==================== design 1
**Design 1: register map, names as in the netlist**

The bar under the picture is 20 um long. Other sequential cells in the stronger gray, the rest of the logic in the fainter gray.
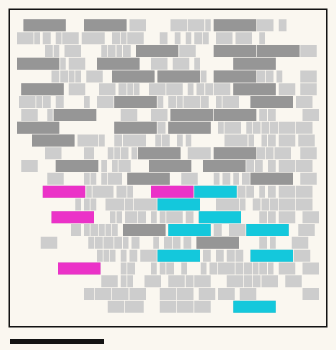

===== config.mk =====
export PLATFORM = sky130hd
export DESIGN_NAME = dmem_arbiter
export DESIGN_NICKNAME = d
export VERILOG_FILES = /design/src/rtl/dmem_arb_pkg.sv /design/src/rtl/dmem_arb_pick.sv /design/src/rtl/dmem_arbiter.sv
export SDC_FILE = /design/constraint.sdc
export NUM_CORES = 1
export LEC_CHECK = 0
export ABC_AREA = 1
export CAP_MARGIN = 10
export CORE_UTILIZATION = 45
export DETAILED_ROUTE_END_ITERATION = 7
export MAX_ROUTING_LAYER = met4
export PLACE_DENSITY = 0.85
export SETUP_SLACK_MARGIN = 0.15
export SYNTH_ARGS = -nofsm -noshare
export SYNTH_HDL_FRONTEND = slang
export SYNTH_SLANG_ARGS = --single-unit

===== constraint.sdc =====
create_clock -name clk -period 3.2 [get_ports clk]
set_input_delay 0.32 -clock clk [delete_from_list [all_inputs] [get_ports clk]]
set_output_delay 0.32 -clock clk [all_outputs]
set_load 0.02 [all_outputs]

===== src/rtl/dmem_arb_pkg.sv =====
// Shared types and default widths for the data-memory arbiter.
package dmem_arb_pkg;

  localparam int unsigned DMEM_ADDR_W = 8;
  localparam int unsigned DMEM_DATA_W = 8;
  localparam int unsigned DMEM_STAT_W = 16;
  // Holds MAX_WAIT up to 15.
  localparam int unsigned WAIT_W      = 4;

  localparam logic PORT_CPU = 1'b0;
  localparam logic PORT_DBG = 1'b1;

  typedef enum logic {
    IDLE   = 1'b0,
    ACCESS = 1'b1
  } state_e;

endpackage


===== src/rtl/dmem_arb_pick.sv =====
// Winner select with port-1 starvation guard and next wait_cnt value.
module dmem_arb_pick
  import dmem_arb_pkg::*;
#(
  parameter int unsigned MAX_WAIT = 4
) (
  input  logic              req0,
  input  logic              req1,
  input  logic [WAIT_W-1:0] wait_cnt,
  output logic              any_c,
  output logic              win_c,
  output logic [WAIT_W-1:0] wait_cnt_c
);

  always_comb begin
    any_c      = req0 | req1;
    win_c      = PORT_CPU;
    wait_cnt_c = wait_cnt;

    if (req1 && (wait_cnt == WAIT_W'(MAX_WAIT))) begin
      win_c = PORT_DBG;
    end else if (req0) begin
      win_c = PORT_CPU;
    end else if (req1) begin
      win_c = PORT_DBG;
    end

    // Count port-0 wins over a pending port 1; any port-1 grant clears.
    if (any_c) begin
      if (win_c == PORT_DBG) begin
        wait_cnt_c = '0;
      end else if (req1 && (wait_cnt < WAIT_W'(MAX_WAIT))) begin
        wait_cnt_c = WAIT_W'(wait_cnt + 1'b1);
      end
    end
  end

endmodule


===== src/rtl/dmem_arbiter.sv =====
// Two-port arbiter for the single-port data memory (CPU port priority, debug port starvation guard).
// Optional grant statistics counters when DMEM_ARB_STATS_EN is defined.
module dmem_arbiter
  import dmem_arb_pkg::*;
#(
  parameter int unsigned ADDR_W   = DMEM_ADDR_W,
  parameter int unsigned DATA_W   = DMEM_DATA_W,
  parameter int unsigned MAX_WAIT = 4
`ifdef DMEM_ARB_STATS_EN
  , parameter int unsigned STAT_W = DMEM_STAT_W
`endif
) (
  input  logic              clk,
  input  logic              rst_n,
  input  logic              req0,
  input  logic              we0,
  input  logic [ADDR_W-1:0] addr0,
  input  logic [DATA_W-1:0] wdata0,
  input  logic              req1,
  input  logic              we1,
  input  logic [ADDR_W-1:0] addr1,
  input  logic [DATA_W-1:0] wdata1,
  output logic              gnt0,
  output logic              gnt1,
  output logic              rvalid0,
  output logic              rvalid1,
  output logic [DATA_W-1:0] rdata0,
  output logic [DATA_W-1:0] rdata1,
  output logic              mem_read,
  output logic              mem_write,
  output logic [ADDR_W-1:0] mem_addr,
  output logic [DATA_W-1:0] mem_wdata,
  input  logic [DATA_W-1:0] mem_rdata
`ifdef DMEM_ARB_STATS_EN
  , output logic [STAT_W-1:0] stat_gnt0
  , output logic [STAT_W-1:0] stat_gnt1
  , output logic [STAT_W-1:0] stat_force
`endif
);

  state_e              state_q, state_d;
  logic                sel_q, sel_d;
  logic [WAIT_W-1:0]   wait_cnt_q, wait_cnt_d;
  logic                gnt0_q, gnt0_d, gnt1_q, gnt1_d;
  logic                rvalid0_q, rvalid0_d, rvalid1_q, rvalid1_d;
  logic [DATA_W-1:0]   rdata0_q, rdata0_d, rdata1_q, rdata1_d;
  logic                mem_read_q, mem_read_d, mem_write_q, mem_write_d;
  logic [ADDR_W-1:0]   mem_addr_q, mem_addr_d;
  logic [DATA_W-1:0]   mem_wdata_q, mem_wdata_d;

  logic                any_c;
  logic                win_c;
  logic [WAIT_W-1:0]   wait_cnt_c;

  dmem_arb_pick #(
    .MAX_WAIT (MAX_WAIT)
  ) u_pick (
    .req0       (req0),
    .req1       (req1),
    .wait_cnt   (wait_cnt_q),
    .any_c      (any_c),
    .win_c      (win_c),
    .wait_cnt_c (wait_cnt_c)
  );

  // Next state: issue the winner's command in IDLE, capture read data in ACCESS.
  always_comb begin
    state_d     = state_q;
    sel_d       = sel_q;
    wait_cnt_d  = wait_cnt_q;
    gnt0_d      = 1'b0;
    gnt1_d      = 1'b0;
    rvalid0_d   = 1'b0;
    rvalid1_d   = 1'b0;
    rdata0_d    = rdata0_q;
    rdata1_d    = rdata1_q;
    mem_read_d  = 1'b0;
    mem_write_d = 1'b0;
    mem_addr_d  = mem_addr_q;
    mem_wdata_d = mem_wdata_q;

    case (state_q)
      IDLE: begin
        if (any_c) begin
          state_d    = ACCESS;
          sel_d      = win_c;
          wait_cnt_d = wait_cnt_c;
          if (win_c == PORT_DBG) begin
            gnt1_d      = 1'b1;
            mem_write_d = we1;
            mem_read_d  = ~we1;
            mem_addr_d  = addr1;
            mem_wdata_d = wdata1;
          end else begin
            gnt0_d      = 1'b1;
            mem_write_d = we0;
            mem_read_d  = ~we0;
            mem_addr_d  = addr0;
            mem_wdata_d = wdata0;
          end
        end
      end
      ACCESS: begin
        state_d = IDLE;
        if (mem_read_q) begin
          if (sel_q == PORT_DBG) begin
            rvalid1_d = 1'b1;
            rdata1_d  = mem_rdata;
          end else begin
            rvalid0_d = 1'b1;
            rdata0_d  = mem_rdata;
          end
        end
      end
      default: state_d = IDLE;
    endcase
  end

  always_ff @(posedge clk or negedge rst_n) begin
    if (!rst_n) begin
      state_q     <= IDLE;
      sel_q       <= 1'b0;
      wait_cnt_q  <= '0;
      gnt0_q      <= 1'b0;
      gnt1_q      <= 1'b0;
      rvalid0_q   <= 1'b0;
      rvalid1_q   <= 1'b0;
      rdata0_q    <= '0;
      rdata1_q    <= '0;
      mem_read_q  <= 1'b0;
      mem_write_q <= 1'b0;
      mem_addr_q  <= '0;
      mem_wdata_q <= '0;
    end else begin
      state_q     <= state_d;
      sel_q       <= sel_d;
      wait_cnt_q  <= wait_cnt_d;
      gnt0_q      <= gnt0_d;
      gnt1_q      <= gnt1_d;
      rvalid0_q   <= rvalid0_d;
      rvalid1_q   <= rvalid1_d;
      rdata0_q    <= rdata0_d;
      rdata1_q    <= rdata1_d;
      mem_read_q  <= mem_read_d;
      mem_write_q <= mem_write_d;
      mem_addr_q  <= mem_addr_d;
      mem_wdata_q <= mem_wdata_d;
    end
  end

  assign gnt0      = gnt0_q;
  assign gnt1      = gnt1_q;
  assign rvalid0   = rvalid0_q;
  assign rvalid1   = rvalid1_q;
  assign rdata0    = rdata0_q;
  assign rdata1    = rdata1_q;
  assign mem_read  = mem_read_q;
  assign mem_write = mem_write_q;
  assign mem_addr  = mem_addr_q;
  assign mem_wdata = mem_wdata_q;

`ifdef DMEM_ARB_STATS_EN
  logic [STAT_W-1:0] stat_gnt0_q, stat_gnt0_d;
  logic [STAT_W-1:0] stat_gnt1_q, stat_gnt1_d;
  logic [STAT_W-1:0] stat_force_q, stat_force_d;
  logic              forced_c;

  // Saturating grant counters, updated when a grant is issued.
  always_comb begin
    stat_gnt0_d  = stat_gnt0_q;
    stat_gnt1_d  = stat_gnt1_q;
    stat_force_d = stat_force_q;
    forced_c     = req1 && (wait_cnt_q == WAIT_W'(MAX_WAIT));
    if ((state_q == IDLE) && any_c) begin
      if ((win_c == PORT_CPU) && (stat_gnt0_q != '1)) stat_gnt0_d = stat_gnt0_q + STAT_W'(1);
      if ((win_c == PORT_DBG) && (stat_gnt1_q != '1)) stat_gnt1_d = stat_gnt1_q + STAT_W'(1);
      if (forced_c && (stat_force_q != '1)) stat_force_d = stat_force_q + STAT_W'(1);
    end
  end

  always_ff @(posedge clk or negedge rst_n) begin
    if (!rst_n) begin
      stat_gnt0_q  <= '0;
      stat_gnt1_q  <= '0;
      stat_force_q <= '0;
    end else begin
      stat_gnt0_q  <= stat_gnt0_d;
      stat_gnt1_q  <= stat_gnt1_d;
      stat_force_q <= stat_force_d;
    end
  end

  assign stat_gnt0  = stat_gnt0_q;
  assign stat_gnt1  = stat_gnt1_q;
  assign stat_force = stat_force_q;
`endif

endmodule


==================== design 2
[src/rtl/div_sequencer_if.sv]
// Handshake and DIV-core bus between the control unit, div_sequencer and the unsigned DIV core.
// The master modport belongs to the surrounding datapath (control unit plus DIV core); the slave modport belongs to the sequencer.
interface div_sequencer_if #(
  parameter int DATA_WIDTH = 32
);
  logic                  start;
  logic                  signed_op;
  logic [DATA_WIDTH-1:0] a;
  logic [DATA_WIDTH-1:0] b;
  logic                  busy;
  logic                  done;
  logic [DATA_WIDTH-1:0] lo;
  logic [DATA_WIDTH-1:0] hi;
  logic                  div_zero;
  logic                  div_nrst;
  logic [DATA_WIDTH-1:0] div_q;
  logic [DATA_WIDTH-1:0] div_m;
  logic [DATA_WIDTH-1:0] core_q;
  logic [DATA_WIDTH-1:0] core_r;

  modport master (
    output start, signed_op, a, b, core_q, core_r,
    input  busy, done, lo, hi, div_zero, div_nrst, div_q, div_m
  );

  modport slave (
    input  start, signed_op, a, b, core_q, core_r,
    output busy, done, lo, hi, div_zero, div_nrst, div_q, div_m
  );
endinterface

[src/rtl/div_sequencer.sv]
// Sequences the unsigned DIV core: it feeds magnitudes to the core, waits out the core latency and sign-corrects the results.
// Optional macro DIV_ZERO_TRAP_EN: a zero divisor bypasses the core and flags div_zero.
//
// state  | meaning
// IDLE   | waiting for start; the operands and sign flags are latched on acceptance
// LOAD   | the DIV core is held in reset while its operands are stable
// RUN    | the DIV core is released; counting DIV_LATENCY cycles
// FIX    | the captured quotient and remainder are sign-corrected into lo/hi
// DONE   | done pulse; the results are valid
module div_sequencer #(
  parameter int DATA_WIDTH  = 32,
  parameter int DIV_LATENCY = 32
) (
  input logic          clk,
  input logic          rst,
  div_sequencer_if.slave bus
);

  typedef enum logic [2:0] {
    S_IDLE,
    S_LOAD,
    S_RUN,
    S_FIX,
    S_DONE
  } state_t;

  localparam int CW = (DIV_LATENCY > 1) ? $clog2(DIV_LATENCY) : 1;
  localparam logic [CW-1:0] LAST = CW'(DIV_LATENCY - 1);

  state_t                state;
  state_t                state_nxt;
  logic [CW-1:0]         cnt;
  logic                  sq;
  logic                  sr;
  logic [DATA_WIDTH-1:0] q_cap;
  logic [DATA_WIDTH-1:0] r_cap;
  logic [DATA_WIDTH-1:0] lo_r;
  logic [DATA_WIDTH-1:0] hi_r;
  logic [DATA_WIDTH-1:0] div_q_r;
  logic [DATA_WIDTH-1:0] div_m_r;
  logic                  a_neg;
  logic                  b_neg;
  logic                  b_zero;

  assign a_neg  = bus.signed_op & bus.a[DATA_WIDTH-1];
  assign b_neg  = bus.signed_op & bus.b[DATA_WIDTH-1];
  assign b_zero = (bus.b == '0);

  always_comb begin
    state_nxt    = state;
    bus.busy     = 1'b0;
    bus.done     = 1'b0;
    bus.div_nrst = 1'b0;
    case (state)
      S_IDLE: begin
        if (bus.start) begin
`ifdef DIV_ZERO_TRAP_EN
          state_nxt = b_zero ? S_DONE : S_LOAD;
`else
          state_nxt = S_LOAD;
`endif
        end
      end
      S_LOAD: begin
        bus.busy  = 1'b1;
        state_nxt = S_RUN;
      end
      S_RUN: begin
        bus.busy     = 1'b1;
        bus.div_nrst = 1'b1;
        if (cnt == LAST) state_nxt = S_FIX;
      end
      S_FIX: begin
        bus.busy  = 1'b1;
        state_nxt = S_DONE;
      end
      S_DONE: begin
        bus.done  = 1'b1;
        state_nxt = S_IDLE;
      end
      default: state_nxt = S_IDLE;
    endcase
  end

`ifdef DIV_ZERO_TRAP_EN
  logic div_zero_r;
  assign bus.div_zero = div_zero_r;
`else
  assign bus.div_zero = 1'b0;
`endif

  always_ff @(posedge clk) begin
    if (rst) begin
      state   <= S_IDLE;
      cnt     <= '0;
      sq      <= 1'b0;
      sr      <= 1'b0;
      q_cap   <= '0;
      r_cap   <= '0;
      lo_r    <= '0;
      hi_r    <= '0;
      div_q_r <= '0;
      div_m_r <= '0;
`ifdef DIV_ZERO_TRAP_EN
      div_zero_r <= 1'b0;
`endif
    end else begin
      state <= state_nxt;
      case (state)
        S_IDLE: begin
          if (bus.start) begin
            sq      <= a_neg ^ b_neg;
            sr      <= a_neg;
            div_q_r <= a_neg ? -bus.a : bus.a;
            div_m_r <= b_neg ? -bus.b : bus.b;
`ifdef DIV_ZERO_TRAP_EN
            // The trap returns the raw dividend and never releases the core
            if (b_zero) begin
              lo_r       <= '1;
              hi_r       <= bus.a;
              div_zero_r <= 1'b1;
            end
`endif
          end
        end
        S_LOAD: cnt <= '0;
        S_RUN: begin
          cnt <= cnt + 1'b1;
          if (cnt == LAST) begin
            q_cap <= bus.core_q;
            r_cap <= bus.core_r;
          end
        end
        S_FIX: begin
          lo_r <= sq ? -q_cap : q_cap;
          hi_r <= sr ? -r_cap : r_cap;
`ifdef DIV_ZERO_TRAP_EN
          div_zero_r <= 1'b0;
`endif
        end
        default: ;
      endcase
    end
  end

  assign bus.lo    = lo_r;
  assign bus.hi    = hi_r;
  assign bus.div_q = div_q_r;
  assign bus.div_m = div_m_r;

endmodule

[src/flat_wrapper.sv]
// flat-port wrapper written by rule: the top's interface ports become plain ports
module div_sequencer_flat 
#(
  parameter int DATA_WIDTH  = 32,
  parameter int DIV_LATENCY = 32
)
  (clk, rst, bus_start, bus_signed_op, bus_a, bus_b, bus_core_q, bus_core_r, bus_busy, bus_done, bus_lo, bus_hi, bus_div_zero, bus_div_nrst, bus_div_q, bus_div_m);
  div_sequencer_if #(.DATA_WIDTH(DATA_WIDTH)) bus_i ();
  input logic clk;
  input logic rst;
  input wire logic [$bits(bus_i.start)-1:0] bus_start;
  input wire logic [$bits(bus_i.signed_op)-1:0] bus_signed_op;
  input wire logic [$bits(bus_i.a)-1:0] bus_a;
  input wire logic [$bits(bus_i.b)-1:0] bus_b;
  input wire logic [$bits(bus_i.core_q)-1:0] bus_core_q;
  input wire logic [$bits(bus_i.core_r)-1:0] bus_core_r;
  output wire logic [$bits(bus_i.busy)-1:0] bus_busy;
  output wire logic [$bits(bus_i.done)-1:0] bus_done;
  output wire logic [$bits(bus_i.lo)-1:0] bus_lo;
  output wire logic [$bits(bus_i.hi)-1:0] bus_hi;
  output wire logic [$bits(bus_i.div_zero)-1:0] bus_div_zero;
  output wire logic [$bits(bus_i.div_nrst)-1:0] bus_div_nrst;
  output wire logic [$bits(bus_i.div_q)-1:0] bus_div_q;
  output wire logic [$bits(bus_i.div_m)-1:0] bus_div_m;
  assign bus_i.start = bus_start;
  assign bus_i.signed_op = bus_signed_op;
  assign bus_i.a = bus_a;
  assign bus_i.b = bus_b;
  assign bus_i.core_q = bus_core_q;
  assign bus_i.core_r = bus_core_r;
  assign bus_busy = bus_i.busy;
  assign bus_done = bus_i.done;
  assign bus_lo = bus_i.lo;
  assign bus_hi = bus_i.hi;
  assign bus_div_zero = bus_i.div_zero;
  assign bus_div_nrst = bus_i.div_nrst;
  assign bus_div_q = bus_i.div_q;
  assign bus_div_m = bus_i.div_m;
  div_sequencer #(.DATA_WIDTH(DATA_WIDTH), .DIV_LATENCY(DIV_LATENCY)) u_core (.clk(clk), .rst(rst), .bus(bus_i));
endmodule
[config.mk]
export PLATFORM = sky130hd
export DESIGN_NAME = div_sequencer_flat
export DESIGN_NICKNAME = d
export VERILOG_FILES = /design/src/rtl/div_sequencer_if.sv /design/src/rtl/div_sequencer.sv /design/src/flat_wrapper.sv
export SDC_FILE = /design/constraint.sdc
export NUM_CORES = 1
export LEC_CHECK = 0
export CAP_MARGIN = 30
export CORE_MARGIN = 2
export CORE_UTILIZATION = 53
export DETAILED_ROUTE_END_ITERATION = 12
export GPL_TIMING_DRIVEN = 1
export HOLD_SLACK_MARGIN = 0.08
export MAX_ROUTING_LAYER = met4
export PLACE_DENSITY = 0.86
export SYNTH_ARGS = -nofsm -noshare
export SYNTH_HDL_FRONTEND = slang
export SYNTH_SLANG_ARGS = --single-unit
[constraint.sdc]
create_clock -name clk -period 9.1 [get_ports clk]
set_clock_uncertainty 0.2 [all_clocks]
set_input_delay 2.73 -clock clk [delete_from_list [all_inputs] [get_ports clk]]
set_output_delay 2.73 -clock clk [all_outputs]
set_load 0.005 [all_outputs]
==================== design 3
<file path="src/rtl/pc_gen_pkg.sv">
// Shared constants for the program-counter generator: state encodings,
// target-select codes and default parameter values.
package pc_gen_pkg;

    localparam int          XLEN_DEFAULT         = 32;
    localparam logic [31:0] RESET_VECTOR_DEFAULT = 32'h0000_0000;
    localparam int          INSTR_BYTES_DEFAULT  = 4;
    localparam int          BOOT_CYCLES_DEFAULT  = 2;

    localparam logic [1:0] ST_BOOT = 2'd0;
    localparam logic [1:0] ST_RUN  = 2'd1;
    localparam logic [1:0] ST_HALT = 2'd2;

    // Ordered lowest to highest priority
    localparam logic [2:0] SEL_SEQ    = 3'd0;
    localparam logic [2:0] SEL_PREDIR = 3'd1;
    localparam logic [2:0] SEL_REDIR  = 3'd2;
    localparam logic [2:0] SEL_PTRAP  = 3'd3;
    localparam logic [2:0] SEL_TRAP   = 3'd4;

endpackage

</file>
<file path="src/rtl/pc_redirect_buffer.sv">
// Single-entry holding register for a redirect or trap target that arrives
// while the PC cannot advance; a trap is never displaced by a redirect.
module pc_redirect_buffer
    import pc_gen_pkg::*;
#(
    parameter int XLEN = XLEN_DEFAULT
) (
    input  logic            clk,
    input  logic            rst,
    input  logic            clear_i,
    input  logic            capture_en_i,
    input  logic            redirect_valid_i,
    input  logic [XLEN-1:0] redirect_pc_i,
    input  logic            trap_valid_i,
    input  logic [XLEN-1:0] trap_pc_i,
    output logic            pend_valid_o,
    output logic            pend_is_trap_o,
    output logic [XLEN-1:0] pend_target_o
);

    logic            valid_q, valid_d;
    logic            is_trap_q, is_trap_d;
    logic [XLEN-1:0] target_q, target_d;

    always_comb begin
        valid_d   = valid_q;
        is_trap_d = is_trap_q;
        target_d  = target_q;
        if (clear_i) begin
            valid_d   = 1'b0;
            is_trap_d = 1'b0;
        end else if (capture_en_i) begin
            if (trap_valid_i) begin
                valid_d   = 1'b1;
                is_trap_d = 1'b1;
                target_d  = trap_pc_i;
            end else if (redirect_valid_i && !(valid_q && is_trap_q)) begin
                valid_d   = 1'b1;
                is_trap_d = 1'b0;
                target_d  = redirect_pc_i;
            end
        end
    end

    always_ff @(posedge clk) begin
        if (rst) begin
            valid_q   <= 1'b0;
            is_trap_q <= 1'b0;
        end else begin
            valid_q   <= valid_d;
            is_trap_q <= is_trap_d;
        end
        // Target is qualified by valid_q, so it needs no reset
        target_q <= target_d;
    end

    assign pend_valid_o   = valid_q;
    assign pend_is_trap_o = is_trap_q;
    assign pend_target_o  = target_q;

endmodule

</file>
<file path="src/rtl/pc_gen.sv">
// Fetch program-counter generator: BOOT/RUN/HALT sequencing, prioritised
// trap/redirect/sequential target selection and a one-deep pending buffer.
module pc_gen
    import pc_gen_pkg::*;
#(
    parameter int              XLEN         = XLEN_DEFAULT,
    parameter logic [XLEN-1:0] RESET_VECTOR = XLEN'(RESET_VECTOR_DEFAULT),
    parameter int              INSTR_BYTES  = INSTR_BYTES_DEFAULT,
    parameter int              BOOT_CYCLES  = BOOT_CYCLES_DEFAULT
) (
    input  logic            clk,
    input  logic            rst,
    input  logic            pc_en,
    input  logic            redirect_valid,
    input  logic [XLEN-1:0] redirect_pc,
    input  logic            trap_valid,
    input  logic [XLEN-1:0] trap_pc,
    input  logic            halt_req,
    input  logic            resume_req,
    output logic [XLEN-1:0] pc,
    output logic            pc_valid,
    output logic            redirect_pending
);

    localparam logic [XLEN-1:0] ALIGN_MASK = ~(XLEN'(INSTR_BYTES - 1));
    localparam logic [3:0]      BOOT_LAST  = 4'(BOOT_CYCLES - 1);

    logic [1:0]      state_q, state_d;
    logic [3:0]      boot_cnt_q, boot_cnt_d;
    logic [XLEN-1:0] pc_q, pc_d;
    logic            pc_valid_q, pc_valid_d;

    logic [XLEN-1:0] redir_al, trap_al, target;
    logic [2:0]      sel;
    logic            advance;
    logic            pend_valid, pend_is_trap;
    logic [XLEN-1:0] pend_target;

    assign redir_al = redirect_pc & ALIGN_MASK;
    assign trap_al  = trap_pc & ALIGN_MASK;

    // A halt request in RUN freezes the PC on that edge, so it blocks advance
    assign advance = (state_q == ST_RUN) && pc_en && !halt_req;

    pc_redirect_buffer #(.XLEN(XLEN)) u_buf (
        .clk              (clk),
        .rst              (rst),
        .clear_i          (advance),
        .capture_en_i     (!advance),
        .redirect_valid_i (redirect_valid),
        .redirect_pc_i    (redir_al),
        .trap_valid_i     (trap_valid),
        .trap_pc_i        (trap_al),
        .pend_valid_o     (pend_valid),
        .pend_is_trap_o   (pend_is_trap),
        .pend_target_o    (pend_target)
    );

    always_comb begin
        if (trap_valid)                     sel = SEL_TRAP;
        else if (pend_valid && pend_is_trap) sel = SEL_PTRAP;
        else if (redirect_valid)            sel = SEL_REDIR;
        else if (pend_valid)                sel = SEL_PREDIR;
        else                                sel = SEL_SEQ;

        case (sel)
            SEL_TRAP:              target = trap_al;
            SEL_PTRAP, SEL_PREDIR: target = pend_target;
            SEL_REDIR:             target = redir_al;
            default:               target = pc_q + XLEN'(INSTR_BYTES);
        endcase
    end

    always_comb begin
        state_d    = state_q;
        boot_cnt_d = boot_cnt_q;
        pc_d       = pc_q;
        case (state_q)
            ST_BOOT: begin
                boot_cnt_d = boot_cnt_q + 4'd1;
                if (boot_cnt_q == BOOT_LAST) state_d = ST_RUN;
            end
            ST_RUN: begin
                if (halt_req)   state_d = ST_HALT;
                else if (pc_en) pc_d    = target;
            end
            ST_HALT: begin
                if (resume_req) state_d = ST_RUN;
            end
            default: state_d = ST_BOOT;
        endcase
        pc_valid_d = (state_d == ST_RUN);
    end

    always_ff @(posedge clk) begin
        if (rst) begin
            state_q    <= ST_BOOT;
            boot_cnt_q <= 4'd0;
            pc_q       <= RESET_VECTOR;
            pc_valid_q <= 1'b0;
        end else begin
            state_q    <= state_d;
            boot_cnt_q <= boot_cnt_d;
            pc_q       <= pc_d;
            pc_valid_q <= pc_valid_d;
        end
    end

    assign pc               = pc_q;
    assign pc_valid         = pc_valid_q;
    assign redirect_pending = pend_valid;

endmodule
</file>
<file path="config.mk">
export PLATFORM = sky130hd
export DESIGN_NAME = pc_gen
export DESIGN_NICKNAME = d
export VERILOG_FILES = /design/src/rtl/pc_gen_pkg.sv /design/src/rtl/pc_redirect_buffer.sv /design/src/rtl/pc_gen.sv
export SDC_FILE = /design/constraint.sdc
export NUM_CORES = 1
export LEC_CHECK = 0
export ABC_AREA = 1
export CAP_MARGIN = 20
export CORE_MARGIN = 2
export CORE_UTILIZATION = 40
export CTS_BUF_LIST = sky130_fd_sc_hd__clkbuf_8
export DETAILED_ROUTE_END_ITERATION = 10
export PLACE_DENSITY = 0.67
export SLEW_MARGIN = 10
export SYNTH_ARGS = -nofsm -noshare
export SYNTH_HDL_FRONTEND = slang
export SYNTH_SLANG_ARGS = --single-unit
</file>
<file path="constraint.sdc">
create_clock -name clk -period 4.72 [get_ports clk]
set_clock_uncertainty 0.1 [all_clocks]
set_input_delay 0.944 -clock clk [delete_from_list [all_inputs] [get_ports clk]]
set_output_delay 0.944 -clock clk [all_outputs]
set_load 0.005 [all_outputs]
</file>

==> notes/layouts.md <==
Pictures saved along the way, in no particular order.

Cell density map.
(a)
The die is cut into 11 by 11 equal tiles; white is low, dark blue is high, 0 to 100% covered.
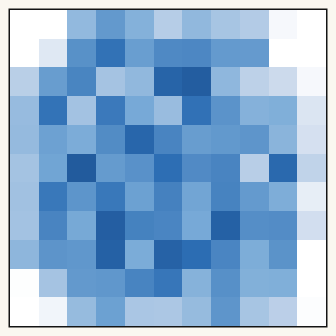
(b)
The die is cut into 14 by 14 equal tiles; white is low, dark blue is high, 0 to 100% covered.
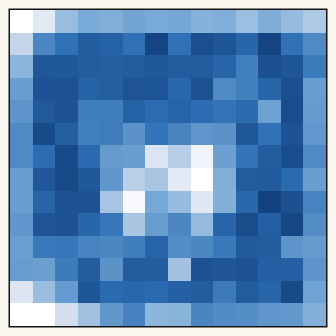
(c)
The die is cut into 7 by 7 equal tiles; white is low, dark blue is high, 0 to 100% covered.
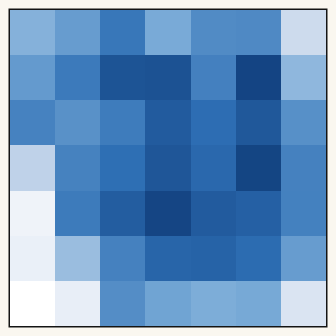
- lowest utilization: (a)
- design 2 = (b)
- design 3 = (a)
- design 1 = (c)

**Design 2: placed cells, one color a class**

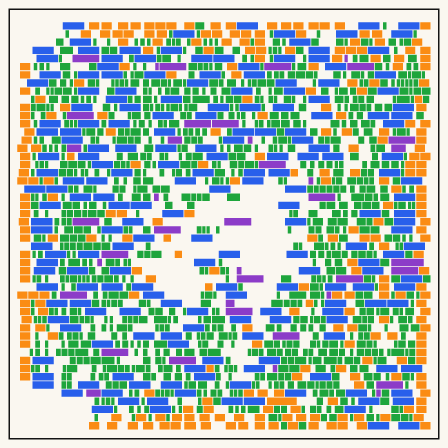
legend:
  flops:
    color: blue
    cells: 202
  clock drivers and dummy loads:
    color: purple
    cells: 39
  all other logic:
    color: green
    cells: 985
  other buffers and delay cells:
    color: orange
    cells: 271

**Design 2: placed standard cells**

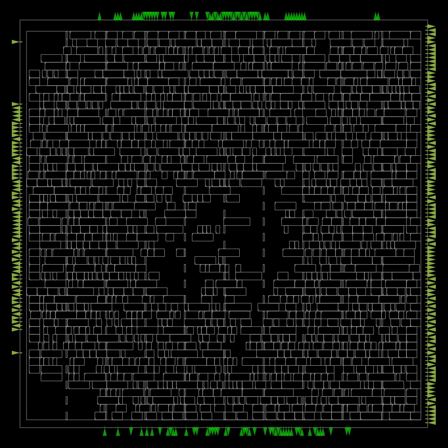
Tap Cells: 234
core area: 18770 sq um
number of rows in the core area: 50
FILL cells: 1505
Util after Layout: 0.7209

==> impl_report.txt, design 2 <==
FLOW METRICS REPORT
----------------------------------------------------
[Logic synthesis]
  Predominant post-synthesis flop cell ........................ dfxtp_1

[Placed design]
  # port buffers ........................ 262

[Global route]
  Number of antenna violations at the first check in global routing ........................ 0
  Total routing resource utilization after global routing ........................ 0.2910

[Drt]
  DRC marker count from the first detailed-route iteration ........................ 718

[Power]
  Pwr dens ........................ 157.8 nW/um^2
  Combinational cell power ........................ 306 uW

[STA]
  Slew Viols, Final ........................ 0
  Count of endpoints failing setup in the final report ........................ 0
  Unrepaired setup endpoints after global routing ........................ false

[Final layout]
  Layout buffering overhead excluding clock cells ........................ 0.2004
  Synth-to-layout area growth ........................ 32.79%
  Multi-input combinational area share ........................ 0.4205

[Worst setup path]
  Worst Path Required ........................ 9.29 ns

[Outcome]
  Result of the run ........................ completed

[Floorplan]
  Ports placed on the boundary ........................ 264

----------------------------------------------------
design 2: cells in the mapped netlist (21+ instances only):
library cell / count
dfxtp_1: 202
nand2_1: 186
nor2_1: 127
a21oi_1: 122
clkbuf_1: 77
a211oi_1: 69
xor2_1: 48
o21ai_0: 43
nor4_1: 29
xnor2_1: 28
nor3_1: 25
and3_1: 24
mux2i_1: 21
design 2: final timing paths:
kind / start / end / slack [ns] / depth (start not counted)
max reg2reg: u_core.r_cap[0] / u_core.bus.hi[18] / 6.23 / 7
min: u_core.bus.lo[0] / u_core.bus.lo[0] / 0.25 / 2
max: bus_b[0] / u_core.bus.div_m[26] / 3.92 / 8
min reg2reg: u_core.bus.lo[0] / u_core.bus.lo[0] / 0.25 / 2
design 2: sequential cells by signal, indices dropped and copies added, names as in the netlist:
signal            count
u_core.bus.div_m     32
u_core.bus.div_q     32
u_core.bus.hi        32
u_core.bus.lo        32
u_core.q_cap         32
u_core.r_cap         32
u_core.cnt            5
u_core.state          3
u_core.sq             1
u_core.sr             1
design 2: routing by layer:
metal	share of wire	vias to the layer above	global-route usage
li1	-	5028	-
met1	0.41	4884	0.3438
met2	0.47	461	0.4884
met3	0.091	80	0.06975
met4	0.030	0	0.09745
met5	0	-	-
**Design 3: placed cells, one color a class**

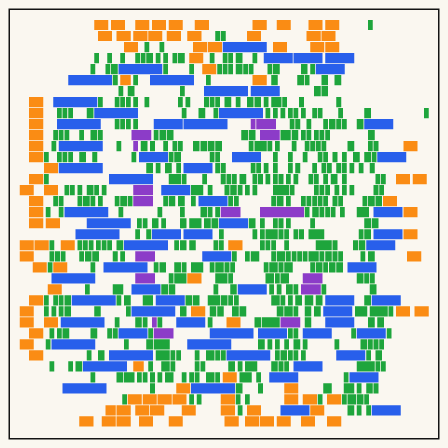
legend:
  other buffers and delay cells:
    color: orange
    cells: 101
  all other logic:
    color: green
    cells: 531
  clock drivers and dummy loads:
    color: purple
    cells: 16
  flops:
    color: blue
    cells: 69

**Design 3: register map, names as in the netlist**

The bar under the picture is 20 um long. Other sequential cells in the stronger gray, the rest of the logic in the fainter gray.
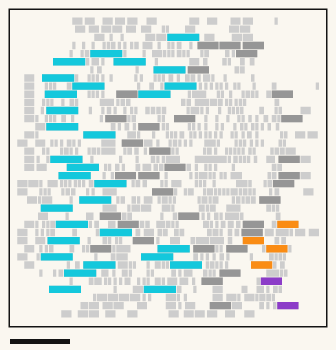
legend:
  state_q:
    color: purple
    flops: 2
  u_buf.pend_target_o:
    color: cyan
    flops: 30
  boot_cnt_q:
    color: orange
    flops: 4
    where: bottom right
not colored: 33

==> impl_report.txt, design 3 <==
FLOW METRICS REPORT
----------------------------------------------------
[Global route]
  Number of global-route vias before repair ........................ 4139
  Number of antenna violations at the first check in global routing ........................ 0

[Logic synthesis]
  Sequential fraction of the synthesis area ........................ 0.4064
  Top cells, area ........................ nand2_1, edfxtp_1, dfxtp_1, nor2_1, nand3_1

[Worst hold path]
  Worst Hold Endpoint ........................ boot_cnt_q[3]

[Floorplan]
  Ports placed on the boundary ........................ 105
  Core area ........................ 10180 sq um

[Worst setup path]
  Critical path's slowest cell ........................ inv_1
  Endpoint of the worst-slack reg-to-reg timing path ........................ u_buf.pend_target_o[22]
  Depth of the worst register-to-register path ........................ 7
  R2r setup slk ........................ 2.40 ns

[Drt]
  DRC marker count from the first detailed-route iteration ........................ 283
  Number of vias per cell after detailed routing ........................ 5.056

[Final layout]
  NumNets Final ........................ 786
  Post-layout instance area ........................ 5400 sq um

[Flow run]
  Tool warning count ........................ 31

[Outcome]
  Result of the run ........................ completed

[STA]
  Actual transition at the worst max-transition pin ........................ 0.9430 ns
  Final clock period utilization by the worst path ........................ 0.6837

[Clock tree]
  Buffer type at the clock tree root ........................ clkbuf_8

----------------------------------------------------
design 3: routing by layer:
layer | global-route usage | part of all wire | up-vias
met3 | 0.03401 | 0.052 | 20
met1 | 0.2980 | 0.46 | 1978
met4 | 0.08459 | 0.020 | 0
li1 | - | - | 2178
met5 | 0 | 0 | -
met2 | 0.3525 | 0.47 | 137
design 3: cell type report:
cell class                      count  area [sq um]  area share
Sequential cell                    69          1682      0.3114
Multi-Input combinational cell    489          2181      0.4038
Clock buffer                       12         165.2     0.03058
Timing Repair Buffer              101          1003      0.1858
Tap cell                          136         170.2     0.03151
Inverter                           42         157.7     0.02919
Clock inverter                      4         41.29    0.007646
design 3: worst reg2reg max path, cell delays in order (launching register included):
cell and delay, ns:
dfxtp_1 0.34, inv_1 0.06, nand2_1 0.07, nor2_2 0.05, nand2_2 0.42, nand2_1 0.11, inv_1 0.60, buf_4 0.29
design 3: logic make-up after synthesis:
family / synth area share
simple gates: 0.3898
xor+xnor: 0.02328
fa+ha+maj: 0.009073
flops: 0.4064
other cells: 0.0009063
compound gates: 0.1031
buf+inv: 0.06743
design 3: power by group:
group	switching, uW	internal [uW]
registers	56.0	702
logic	171	155
clock network	230	282
total	457	1140
**Design 1: placed standard cells**

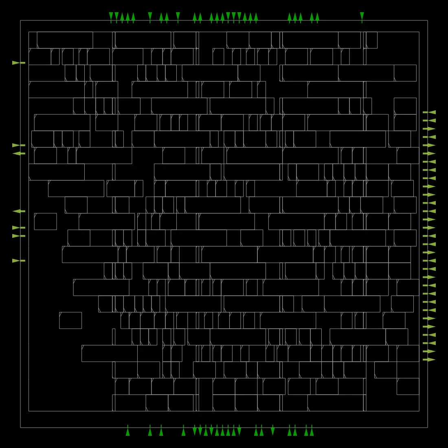
FILL cells: 325
number of rows in the core area: 23
Util after Layout: 0.6988
Tap Cells: 50
sequential cells: 44

Notes on 'register map, names as in the netlist' of design 1 above:
legend:
  mem_wdata:
    color: cyan
    flops: 8
  wait_cnt_q:
    color: magenta
    flops: 4
    where: left middle

==> impl_report.txt, design 1 <==
FLOW METRICS REPORT
----------------------------------------------------
[Outcome]
  Result of the run ........................ completed

[Logic synthesis]
  Number of synthesized flops with an enable pin ........................ 0
  Summed standard-cell area reported by yosys ........................ 1912 sq um
  Count of warnings emitted by yosys ........................ 0
  Most used standard cell by instance count after synthesis ........................ nand3_1
  Synth top area share ........................ 0.5759
  Synthesis-stage register bit count ........................ 44
  Synth Cell Area ........................ 1912 sq um
  Sequential fraction of the synthesis area ........................ 0.5759
  Predominant post-synthesis flop cell ........................ dfrtp_1
  Number of nets in the synthesized netlist ........................ 255
  Yosys stat cell total ........................ 207

[Final layout]
  Post-layout instance area ........................ 2815 sq um
  NumNets Final ........................ 338

[Worst setup path]
  Startpoint types ........................ register
  List of cells traversed by the critical path ........................ clkdlybuf4s50_1
  CP Capture Point ........................ mem_addr[1]
  Endpoint of the worst-slack reg-to-reg timing path ........................ mem_write
  Crit end category ........................ output pin
  Launch point of the critical path ........................ mem_addr[1]

[Floorplan]
  Die Width ........................ 67.18 um
  Overall die height ........................ 67.18 um

[Worst hold path]
  Hold Path Class ........................ in -> async

[Power]
  Lkg Pwr ........................ 0.001344 uW

[Clock tree]
  Buffer type at the clock tree root ........................ clkbuf_8
  Post-cts sizing count ........................ 0
  Number of buffers inserted during clock tree synthesis ........................ 5
  Number of H-tree levels ........................ 2

[STA]
  Final clock period utilization by the worst path ........................ 0.5052
  Unrepaired setup endpoints after global routing ........................ false
  Post-route clock skew ........................ 0.005986 ns

[Placed design]
  Placed cell areas ........................ 2721 sq um
  DP HPWL ........................ 3497 um

[Drt]
  Remaining design rule violation count ........................ 0
  Post-DRT Antenna Nets ........................ 0
  Met1 routed wirelength after detailed routing ........................ 1898 um

----------------------------------------------------
-- design 1: layout make-up --
cell class	instances	area, sq um	area share
timing repair buffer	84	833.3	0.2960
clock inverter	1	7.507	0.002667
inverter	23	86.33	0.03067
multi-input combinational	132	638.1	0.2267
sequential	44	1101	0.3911
clock buffer	7	86.33	0.03067
tap	50	62.56	0.02222
-- design 1: flip-flops by register name, summed over array words and instances (netlist names), 4 cells and up --
| signal | cells |
|---|---|
| mem_wdata | 8 |
| rdata1 | 8 |
| wait_cnt_q | 4 |
| mem_addr | 8 |
| rdata0 | 8 |
-- design 1: cells by family (layout without fill, tap and decap cells) --
kind of cell | count (synthesis) | after routing | synth area share
simple gates | 110 | 110 | 0.2683
compound gates | 20 | 20 | 0.05236
buf+inv | 31 | 115 | 0.09031
fa+ha+maj | 2 | 2 | 0.01309
flops | 44 | 44 | 0.5759
-- design 1: routing by layer --
metal,vias up,global-route usage
met5,-,-
met4,0,0.09043
met2,77,0.4100
li1,836,-
met1,822,0.2552
met3,8,0.05236
-- design 1: where the power goes --
group	internal (uW)	switching, uW	total (uW)
Sequential	722	96.8	818
Clock	175	185	360
Combinational	392	436	829
Total	1290	718	2010

==================== design 4
**Design 4: placed standard cells**

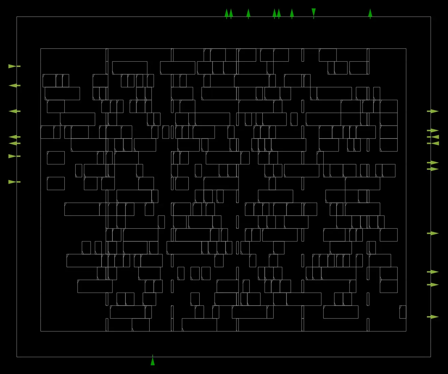

**config.mk**
```make
export PLATFORM = sky130hd
export DESIGN_NAME = reg_window_ctrl
export DESIGN_NICKNAME = d
export VERILOG_FILES = /design/src/rtl/reg_window_ctrl.sv
export SDC_FILE = /design/constraint.sdc
export NUM_CORES = 1
export LEC_CHECK = 0
export ABC_AREA = 1
export ABC_CLOCK_PERIOD_IN_PS = 2720
export CAP_MARGIN = 20
export CORE_ASPECT_RATIO = 0.8
export CORE_MARGIN = 5
export CORE_UTILIZATION = 36
export DETAILED_ROUTE_END_ITERATION = 8
export HOLD_SLACK_MARGIN = 0.08
export PLACE_DENSITY_LB_ADDON = 0.08
export SYNTH_ARGS = -nofsm -noshare
export SYNTH_HDL_FRONTEND = slang
export SYNTH_SLANG_ARGS = --single-unit
```
**constraint.sdc**
```tcl
create_clock -name i_clk -period 2.72 [get_ports i_clk]
set_clock_uncertainty 0.15 [all_clocks]
set_input_delay 0.544 -clock i_clk [delete_from_list [all_inputs] [get_ports i_clk]]
set_output_delay 0.544 -clock i_clk [all_outputs]
set_load 0.05 [all_outputs]
```
**src/rtl/reg_window_ctrl.sv**
```systemverilog
// Frame-pointer controller: sequences CALL/RTN window moves and keeps a stack of call offsets.
// Define FP_STACK_CHECK_EN for overflow/underflow faults; otherwise FP wraps and the stack is circular.
module reg_window_ctrl #(
  parameter int STACK_DEPTH = 4,
  parameter int FP_MAX      = 8
) (
  input  logic       i_clk,
  input  logic       i_reset,
  input  logic       i_call_req,
  input  logic       i_rtn_req,
  input  logic [2:0] i_offset,
  output logic       o_busy,
  output logic       o_done,
  output logic       o_fault,
  output logic [3:0] o_fp,
  output logic [3:0] o_new_fp,
  output logic       o_fp_move,
  output logic       o_fp_push_up,
  output logic [2:0] o_move_off,
  output logic [2:0] o_depth
);

  localparam int         PTR_W       = (STACK_DEPTH > 1) ? $clog2(STACK_DEPTH) : 1;
  localparam logic [2:0] C_DEPTH_MAX = 3'(STACK_DEPTH);
  localparam logic [4:0] C_FP_MAX    = 5'(FP_MAX);
`ifdef FP_STACK_CHECK_EN
  localparam bit         C_CHECK     = 1'b1;
`else
  localparam bit         C_CHECK     = 1'b0;
`endif

  typedef enum logic [1:0] {S_IDLE, S_MOVE, S_DONE, S_FAULT} state_t;

  state_t                 r_state;
  state_t                 w_state_next;
  logic [3:0]             r_fp;
  logic [3:0]             r_target;
  logic [2:0]             r_off;
  logic                   r_up;
  logic [2:0]             r_depth;
  logic [PTR_W-1:0]       r_top;
  logic [STACK_DEPTH-1:0][2:0] w_stack;

  logic [4:0]       w_sum;
  logic             w_full;
  logic             w_empty;
  logic [PTR_W-1:0] w_top_m1;
  logic [2:0]       w_pop_off;
  logic             w_call_ok;
  logic             w_rtn_ok;
  logic             w_push;
  logic             w_pop;

  assign w_sum     = {1'b0, r_fp} + {2'b00, i_offset};
  assign w_full    = (r_depth == C_DEPTH_MAX);
  assign w_empty   = (r_depth == 3'd0);
  assign w_top_m1  = r_top - PTR_W'(1);
  // An empty pop (only reachable without checking) returns offset 0, leaving FP unchanged.
  assign w_pop_off = w_empty ? 3'd0 : w_stack[w_top_m1];
  assign w_call_ok = !C_CHECK || ((w_sum <= C_FP_MAX) && !w_full);
  assign w_rtn_ok  = !C_CHECK || !w_empty;

  always_comb begin
    w_state_next = r_state;
    w_push       = 1'b0;
    w_pop        = 1'b0;
    case (r_state)
      S_IDLE: begin
        if (i_call_req) begin
          if (w_call_ok) begin
            w_state_next = S_MOVE;
            w_push       = 1'b1;
          end else begin
            w_state_next = S_FAULT;
          end
        end else if (i_rtn_req) begin
          if (w_rtn_ok) begin
            w_state_next = S_MOVE;
            w_pop        = 1'b1;
          end else begin
            w_state_next = S_FAULT;
          end
        end
      end
      S_MOVE:  w_state_next = S_DONE;
      S_DONE:  w_state_next = S_IDLE;
      S_FAULT: w_state_next = S_IDLE;
      default: w_state_next = S_IDLE;
    endcase
  end

  always_ff @(posedge i_clk) begin
    if (i_reset) begin
      r_state  <= S_IDLE;
      r_fp     <= 4'd0;
      r_target <= 4'd0;
      r_off    <= 3'd0;
      r_up     <= 1'b0;
      r_depth  <= 3'd0;
      r_top    <= '0;
    end else begin
      r_state <= w_state_next;
      if (w_push) begin
        r_target <= w_sum[3:0];
        r_off    <= i_offset;
        r_up     <= 1'b1;
        r_top    <= r_top + PTR_W'(1);
        // A full push overwrites the oldest entry; depth saturates.
        if (!w_full) begin
          r_depth <= r_depth + 3'd1;
        end
      end
      if (w_pop) begin
        r_target <= r_fp - {1'b0, w_pop_off};
        r_off    <= w_pop_off;
        r_up     <= 1'b0;
        if (!w_empty) begin
          r_top   <= w_top_m1;
          r_depth <= r_depth - 3'd1;
        end
      end
      if (r_state == S_MOVE) begin
        r_fp <= r_target;
      end
    end
  end

  genvar gi;
  generate
    for (gi = 0; gi < STACK_DEPTH; gi++) begin : g_entry
      logic [2:0] r_entry;
      always_ff @(posedge i_clk) begin
        if (i_reset) begin
          r_entry <= 3'd0;
        end else if (w_push && (r_top == PTR_W'(gi))) begin
          r_entry <= i_offset;
        end
      end
      assign w_stack[gi] = r_entry;
    end
  endgenerate

  assign o_busy       = (r_state != S_IDLE);
  assign o_done       = (r_state == S_DONE);
`ifdef FP_STACK_CHECK_EN
  assign o_fault      = (r_state == S_FAULT);
`else
  assign o_fault      = 1'b0;
`endif
  assign o_fp         = r_fp;
  assign o_fp_move    = (r_state == S_MOVE);
  assign o_new_fp     = o_fp_move ? r_target : r_fp;
  assign o_fp_push_up = o_fp_move & r_up;
  assign o_move_off   = o_fp_move ? r_off : 3'd0;
  assign o_depth      = r_depth;

endmodule

```
==================== design 5
--- src/rtl/bot_int_ack_ctrl_pkg.sv ---
// Shared types and constants for the RojoBot update acknowledge controller.
package bot_int_pkg;

  typedef enum logic [2:0] {
    IDLE,
    CAPTURE,
    PENDING,
    ACK,
    WAIT_CLR
  } state_e;

  localparam int unsigned        STAT_W   = 8;
  localparam logic [STAT_W-1:0]  MISS_SAT = 8'd255;

endpackage

--- src/rtl/bot_int_ack_ctrl_if.sv ---
// Handshake, status and snapshot signals between the bot interface and the CPU side.
interface bot_int_ack_ctrl_if;
  import bot_int_pkg::*;

  logic              IO_BotUpdt_Sync;
  logic              IO_BotUpdt;
  logic [STAT_W-1:0] LocX, LocY, Sensors, BotInfo;
  logic              sw_ack_wr;
  logic              IO_INT_ACK;
  logic              irq;
  logic [STAT_W-1:0] snap_LocX, snap_LocY, snap_Sensors, snap_BotInfo;
  logic              ack_err;
  logic [STAT_W-1:0] miss_cnt;

  modport master (
    output IO_BotUpdt_Sync, IO_BotUpdt, LocX, LocY, Sensors, BotInfo, sw_ack_wr,
    input  IO_INT_ACK, irq, snap_LocX, snap_LocY, snap_Sensors, snap_BotInfo,
           ack_err, miss_cnt
  );

  modport slave (
    input  IO_BotUpdt_Sync, IO_BotUpdt, LocX, LocY, Sensors, BotInfo, sw_ack_wr,
    output IO_INT_ACK, irq, snap_LocX, snap_LocY, snap_Sensors, snap_BotInfo,
           ack_err, miss_cnt
  );

endinterface

--- src/rtl/bot_int_ack_ctrl_snap.sv ---
// Four-byte status snapshot register with a shared load enable.
module bot_snap_reg
  import bot_int_pkg::*;
(
  input  logic              clk_i,
  input  logic              rst_i,
  input  logic              ld_i,
  input  logic [STAT_W-1:0] locx_i,
  input  logic [STAT_W-1:0] locy_i,
  input  logic [STAT_W-1:0] sensors_i,
  input  logic [STAT_W-1:0] botinfo_i,
  output logic [STAT_W-1:0] locx_o,
  output logic [STAT_W-1:0] locy_o,
  output logic [STAT_W-1:0] sensors_o,
  output logic [STAT_W-1:0] botinfo_o
);

  always_ff @(posedge clk_i or posedge rst_i) begin
    if (rst_i) begin
      locx_o    <= '0;
      locy_o    <= '0;
      sensors_o <= '0;
      botinfo_o <= '0;
    end else if (ld_i) begin
      locx_o    <= locx_i;
      locy_o    <= locy_i;
      sensors_o <= sensors_i;
      botinfo_o <= botinfo_i;
    end
  end

endmodule

--- src/rtl/bot_int_ack_ctrl.sv ---
// RojoBot update consumer: snapshot status, interrupt the CPU, acknowledge with retry.
// Optional BOT_MISS_CNT_EN counts raw updates that arrive while one is still in flight.
module bot_int_ack_ctrl
  import bot_int_pkg::*;
#(
  parameter int unsigned CLR_TIMEOUT = 16,
  parameter int unsigned MAX_RETRY   = 3
) (
  input  logic              clk50,
  input  logic              reset,
  bot_int_ack_ctrl_if.slave bus
);

  localparam int unsigned TMO_W = (CLR_TIMEOUT > 2) ? $clog2(CLR_TIMEOUT) : 1;
  localparam int unsigned RTY_W = (MAX_RETRY > 0) ? $clog2(MAX_RETRY + 1) : 1;
  localparam logic [TMO_W-1:0] TMO_LAST = TMO_W'(CLR_TIMEOUT - 1);
  localparam logic [RTY_W-1:0] RTY_MAX  = RTY_W'(MAX_RETRY);

  state_e           state_q;
  logic [TMO_W-1:0] tmo_q;
  logic [RTY_W-1:0] rty_q;
  logic             irq_q, ack_q, err_q;
  logic             snap_ld;

  // ack_q is set on entry to ACK so the pulse coincides with the ACK state.
  always_ff @(posedge clk50 or posedge reset) begin
    if (reset) begin
      state_q <= IDLE;
      tmo_q   <= '0;
      rty_q   <= '0;
      irq_q   <= 1'b0;
      ack_q   <= 1'b0;
      err_q   <= 1'b0;
    end else begin
      unique case (state_q)
        IDLE: if (bus.IO_BotUpdt_Sync) state_q <= CAPTURE;
        CAPTURE: begin
          irq_q   <= 1'b1;
          state_q <= PENDING;
        end
        PENDING: if (bus.sw_ack_wr) begin
          irq_q   <= 1'b0;
          ack_q   <= 1'b1;
          state_q <= ACK;
        end
        ACK: begin
          ack_q   <= 1'b0;
          tmo_q   <= '0;
          state_q <= WAIT_CLR;
        end
        WAIT_CLR: begin
          if (!bus.IO_BotUpdt_Sync) begin
            rty_q   <= '0;
            state_q <= IDLE;
          end else if (tmo_q == TMO_LAST) begin
            if (rty_q < RTY_MAX) begin
              rty_q   <= rty_q + 1'b1;
              ack_q   <= 1'b1;
              state_q <= ACK;
            end else begin
              err_q   <= 1'b1;
              rty_q   <= '0;
              state_q <= IDLE;
            end
          end else begin
            tmo_q <= tmo_q + 1'b1;
          end
        end
        default: state_q <= IDLE;
      endcase
    end
  end

  assign snap_ld        = (state_q == CAPTURE);
  assign bus.irq        = irq_q;
  assign bus.IO_INT_ACK = ack_q;
  assign bus.ack_err    = err_q;

  bot_snap_reg u_snap (
    .clk_i     (clk50),
    .rst_i     (reset),
    .ld_i      (snap_ld),
    .locx_i    (bus.LocX),
    .locy_i    (bus.LocY),
    .sensors_i (bus.Sensors),
    .botinfo_i (bus.BotInfo),
    .locx_o    (bus.snap_LocX),
    .locy_o    (bus.snap_LocY),
    .sensors_o (bus.snap_Sensors),
    .botinfo_o (bus.snap_BotInfo)
  );

`ifdef BOT_MISS_CNT_EN
  logic              updt_q;
  logic [STAT_W-1:0] miss_q, miss_d;

  always_comb begin
    miss_d = miss_q;
    if (bus.IO_BotUpdt && !updt_q && (state_q != IDLE) && (miss_q != MISS_SAT))
      miss_d = miss_q + 1'b1;
  end

  always_ff @(posedge clk50 or posedge reset) begin
    if (reset) begin
      updt_q <= 1'b0;
      miss_q <= '0;
    end else begin
      updt_q <= bus.IO_BotUpdt;
      miss_q <= miss_d;
    end
  end

  assign bus.miss_cnt = miss_q;
`else
  assign bus.miss_cnt = '0;
`endif

endmodule

--- src/flat_wrapper.sv ---
// flat-port wrapper written by rule: the top's interface ports become plain ports
module bot_int_ack_ctrl_flat import bot_int_pkg::*;
#(
  parameter int unsigned CLR_TIMEOUT = 16,
  parameter int unsigned MAX_RETRY   = 3
)
  (clk50, reset, bus_IO_BotUpdt_Sync, bus_IO_BotUpdt, bus_LocX, bus_LocY, bus_Sensors, bus_BotInfo, bus_sw_ack_wr, bus_IO_INT_ACK, bus_irq, bus_snap_LocX, bus_snap_LocY, bus_snap_Sensors, bus_snap_BotInfo, bus_ack_err, bus_miss_cnt);
  bot_int_ack_ctrl_if bus_i ();
  input  logic clk50;
  input  logic reset;
  input wire logic [$bits(bus_i.IO_BotUpdt_Sync)-1:0] bus_IO_BotUpdt_Sync;
  input wire logic [$bits(bus_i.IO_BotUpdt)-1:0] bus_IO_BotUpdt;
  input wire logic [$bits(bus_i.LocX)-1:0] bus_LocX;
  input wire logic [$bits(bus_i.LocY)-1:0] bus_LocY;
  input wire logic [$bits(bus_i.Sensors)-1:0] bus_Sensors;
  input wire logic [$bits(bus_i.BotInfo)-1:0] bus_BotInfo;
  input wire logic [$bits(bus_i.sw_ack_wr)-1:0] bus_sw_ack_wr;
  output wire logic [$bits(bus_i.IO_INT_ACK)-1:0] bus_IO_INT_ACK;
  output wire logic [$bits(bus_i.irq)-1:0] bus_irq;
  output wire logic [$bits(bus_i.snap_LocX)-1:0] bus_snap_LocX;
  output wire logic [$bits(bus_i.snap_LocY)-1:0] bus_snap_LocY;
  output wire logic [$bits(bus_i.snap_Sensors)-1:0] bus_snap_Sensors;
  output wire logic [$bits(bus_i.snap_BotInfo)-1:0] bus_snap_BotInfo;
  output wire logic [$bits(bus_i.ack_err)-1:0] bus_ack_err;
  output wire logic [$bits(bus_i.miss_cnt)-1:0] bus_miss_cnt;
  assign bus_i.IO_BotUpdt_Sync = bus_IO_BotUpdt_Sync;
  assign bus_i.IO_BotUpdt = bus_IO_BotUpdt;
  assign bus_i.LocX = bus_LocX;
  assign bus_i.LocY = bus_LocY;
  assign bus_i.Sensors = bus_Sensors;
  assign bus_i.BotInfo = bus_BotInfo;
  assign bus_i.sw_ack_wr = bus_sw_ack_wr;
  assign bus_IO_INT_ACK = bus_i.IO_INT_ACK;
  assign bus_irq = bus_i.irq;
  assign bus_snap_LocX = bus_i.snap_LocX;
  assign bus_snap_LocY = bus_i.snap_LocY;
  assign bus_snap_Sensors = bus_i.snap_Sensors;
  assign bus_snap_BotInfo = bus_i.snap_BotInfo;
  assign bus_ack_err = bus_i.ack_err;
  assign bus_miss_cnt = bus_i.miss_cnt;
  bot_int_ack_ctrl #(.CLR_TIMEOUT(CLR_TIMEOUT), .MAX_RETRY(MAX_RETRY)) u_core (.clk50(clk50), .reset(reset), .bus(bus_i));
endmodule
--- config.mk ---
export PLATFORM = sky130hd
export DESIGN_NAME = bot_int_ack_ctrl_flat
export DESIGN_NICKNAME = d
export VERILOG_FILES = /design/src/rtl/bot_int_ack_ctrl_pkg.sv /design/src/rtl/bot_int_ack_ctrl_if.sv /design/src/rtl/bot_int_ack_ctrl_snap.sv /design/src/rtl/bot_int_ack_ctrl.sv /design/src/flat_wrapper.sv
export SDC_FILE = /design/constraint.sdc
export NUM_CORES = 1
export LEC_CHECK = 0
export ABC_AREA = 0
export CORE_AREA = 4 4 78 80
export DETAILED_ROUTE_END_ITERATION = 7
export DIE_AREA = 0 0 82 84
export PLACE_DENSITY = 0.76
export SYNTH_ARGS = -nofsm -noshare
export SYNTH_HDL_FRONTEND = slang
export SYNTH_SLANG_ARGS = --single-unit
--- constraint.sdc ---
create_clock -name clk50 -period 1.9 [get_ports clk50]
set_clock_uncertainty 0.15 [all_clocks]
set_input_delay 0.38 -clock clk50 [delete_from_list [all_inputs] [get_ports clk50]]
set_output_delay 0.38 -clock clk50 [all_outputs]
set_load 0.01 [all_outputs]
==================== design 6
### src/rtl/cu_run_pkg.sv
// Shared types for the CU run sequencer: FSM states, stop reasons, byte-lane helper.
package cu_run_pkg;

    typedef enum logic [2:0] {
        S_IDLE     = 3'd0,
        S_LD_RD    = 3'd1,
        S_LD_WR    = 3'd2,
        S_RST_HOLD = 3'd3,
        S_RUN      = 3'd4,
        S_DONE     = 3'd5
    } run_state_t;

    typedef enum logic [1:0] {
        STOP_NONE   = 2'd0,
        STOP_HALT   = 2'd1,
        STOP_BUDGET = 2'd2
    } stop_reason_t;

    localparam int BYTE_W = 8;

    function automatic int byte_lanes(input int data_w);
        return data_w / BYTE_W;
    endfunction

endpackage

### src/rtl/cu_trace_ring.sv
// Ring of the most recent (pc, ir) pairs with saturating occupancy count.
// Writes take effect next cycle; indexed read is combinational, index 0 = newest.
module cu_trace_ring #(
    parameter int DATA_W = 32,
    parameter int DEPTH  = 16
) (
    input  logic                       clk,
    input  logic                       reset,
    input  logic                       clear,
    input  logic                       push,
    input  logic [DATA_W-1:0]          pc,
    input  logic [DATA_W-1:0]          ir,
    input  logic [$clog2(DEPTH)-1:0]   idx,
    output logic [DATA_W-1:0]          rd_pc,
    output logic [DATA_W-1:0]          rd_ir,
    output logic [$clog2(DEPTH):0]     count
);
    localparam int IW = $clog2(DEPTH);

    logic [DATA_W-1:0] pc_mem [DEPTH];
    logic [DATA_W-1:0] ir_mem [DEPTH];
    logic [IW-1:0]     wr_ptr;
    logic [IW-1:0]     rd_ptr;

    always_ff @(posedge clk) begin
        if (reset || clear) begin
            wr_ptr <= '0;
            count  <= '0;
            for (int i = 0; i < DEPTH; i++) begin
                pc_mem[i] <= '0;
                ir_mem[i] <= '0;
            end
        end else if (push) begin
            pc_mem[wr_ptr] <= pc;
            ir_mem[wr_ptr] <= ir;
            wr_ptr         <= wr_ptr + 1'b1;
            if (count != (IW+1)'(DEPTH))
                count <= count + 1'b1;
        end
    end

    // wr_ptr points one past the newest entry; pointer arithmetic wraps naturally
    always_comb begin
        rd_ptr = wr_ptr - 1'b1 - idx;
        rd_pc  = pc_mem[rd_ptr];
        rd_ir  = ir_mem[rd_ptr];
    end

endmodule

### src/rtl/cu_run_sequencer.sv
// Loads a word image big-endian into the CU byte RAM (5 cycles/word), holds CU reset
// RST_CYCLES, then runs under a cycle budget until halt PC; trace ring under CU_TRACE_EN.
module cu_run_sequencer
    import cu_run_pkg::*;
#(
    parameter int DATA_W      = 32,
    parameter int IMG_AW      = 6,
    parameter int RAM_AW      = 8,
    parameter int CYC_W       = 16,
    parameter int RST_CYCLES  = 4,
    parameter int TRACE_DEPTH = 16
) (
    input  logic                  Clk,
    input  logic                  Reset,
    input  logic                  start,
    input  logic                  abort,
    input  logic [IMG_AW:0]       img_len,
    input  logic [CYC_W-1:0]      cycle_budget,
    input  logic [DATA_W-1:0]     halt_pc,
    output logic [IMG_AW-1:0]     img_rd_addr,
    input  logic [DATA_W-1:0]     img_rd_data,
    output logic                  ram_we,
    output logic [RAM_AW-1:0]     ram_addr,
    output logic [7:0]            ram_wdata,
    output logic                  cu_reset_n,
    output logic                  cu_clk_en,
    input  logic [DATA_W-1:0]     pc_in,
    input  logic [DATA_W-1:0]     ir_in,
    output logic                  busy,
    output logic                  done,
    output logic                  timeout,
    output logic [CYC_W-1:0]      cycles
`ifdef CU_TRACE_EN
    ,
    input  logic [$clog2(TRACE_DEPTH)-1:0] trace_idx,
    output logic [DATA_W-1:0]              trace_pc,
    output logic [DATA_W-1:0]              trace_ir,
    output logic [$clog2(TRACE_DEPTH):0]   trace_count
`endif
);
    localparam int LANES = byte_lanes(DATA_W);
    localparam int BW    = (LANES > 1) ? $clog2(LANES) : 1;
    localparam int RW    = $clog2(RST_CYCLES + 1);

    run_state_t        state;
    stop_reason_t      stop;
    logic [IMG_AW:0]   len_q;
    logic [IMG_AW-1:0] word_idx;
    logic [BW-1:0]     byte_idx;
    logic [RW-1:0]     rst_cnt;
    logic [DATA_W-1:0] word_q;
    logic [DATA_W-1:0] cur_word;
    logic [7:0]        byte_sel;
    logic              start_ok;
    logic              last_byte;
    logic              last_word;

    // The image word arrives during the first LD_WR cycle, so byte 0 bypasses word_q
    always_comb begin
        cur_word  = (byte_idx == '0) ? img_rd_data : word_q;
        byte_sel  = cur_word[(LANES - 1 - int'(byte_idx)) * 8 +: 8];
        last_byte = (byte_idx == BW'(LANES - 1));
        last_word = (({1'b0, word_idx} + 1'b1) == len_q);
        start_ok  = start && ((state == S_IDLE) || (state == S_DONE));
        stop      = STOP_NONE;
        if (pc_in == halt_pc)
            stop = STOP_HALT;
        else if ((cycle_budget != '0) && ((cycles + CYC_W'(1)) == cycle_budget))
            stop = STOP_BUDGET;
    end

    always_ff @(posedge Clk) begin
        if (Reset) begin
            state       <= S_IDLE;
            len_q       <= '0;
            word_idx    <= '0;
            byte_idx    <= '0;
            rst_cnt     <= '0;
            word_q      <= '0;
            img_rd_addr <= '0;
            ram_we      <= 1'b0;
            ram_addr    <= '0;
            ram_wdata   <= '0;
            cu_reset_n  <= 1'b0;
            cu_clk_en   <= 1'b0;
            busy        <= 1'b0;
            done        <= 1'b0;
            timeout     <= 1'b0;
            cycles      <= '0;
        end else begin
            ram_we <= 1'b0;
            if (abort) begin
                state      <= S_IDLE;
                cu_reset_n <= 1'b0;
                cu_clk_en  <= 1'b0;
                busy       <= 1'b0;
                done       <= 1'b0;
            end else begin
                case (state)
                    S_IDLE, S_DONE: begin
                        if (start_ok) begin
                            cycles      <= '0;
                            timeout     <= 1'b0;
                            done        <= 1'b0;
                            busy        <= 1'b1;
                            len_q       <= img_len;
                            word_idx    <= '0;
                            byte_idx    <= '0;
                            rst_cnt     <= '0;
                            img_rd_addr <= '0;
                            cu_reset_n  <= 1'b0;
                            if (img_len != '0) begin
                                state     <= S_LD_RD;
                                cu_clk_en <= 1'b0;
                            end else begin
                                state     <= S_RST_HOLD;
                                cu_clk_en <= 1'b1;
                            end
                        end
                    end
                    S_LD_RD: begin
                        byte_idx <= '0;
                        state    <= S_LD_WR;
                    end
                    S_LD_WR: begin
                        if (byte_idx == '0)
                            word_q <= img_rd_data;
                        ram_we    <= 1'b1;
                        ram_addr  <= RAM_AW'(word_idx) * RAM_AW'(LANES) + RAM_AW'(byte_idx);
                        ram_wdata <= byte_sel;
                        if (!last_byte) begin
                            byte_idx <= byte_idx + 1'b1;
                        end else if (last_word) begin
                            state     <= S_RST_HOLD;
                            rst_cnt   <= '0;
                            cu_clk_en <= 1'b1;
                        end else begin
                            word_idx    <= word_idx + 1'b1;
                            img_rd_addr <= word_idx + 1'b1;
                            state       <= S_LD_RD;
                        end
                    end
                    S_RST_HOLD: begin
                        if (rst_cnt == RW'(RST_CYCLES - 1)) begin
                            state      <= S_RUN;
                            cu_reset_n <= 1'b1;
                        end else begin
                            rst_cnt <= rst_cnt + 1'b1;
                        end
                    end
                    S_RUN: begin
                        cycles <= cycles + 1'b1;
                        if (stop != STOP_NONE) begin
                            state     <= S_DONE;
                            done      <= 1'b1;
                            busy      <= 1'b0;
                            cu_clk_en <= 1'b0;
                            timeout   <= (stop == STOP_BUDGET);
                        end
                    end
                    default: state <= S_IDLE;
                endcase
            end
        end
    end

`ifdef CU_TRACE_EN
    cu_trace_ring #(
        .DATA_W (DATA_W),
        .DEPTH  (TRACE_DEPTH)
    ) u_trace (
        .clk    (Clk),
        .reset  (Reset),
        .clear  (start_ok && !abort),
        .push   ((state == S_RUN) && !abort),
        .pc     (pc_in),
        .ir     (ir_in),
        .idx    (trace_idx),
        .rd_pc  (trace_pc),
        .rd_ir  (trace_ir),
        .count  (trace_count)
    );
`else
    logic unused_ir;
    assign unused_ir = ^ir_in;
`endif

endmodule
### config.mk
export PLATFORM = sky130hd
export DESIGN_NAME = cu_run_sequencer
export DESIGN_NICKNAME = d
export VERILOG_FILES = /design/src/rtl/cu_run_pkg.sv /design/src/rtl/cu_trace_ring.sv /design/src/rtl/cu_run_sequencer.sv
export SDC_FILE = /design/constraint.sdc
export NUM_CORES = 1
export LEC_CHECK = 0
export CORE_ASPECT_RATIO = 0.75
export CORE_MARGIN = 3
export CORE_UTILIZATION = 60
export DETAILED_ROUTE_END_ITERATION = 7
export DONT_BUFFER_PORTS = 1
export PLACE_DENSITY = 0.76
export REMOVE_ABC_BUFFERS = 1
export SLEW_MARGIN = 10
export SYNTH_ARGS = -nofsm -noshare
export SYNTH_HDL_FRONTEND = slang
export SYNTH_HIERARCHICAL = 1
export SYNTH_SLANG_ARGS = --single-unit
export TNS_END_PERCENT = 1
### constraint.sdc
create_clock -name Clk -period 3.1 [get_ports Clk]
set_clock_uncertainty 0.2 [all_clocks]
set_input_delay 0.62 -clock Clk [delete_from_list [all_inputs] [get_ports Clk]]
set_output_delay 0.62 -clock Clk [all_outputs]
set_load 0.01 [all_outputs]
==================== design 7
[src/rtl/seq_pattern_gen_pkg.sv]
// seq_pattern_gen_pkg: shared types and pattern lookup for the serial pattern generator.
//   pat_id_e  : pattern ids (0=1101, 1=1010, 2=1001, 3=0110)
//   gen_state : generator FSM states
//   pattern() : 4-bit pattern for a pattern id, MSB sent first
package seq_pattern_gen_pkg;
  localparam int PAT_W = 4;
  typedef enum logic [1:0] {P1101, P1010, P1001, P0110} pat_id_e;
  typedef enum logic [1:0] {IDLE, SHIFT, GAP, DONE} gen_state;
  function automatic logic [PAT_W-1:0] pattern(input pat_id_e id);
    return id == P1101 ? 4'b1101 : id == P1010 ? 4'b1010 : id == P1001 ? 4'b1001 : 4'b0110;
  endfunction
endpackage

[src/rtl/seq_pattern_gen_piso.sv]
// seq_piso4: 4-bit parallel-load shift-left register, load has priority over shift.
//   clock_i, areset_ni : clock, async active-low reset
//   load_i, d_i        : parallel load of d_i
//   shift_i            : shift left, zero fill
//   msb_o              : bit 3 of the register
module seq_piso4 import seq_pattern_gen_pkg::*; (
  input  logic             clock_i,
  input  logic             areset_ni,
  input  logic             load_i,
  input  logic             shift_i,
  input  logic [PAT_W-1:0] d_i,
  output logic             msb_o
);
  logic [PAT_W-1:0] shreg_q, shreg_d;
  always_comb shreg_d = load_i ? d_i : shift_i ? {shreg_q[PAT_W-2:0], 1'b0} : shreg_q;
  always_ff @(posedge clock_i or negedge areset_ni)
    if (!areset_ni) shreg_q <= '0;
    else shreg_q <= shreg_d;
  assign msb_o = shreg_q[PAT_W-1];
endmodule

[src/rtl/seq_pattern_gen.sv]
// seq_pattern_gen: serialises a selected 4-bit pattern MSB-first, repeated req_count_i+1 times.
//   clock_i, areset_ni         : clock, async active-low reset
//   req_valid_i/req_ready_o    : request handshake (ready only in IDLE)
//   req_sel_i, req_count_i     : pattern id, repetitions minus one
//   out_o, out_valid_o         : serial bit and its qualifier
//   busy_o, done_o             : not-idle flag, end-of-transfer pulse
//   Define SEQGEN_GAP_EN to insert GAP_CYCLES idle cycles between repetitions.
module seq_pattern_gen import seq_pattern_gen_pkg::*; #(
  parameter int CNT_W      = 4,
  parameter int GAP_CYCLES = 2
) (
  input  logic             clock_i,
  input  logic             areset_ni,
  input  logic             req_valid_i,
  input  logic [1:0]       req_sel_i,
  input  logic [CNT_W-1:0] req_count_i,
  output logic             req_ready_o,
  output logic             out_o,
  output logic             out_valid_o,
  output logic             busy_o,
  output logic             done_o
);
  gen_state         state_q, state_d;
  pat_id_e          sel_q, sel_d;
  logic [1:0]       bit_q, bit_d;
  logic [CNT_W-1:0] rep_q, rep_d;
  logic             load, shift, msb;
  logic [PAT_W-1:0] load_val;
`ifdef SEQGEN_GAP_EN
  logic [3:0]       gap_q, gap_d;
`else
  logic             unused_gap;
  assign unused_gap = GAP_CYCLES != 0;
`endif
  always_comb begin
    state_d  = state_q;
    sel_d    = sel_q;
    bit_d    = bit_q;
    rep_d    = rep_q;
    load     = 1'b0;
    shift    = 1'b0;
    load_val = pattern(sel_q);
`ifdef SEQGEN_GAP_EN
    gap_d    = gap_q;
`endif
    case (state_q)
      IDLE: if (req_valid_i) begin
        load     = 1'b1;
        load_val = pattern(pat_id_e'(req_sel_i));
        sel_d    = pat_id_e'(req_sel_i);
        bit_d    = 2'd3;
        rep_d    = req_count_i;
        state_d  = SHIFT;
      end
      SHIFT: if (bit_q != 2'd0) begin
        shift = 1'b1;
        bit_d = bit_q - 2'd1;
      end else if (rep_q != '0) begin
        // reload the captured pattern; it holds in the register across any gap
        load  = 1'b1;
        bit_d = 2'd3;
        rep_d = rep_q - CNT_W'(1);
`ifdef SEQGEN_GAP_EN
        if (GAP_CYCLES > 0) begin
          state_d = GAP;
          gap_d   = 4'(GAP_CYCLES - 1);
        end
`endif
      end else state_d = DONE;
`ifdef SEQGEN_GAP_EN
      GAP: if (gap_q == 4'd0) state_d = SHIFT;
      else gap_d = gap_q - 4'd1;
`endif
      DONE: state_d = IDLE;
      default: state_d = IDLE;
    endcase
  end
  always_ff @(posedge clock_i or negedge areset_ni)
    if (!areset_ni) begin
      state_q <= IDLE;
      sel_q   <= P1101;
      bit_q   <= '0;
      rep_q   <= '0;
`ifdef SEQGEN_GAP_EN
      gap_q   <= '0;
`endif
    end else begin
      state_q <= state_d;
      sel_q   <= sel_d;
      bit_q   <= bit_d;
      rep_q   <= rep_d;
`ifdef SEQGEN_GAP_EN
      gap_q   <= gap_d;
`endif
    end
  seq_piso4 u_piso (
    .clock_i  (clock_i),
    .areset_ni(areset_ni),
    .load_i   (load),
    .shift_i  (shift),
    .d_i      (load_val),
    .msb_o    (msb)
  );
  // outputs decode registered state only, so no input-to-output path exists
  assign req_ready_o = state_q == IDLE;
  assign busy_o      = state_q != IDLE;
  assign out_valid_o = state_q == SHIFT;
  assign out_o       = out_valid_o & msb;
  assign done_o      = state_q == DONE;
endmodule

[config.mk]
export PLATFORM = sky130hd
export DESIGN_NAME = seq_pattern_gen
export DESIGN_NICKNAME = d
export VERILOG_FILES = /design/src/rtl/seq_pattern_gen_pkg.sv /design/src/rtl/seq_pattern_gen_piso.sv /design/src/rtl/seq_pattern_gen.sv
export SDC_FILE = /design/constraint.sdc
export NUM_CORES = 1
export LEC_CHECK = 0
export ABC_AREA = 0
export CORE_MARGIN = 5
export CORE_UTILIZATION = 52
export CTS_CLUSTER_SIZE = 28
export DETAILED_ROUTE_END_ITERATION = 12
export PLACE_DENSITY_LB_ADDON = 0.08
export RECOVER_POWER = 100
export SLEW_MARGIN = 20
export SYNTH_ARGS = -nofsm -noshare
export SYNTH_HDL_FRONTEND = slang
export SYNTH_SLANG_ARGS = --single-unit
[constraint.sdc]
create_clock -name clock_i -period 2.1 [get_ports clock_i]
set_clock_uncertainty 0.1 [all_clocks]
set_input_delay 0.42 -clock clock_i [delete_from_list [all_inputs] [get_ports clock_i]]
set_output_delay 0.42 -clock clock_i [all_outputs]
set_load 0.02 [all_outputs]
**Design 5: M3 wires**

The bar under the picture is 20 um long.
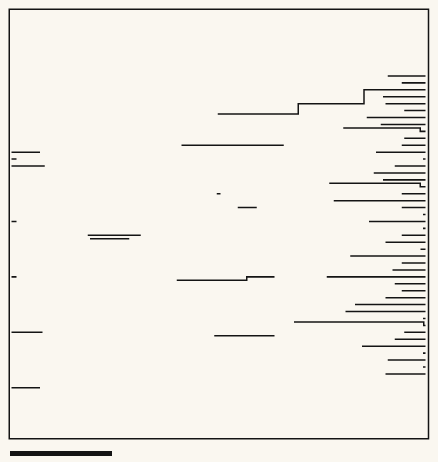
longest straight run: 25.3 um
main direction: horizontal
wire length on this layer: 475 um
nets with wire on the layer: 55
share of all routed wire: 11%

==> impl_report.txt, design 5 <==
FLOW METRICS REPORT
----------------------------------------------------
[Final layout]
  Most frequent logic cells in the routed design ........................ clkdlybuf4s50_1, dfrtp_1, mux2_4
  Register cell area after layout ........................ 1101 sq um
  Combinational gates ........................ 96
  Ratio of cells with drive above 1 in the final layout ........................ 0.2304

[STA]
  Crit path time final ........................ 1.749 ns
  Max Fclk ........................ 571.6 MHz

[Logic synthesis]
  Synth Instances ........................ 150
  Synth Area in Adders ........................ 0.01200
  Predominant post-synthesis flop cell ........................ dfrtp_1
  Simple share ........................ 0.09484

[Outcome]
  Result of the run ........................ completed

[Clock tree]
  Clock slew at the register clock pins of the worst setup and hold paths ........................ 0.09 ns
  TritonCTS clock tree ........................ done
  Hold-fix buffers at CTS ........................ 0

[Floorplan]
  Number of rows in the core area ........................ 27

[Worst setup path]
  Total stage count of the critical path ........................ 1
  R2r setup slk ........................ 0.26 ns

[Global route]
  First-pass GRT wire length ........................ 6996 um

----------------------------------------------------
## design 5: through the flow
| step | setup WS [ns] | cells | instance area, sq um | util | power (uW) |
|---|---|---|---|---|---|
| after detailed placement | 0.01939 | 294 | 2885 | 0.5338 | 4171 |
| after CTS | 0.1349 | 302 | 2997 | 0.5544 | 4901 |
| after global routing | 0.08363 | 302 | 2997 | 0.5544 | 5143 |
| final | 0.1506 | 302 | 2997 | 0.5544 | 4849 |
| after floorplan | 0.3389 | 157 | 2111 | - | 3098 |
| after global placement | 0.05916 | 294 | 2885 | 0.5338 | 4119 |
## design 5: where the power goes
group,switching (uW),leakage (uW),total [uW],internal (uW)
clock,317,0.0000541,706,389
combinational,909,0.000724,2520,1610
sequential,249,0.000532,1620,1370
## design 5: metal layers
layer  routed length [um]  up-vias  share of wire  GRT usage
li1                     -      678              -          -
met2                 1944       63           0.43     0.1925
met5                    0        -              0          0
met3                  474        5           0.11    0.04860
met4                   41        0         0.0091    0.03172
met1                 2044      686           0.45     0.1801
## design 5: worst register-to-register path: stages (launching register included)
cell and delay (ns):
dfrtp_1 0.41, ha_1 0.25, nand3_2 0.19, or3_1 0.42, mux2i_1 0.14
**Design 7: register map, names as in the netlist**

The bar under the picture is 20 um long. Other sequential cells in the stronger gray, the rest of the logic in the fainter gray.
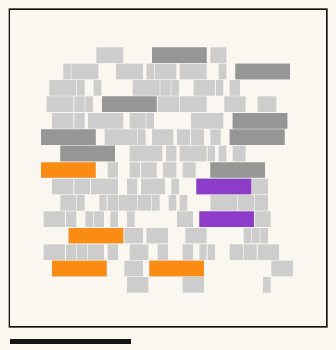
legend:
  state_q:
    color: purple
    flops: 2
  rep_q:
    color: orange
    flops: 4
    where: bottom left

**Design 7: cell density map**

The die is cut into 10 by 10 equal tiles; white is low, dark blue is high, 0 to 100% covered.
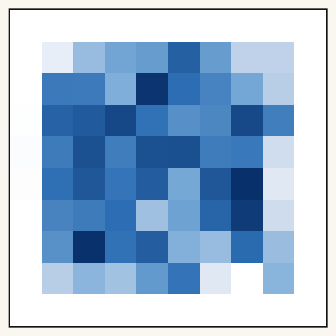
mean over tiles: 39%
nearly empty tiles: 37%
densest ninth of the die: middle
fullest tile: 100%
tiles over 75% full: 20%

==> impl_report.txt, design 7 <==
FLOW METRICS REPORT
----------------------------------------------------
[STA]
  Unrepaired setup endpoints after global routing ........................ false
  Relative slew slack ........................ 0.5733
  Max Fclk ........................ 499.1 MHz
  Slew Viols, Final ........................ 0

[Global route]
  Met2 track demand over resource ........................ 0.2335

[Final layout]
  NumNets Final ........................ 134
  Non-CTS inverters ........................ 10
  Post-layout instance area ........................ 1104 sq um
  Number of antenna diodes ........................ 0
  Cell kind with the greatest summed area ........................ multi-input combinational cells
  Footprint of the multi-input gates ........................ 514.2 sq um
  Most numerous logic cell after layout ........................ dfrtp_1
  Register cell area after layout ........................ 350.3 sq um
  Layout buffering overhead excluding clock cells ........................ 0.1315

[Placed design]
  # port buffers ........................ 13

[Flow run]
  Max-capacitance violation count ........................ 0

[Worst setup path]
  Path type of the worst setup path ........................ reg -> out
  Worst endpoint data arrival time ........................ 1.48 ns
  Crit end category ........................ output pin
  Largest driver fanout on the critical path ........................ 6
  Crit-path max cell delay ........................ 0.53 ns
  CP Capture Point ........................ done_o
  R2r setup slk ........................ 0.17 ns

[Floorplan]
  Die Width ........................ 52.34 um
  Initial Util ........................ 0.5458

[Logic synthesis]
  Predominant post-synthesis flop cell ........................ dfrtp_1

[Clock tree]
  Buffer levels on the longest clock path ........................ 2
  CTS Sinks ........................ 14
  Number of H-tree levels ........................ 1

[Worst hold path]
  Number of cells on the worst hold path ........................ 1
  Hold Path Class ........................ reg -> reg

[Drt]
  Top layer in use ........................ met4

[Power]
  Pwr dens ........................ 1342 nW/um^2

[Outcome]
  Result of the run ........................ completed

----------------------------------------------------
## design 7: where the power goes
group          internal, uW  leakage [uW]  switching (uW)
Combinational           408      0.000346             450
Clock                  66.6     0.0000138            80.4
Sequential              393      0.000169            82.9
Total                   868      0.000528             613
## design 7: kinds of logic after synthesis
| group | count (synthesis) | share of synthesized area |
|---|---|---|
| multiplexers | 9 | 0.1128 |
| buffers and inverters | 13 | 0.07248 |
| flip-flops | 14 | 0.3758 |
| XOR/XNOR | 1 | 0.009398 |
| adder cells (fa/ha/maj) | 10 | 0.1342 |
| AND-OR/OR-AND | 21 | 0.1369 |
| AND/OR/NAND/NOR | 27 | 0.1584 |
## design 7: worst max-delay path: cells and delay by family, from the launching register on
kind                   cells  cell delay, ns
buffers and inverters      2            0.68
flip-flops                 1            0.38
AND/OR/NAND/NOR            1            0.14
## design 7: what timing repair did
action	4_1_cts	5_1_grt
gates cloned	0	0
resized	2	2
setup endpoints to repair	2	2
hold buffers	0	0
## design 7: registers in the layout, indices dropped and copies added, names as in the netlist
register	cells
rep_q	4
u_piso.shreg_q	4
bit_q	2
sel_q	2
state_q	2
**Design 6: cell density map**

The die is cut into 12 by 9 equal tiles; white is low, dark blue is high, 0 to 100% covered.
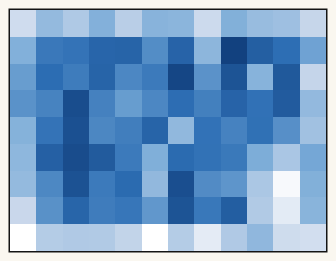
tiles over 75% full: 24%
fullest tile: 93%
nearly empty tiles: 1.9%
mean over tiles: 56%

**Design 6: placed cells, one color a class**

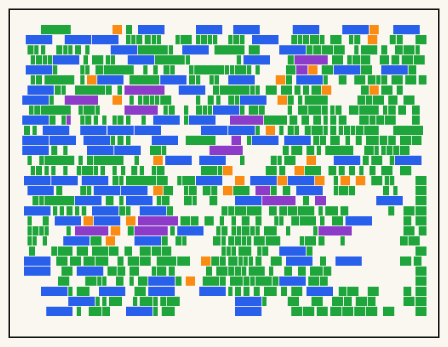
legend:
  clock drivers and dummy loads:
    color: purple
    cells: 16
  other buffers and delay cells:
    color: orange
    cells: 28
  flops:
    color: blue
    cells: 91
  all other logic:
    color: green
    cells: 523

==> impl_report.txt, design 6 <==
FLOW METRICS REPORT
----------------------------------------------------
[Global route]
  Maximum number of pins on one net before global-route repair ........................ 84
  Total grt overflow ........................ 0

[STA]
  Actual transition at the worst max-transition pin ........................ 0.6672 ns
  Setup slack after layout ........................ 0.2646 ns
  Relative slew slack ........................ 0.5552

[Placed design]
  Placed cell count ........................ 750
  Placement-stage worst setup slack ........................ 0.3250 ns

[Logic synthesis]
  Synth Cell Area ........................ 5415 sq um
  Synth top area share ........................ 0.3364
  Sequential fraction of the synthesis area ........................ 0.3364
  Most used standard cell by instance count after synthesis ........................ nand2_1
  Predominant post-synthesis flop cell ........................ dfxtp_1

[Worst setup path]
  Critical path's slowest cell ........................ or4_1
  Worst endpoint data arrival time ........................ 2.87 ns
  Startpoint types ........................ register
  Crit end category ........................ register
  CP bufs+invs ........................ 1

[Clock tree]
  Hold-fix buffers at CTS ........................ 0
  Buffer type at the clock tree root ........................ clkbuf_16
  Number of H-tree levels ........................ 3
  Number of setup buffers added after CTS ........................ 0

[Drt]
  Routed wire length on met3 ........................ 1364 um
  Top layer in use ........................ met4
  Overall via count from detail_route ........................ 4744
  Remaining design rule violation count ........................ 0

[Floorplan]
  Overall die height ........................ 88.28 um

[Power]
  Group with the largest share of power ........................ sequential cells
  Switching fraction of total power ........................ 0.2311
  Sequential share of power ........................ 0.463

[Final layout]
  Register cell area after layout ........................ 1822 sq um
  NumNets Final ........................ 814
  Util after Layout ........................ 0.6818
  Number of antenna diodes ........................ 0
  Multi-input combinational area share ........................ 0.5710

[Outcome]
  Result of the run ........................ completed

----------------------------------------------------
## design 6: routing by layer
| layer | global-route usage | vias to the layer above |
|---|---|---|
| li1 | - | 2331 |
| met1 | 0.3219 | 2203 |
| met2 | 0.4548 | 192 |
| met3 | 0.08817 | 18 |
| met4 | 0.07798 | 0 |
| met5 | 0 | - |
## design 6: cell families (layout without fill, tap and decap cells)
kind of cell	Yosys count	count (layout)	synth area share
AOI/OAI and AO/OA	134	134	0.1569
adders and majority gates	8	8	0.01756
muxes	29	29	0.09104
xor gates and xnor gates	62	62	0.1028
DFF	91	91	0.3364
buffers and inverters	51	53	0.04321
and+or+nand+nor	281	281	0.2521
## design 6: final timing paths
kind	start	cells after the start	slack, ns	end
hold / removal	Reset	1	0.15	word_q[17]
setup reg to reg	word_idx[3]	7	0.26	word_idx[0]
hold reg to reg	word_q[23]	2	0.25	word_q[23]
setup / recovery	word_idx[3]	7	0.26	word_idx[0]
## design 6: registers in the layout, indices dropped and copies added, names as in the netlist, 2 cells and up
register   flops
len_q          7
ram_wdata      8
word_q        32
cycles        16
word_idx       6
rst_cnt        3
ram_addr       8
state          3
byte_idx       2
**Design 4: placed cells, one color a class**

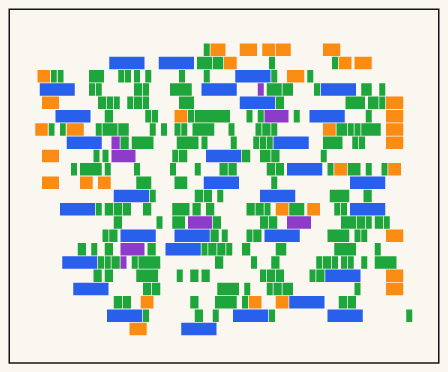
legend:
  all other logic:
    color: green
    cells: 198
  clock drivers and dummy loads:
    color: purple
    cells: 8
  flops:
    color: blue
    cells: 31
  other buffers and delay cells:
    color: orange
    cells: 34

Notes on 'placed standard cells' of design 4 above:
sequential cells: 31
number of rows in the core area: 22
Util after Layout: 0.4594
core area: 4624 sq um

==> impl_report.txt, design 4 <==
FLOW METRICS REPORT
----------------------------------------------------
[Logic synthesis]
  Post-synthesis share of cell area spent on xor and xnor gates ........................ 0.01517
  Synth top area share ........................ 0.3584
  Mux cell area share after synthesis ........................ 0
  Main logic family after synthesis ........................ simple AND/OR/NAND/NOR gates
  Number of synthesized flops with an enable pin ........................ 0

[Power]
  Power after layout ........................ 1323 uW
  Pwr dens ........................ 622.6 nW/um^2
  Switching power of the nets ........................ 488.6 uW
  Largest vdd supply drop ........................ 0.0002097 V

[Clock tree]
  Number of setup buffers added after CTS ........................ 0
  TritonCTS clock tree ........................ done
  Clock insertion delay at the later pin of the skew report ........................ 0.28 ns

[Final layout]
  Most frequent logic cells in the routed design ........................ nand2_1, inv_1, dfxtp_1

[Worst setup path]
  Crit end category ........................ output pin
  Endpoint of the worst-slack reg-to-reg timing path ........................ r_target[2]
  Largest driver fanout on the critical path ........................ 4

[STA]
  Actual transition at the worst max-transition pin ........................ 0.5016 ns
  Final Hold Slack ........................ 0.3058 ns

[Placed design]
  DP HPWL ........................ 2796 um
  Gp weighted congestion ........................ 0.7339

[Outcome]
  Result of the run ........................ completed

----------------------------------------------------
==> design 4: power by group through the flow <==
stage	logic [uW]	registers, uW	clock network, uW
3_5_place_dp	453	534	0
5_1_grt	502	530	386
4_1_cts	453	524	361
6_report	449	524	350
3_3_place_gp	456	535	0
2_1_floorplan	297	570	0
==> design 4: worst max-delay path, stage by stage (launching register included) <==
cell,delay [ns]
dfxtp_1,0.39
inv_1,0.10
nor2_2,0.19
clkdlybuf4s50_1,0.84
==> design 4: routing by layer <==
layer,part of all wire,GRT usage,vias to the layer above
li1,-,-,817
met1,0.53,0.2000,644
met2,0.40,0.1814,25
met3,0.051,0.03632,6
met4,0.017,0.05111,0
met5,0,0,-
==> design 4: layout make-up <==
class                      count  area (sq um)
fill                         485          2500
multi-input combinational    158         892.1
sequential                    31         620.6
timing repair buffer          34         297.8
inverter                      40         157.7
clock buffer                   7         76.32
tap                           60         75.07
clock inverter                 1         5.005
==> design 4: sequential cells by signal, indices dropped and copies added, names as in the netlist <==
register / cells
r_top: 2
r_target: 4
r_up: 1
g_entry.r_entry: 12
o_depth: 3
r_off: 3
r_state: 2
o_fp: 4


==> gallery <==
M3 wires.
shot_01.png
The bar under the picture is 20 um long.
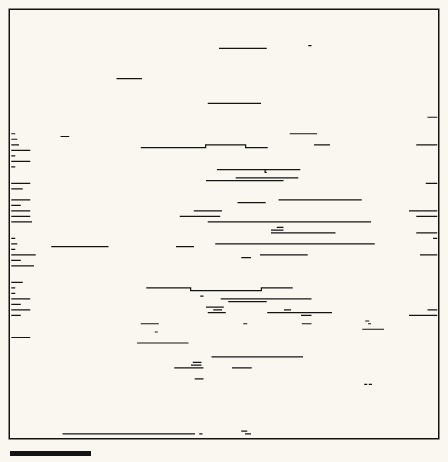
shot_02.png
The bar under the picture is 20 um long.
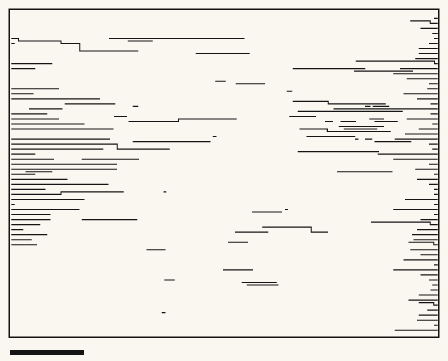
shot_03.png
The bar under the picture is 20 um long.
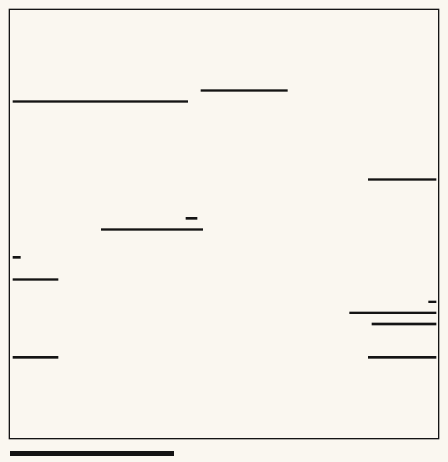
shot_04.png
The bar under the picture is 20 um long.
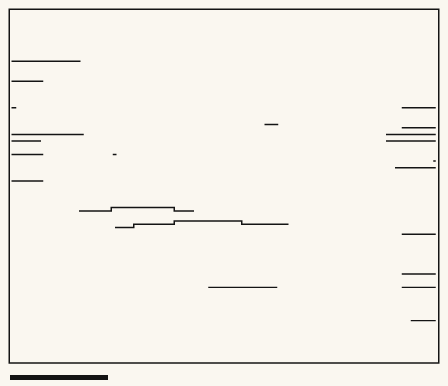
shot_05.png
The bar under the picture is 20 um long.
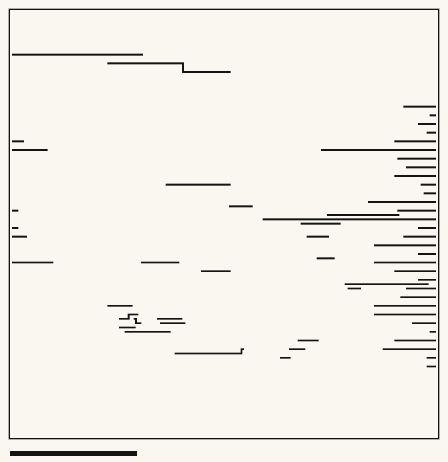
shot_06.png
The bar under the picture is 50 um long.
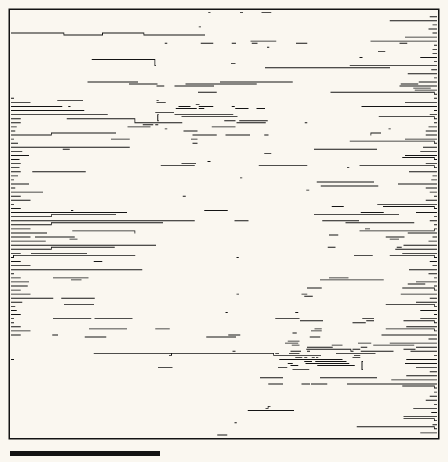
- largest die: shot_06.png
- smallest die: shot_03.png
design 6 -> shot_02.png
design 4 -> shot_04.png
design 1 -> shot_05.png
design 2 -> shot_06.png
design 7 -> shot_03.png
design 3 -> shot_01.png

Key to shot_06.png:
wire length on this layer: 2770 um
longest straight run: 60.9 um
main direction: horizontal
nets with wire on the layer: 255
share of all routed wire: 9.1%


## Gallery

Placed standard cells.
panel A
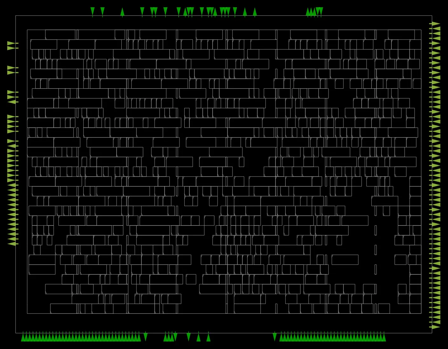
panel B
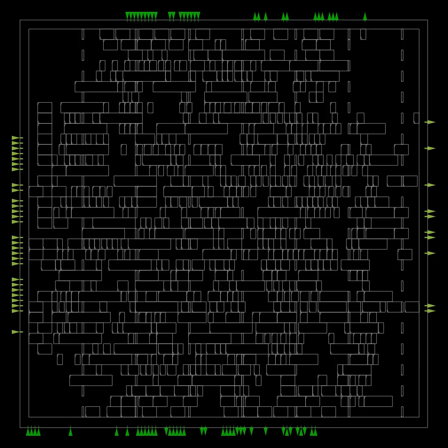
panel C
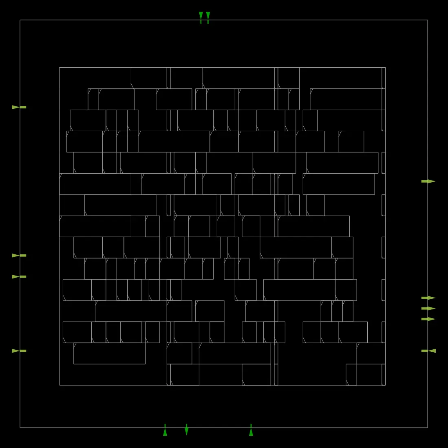
panel D
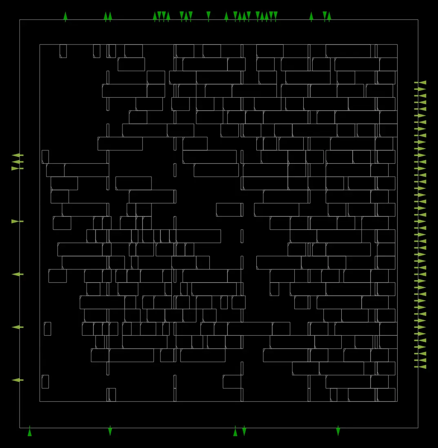
Panel B is design 3.
Panel D is design 5.
Panel C is design 7.
Panel A is design 6.
- fewest sequential cells: panel C

No activity file was given, so power comes from the tool's default toggle rates.
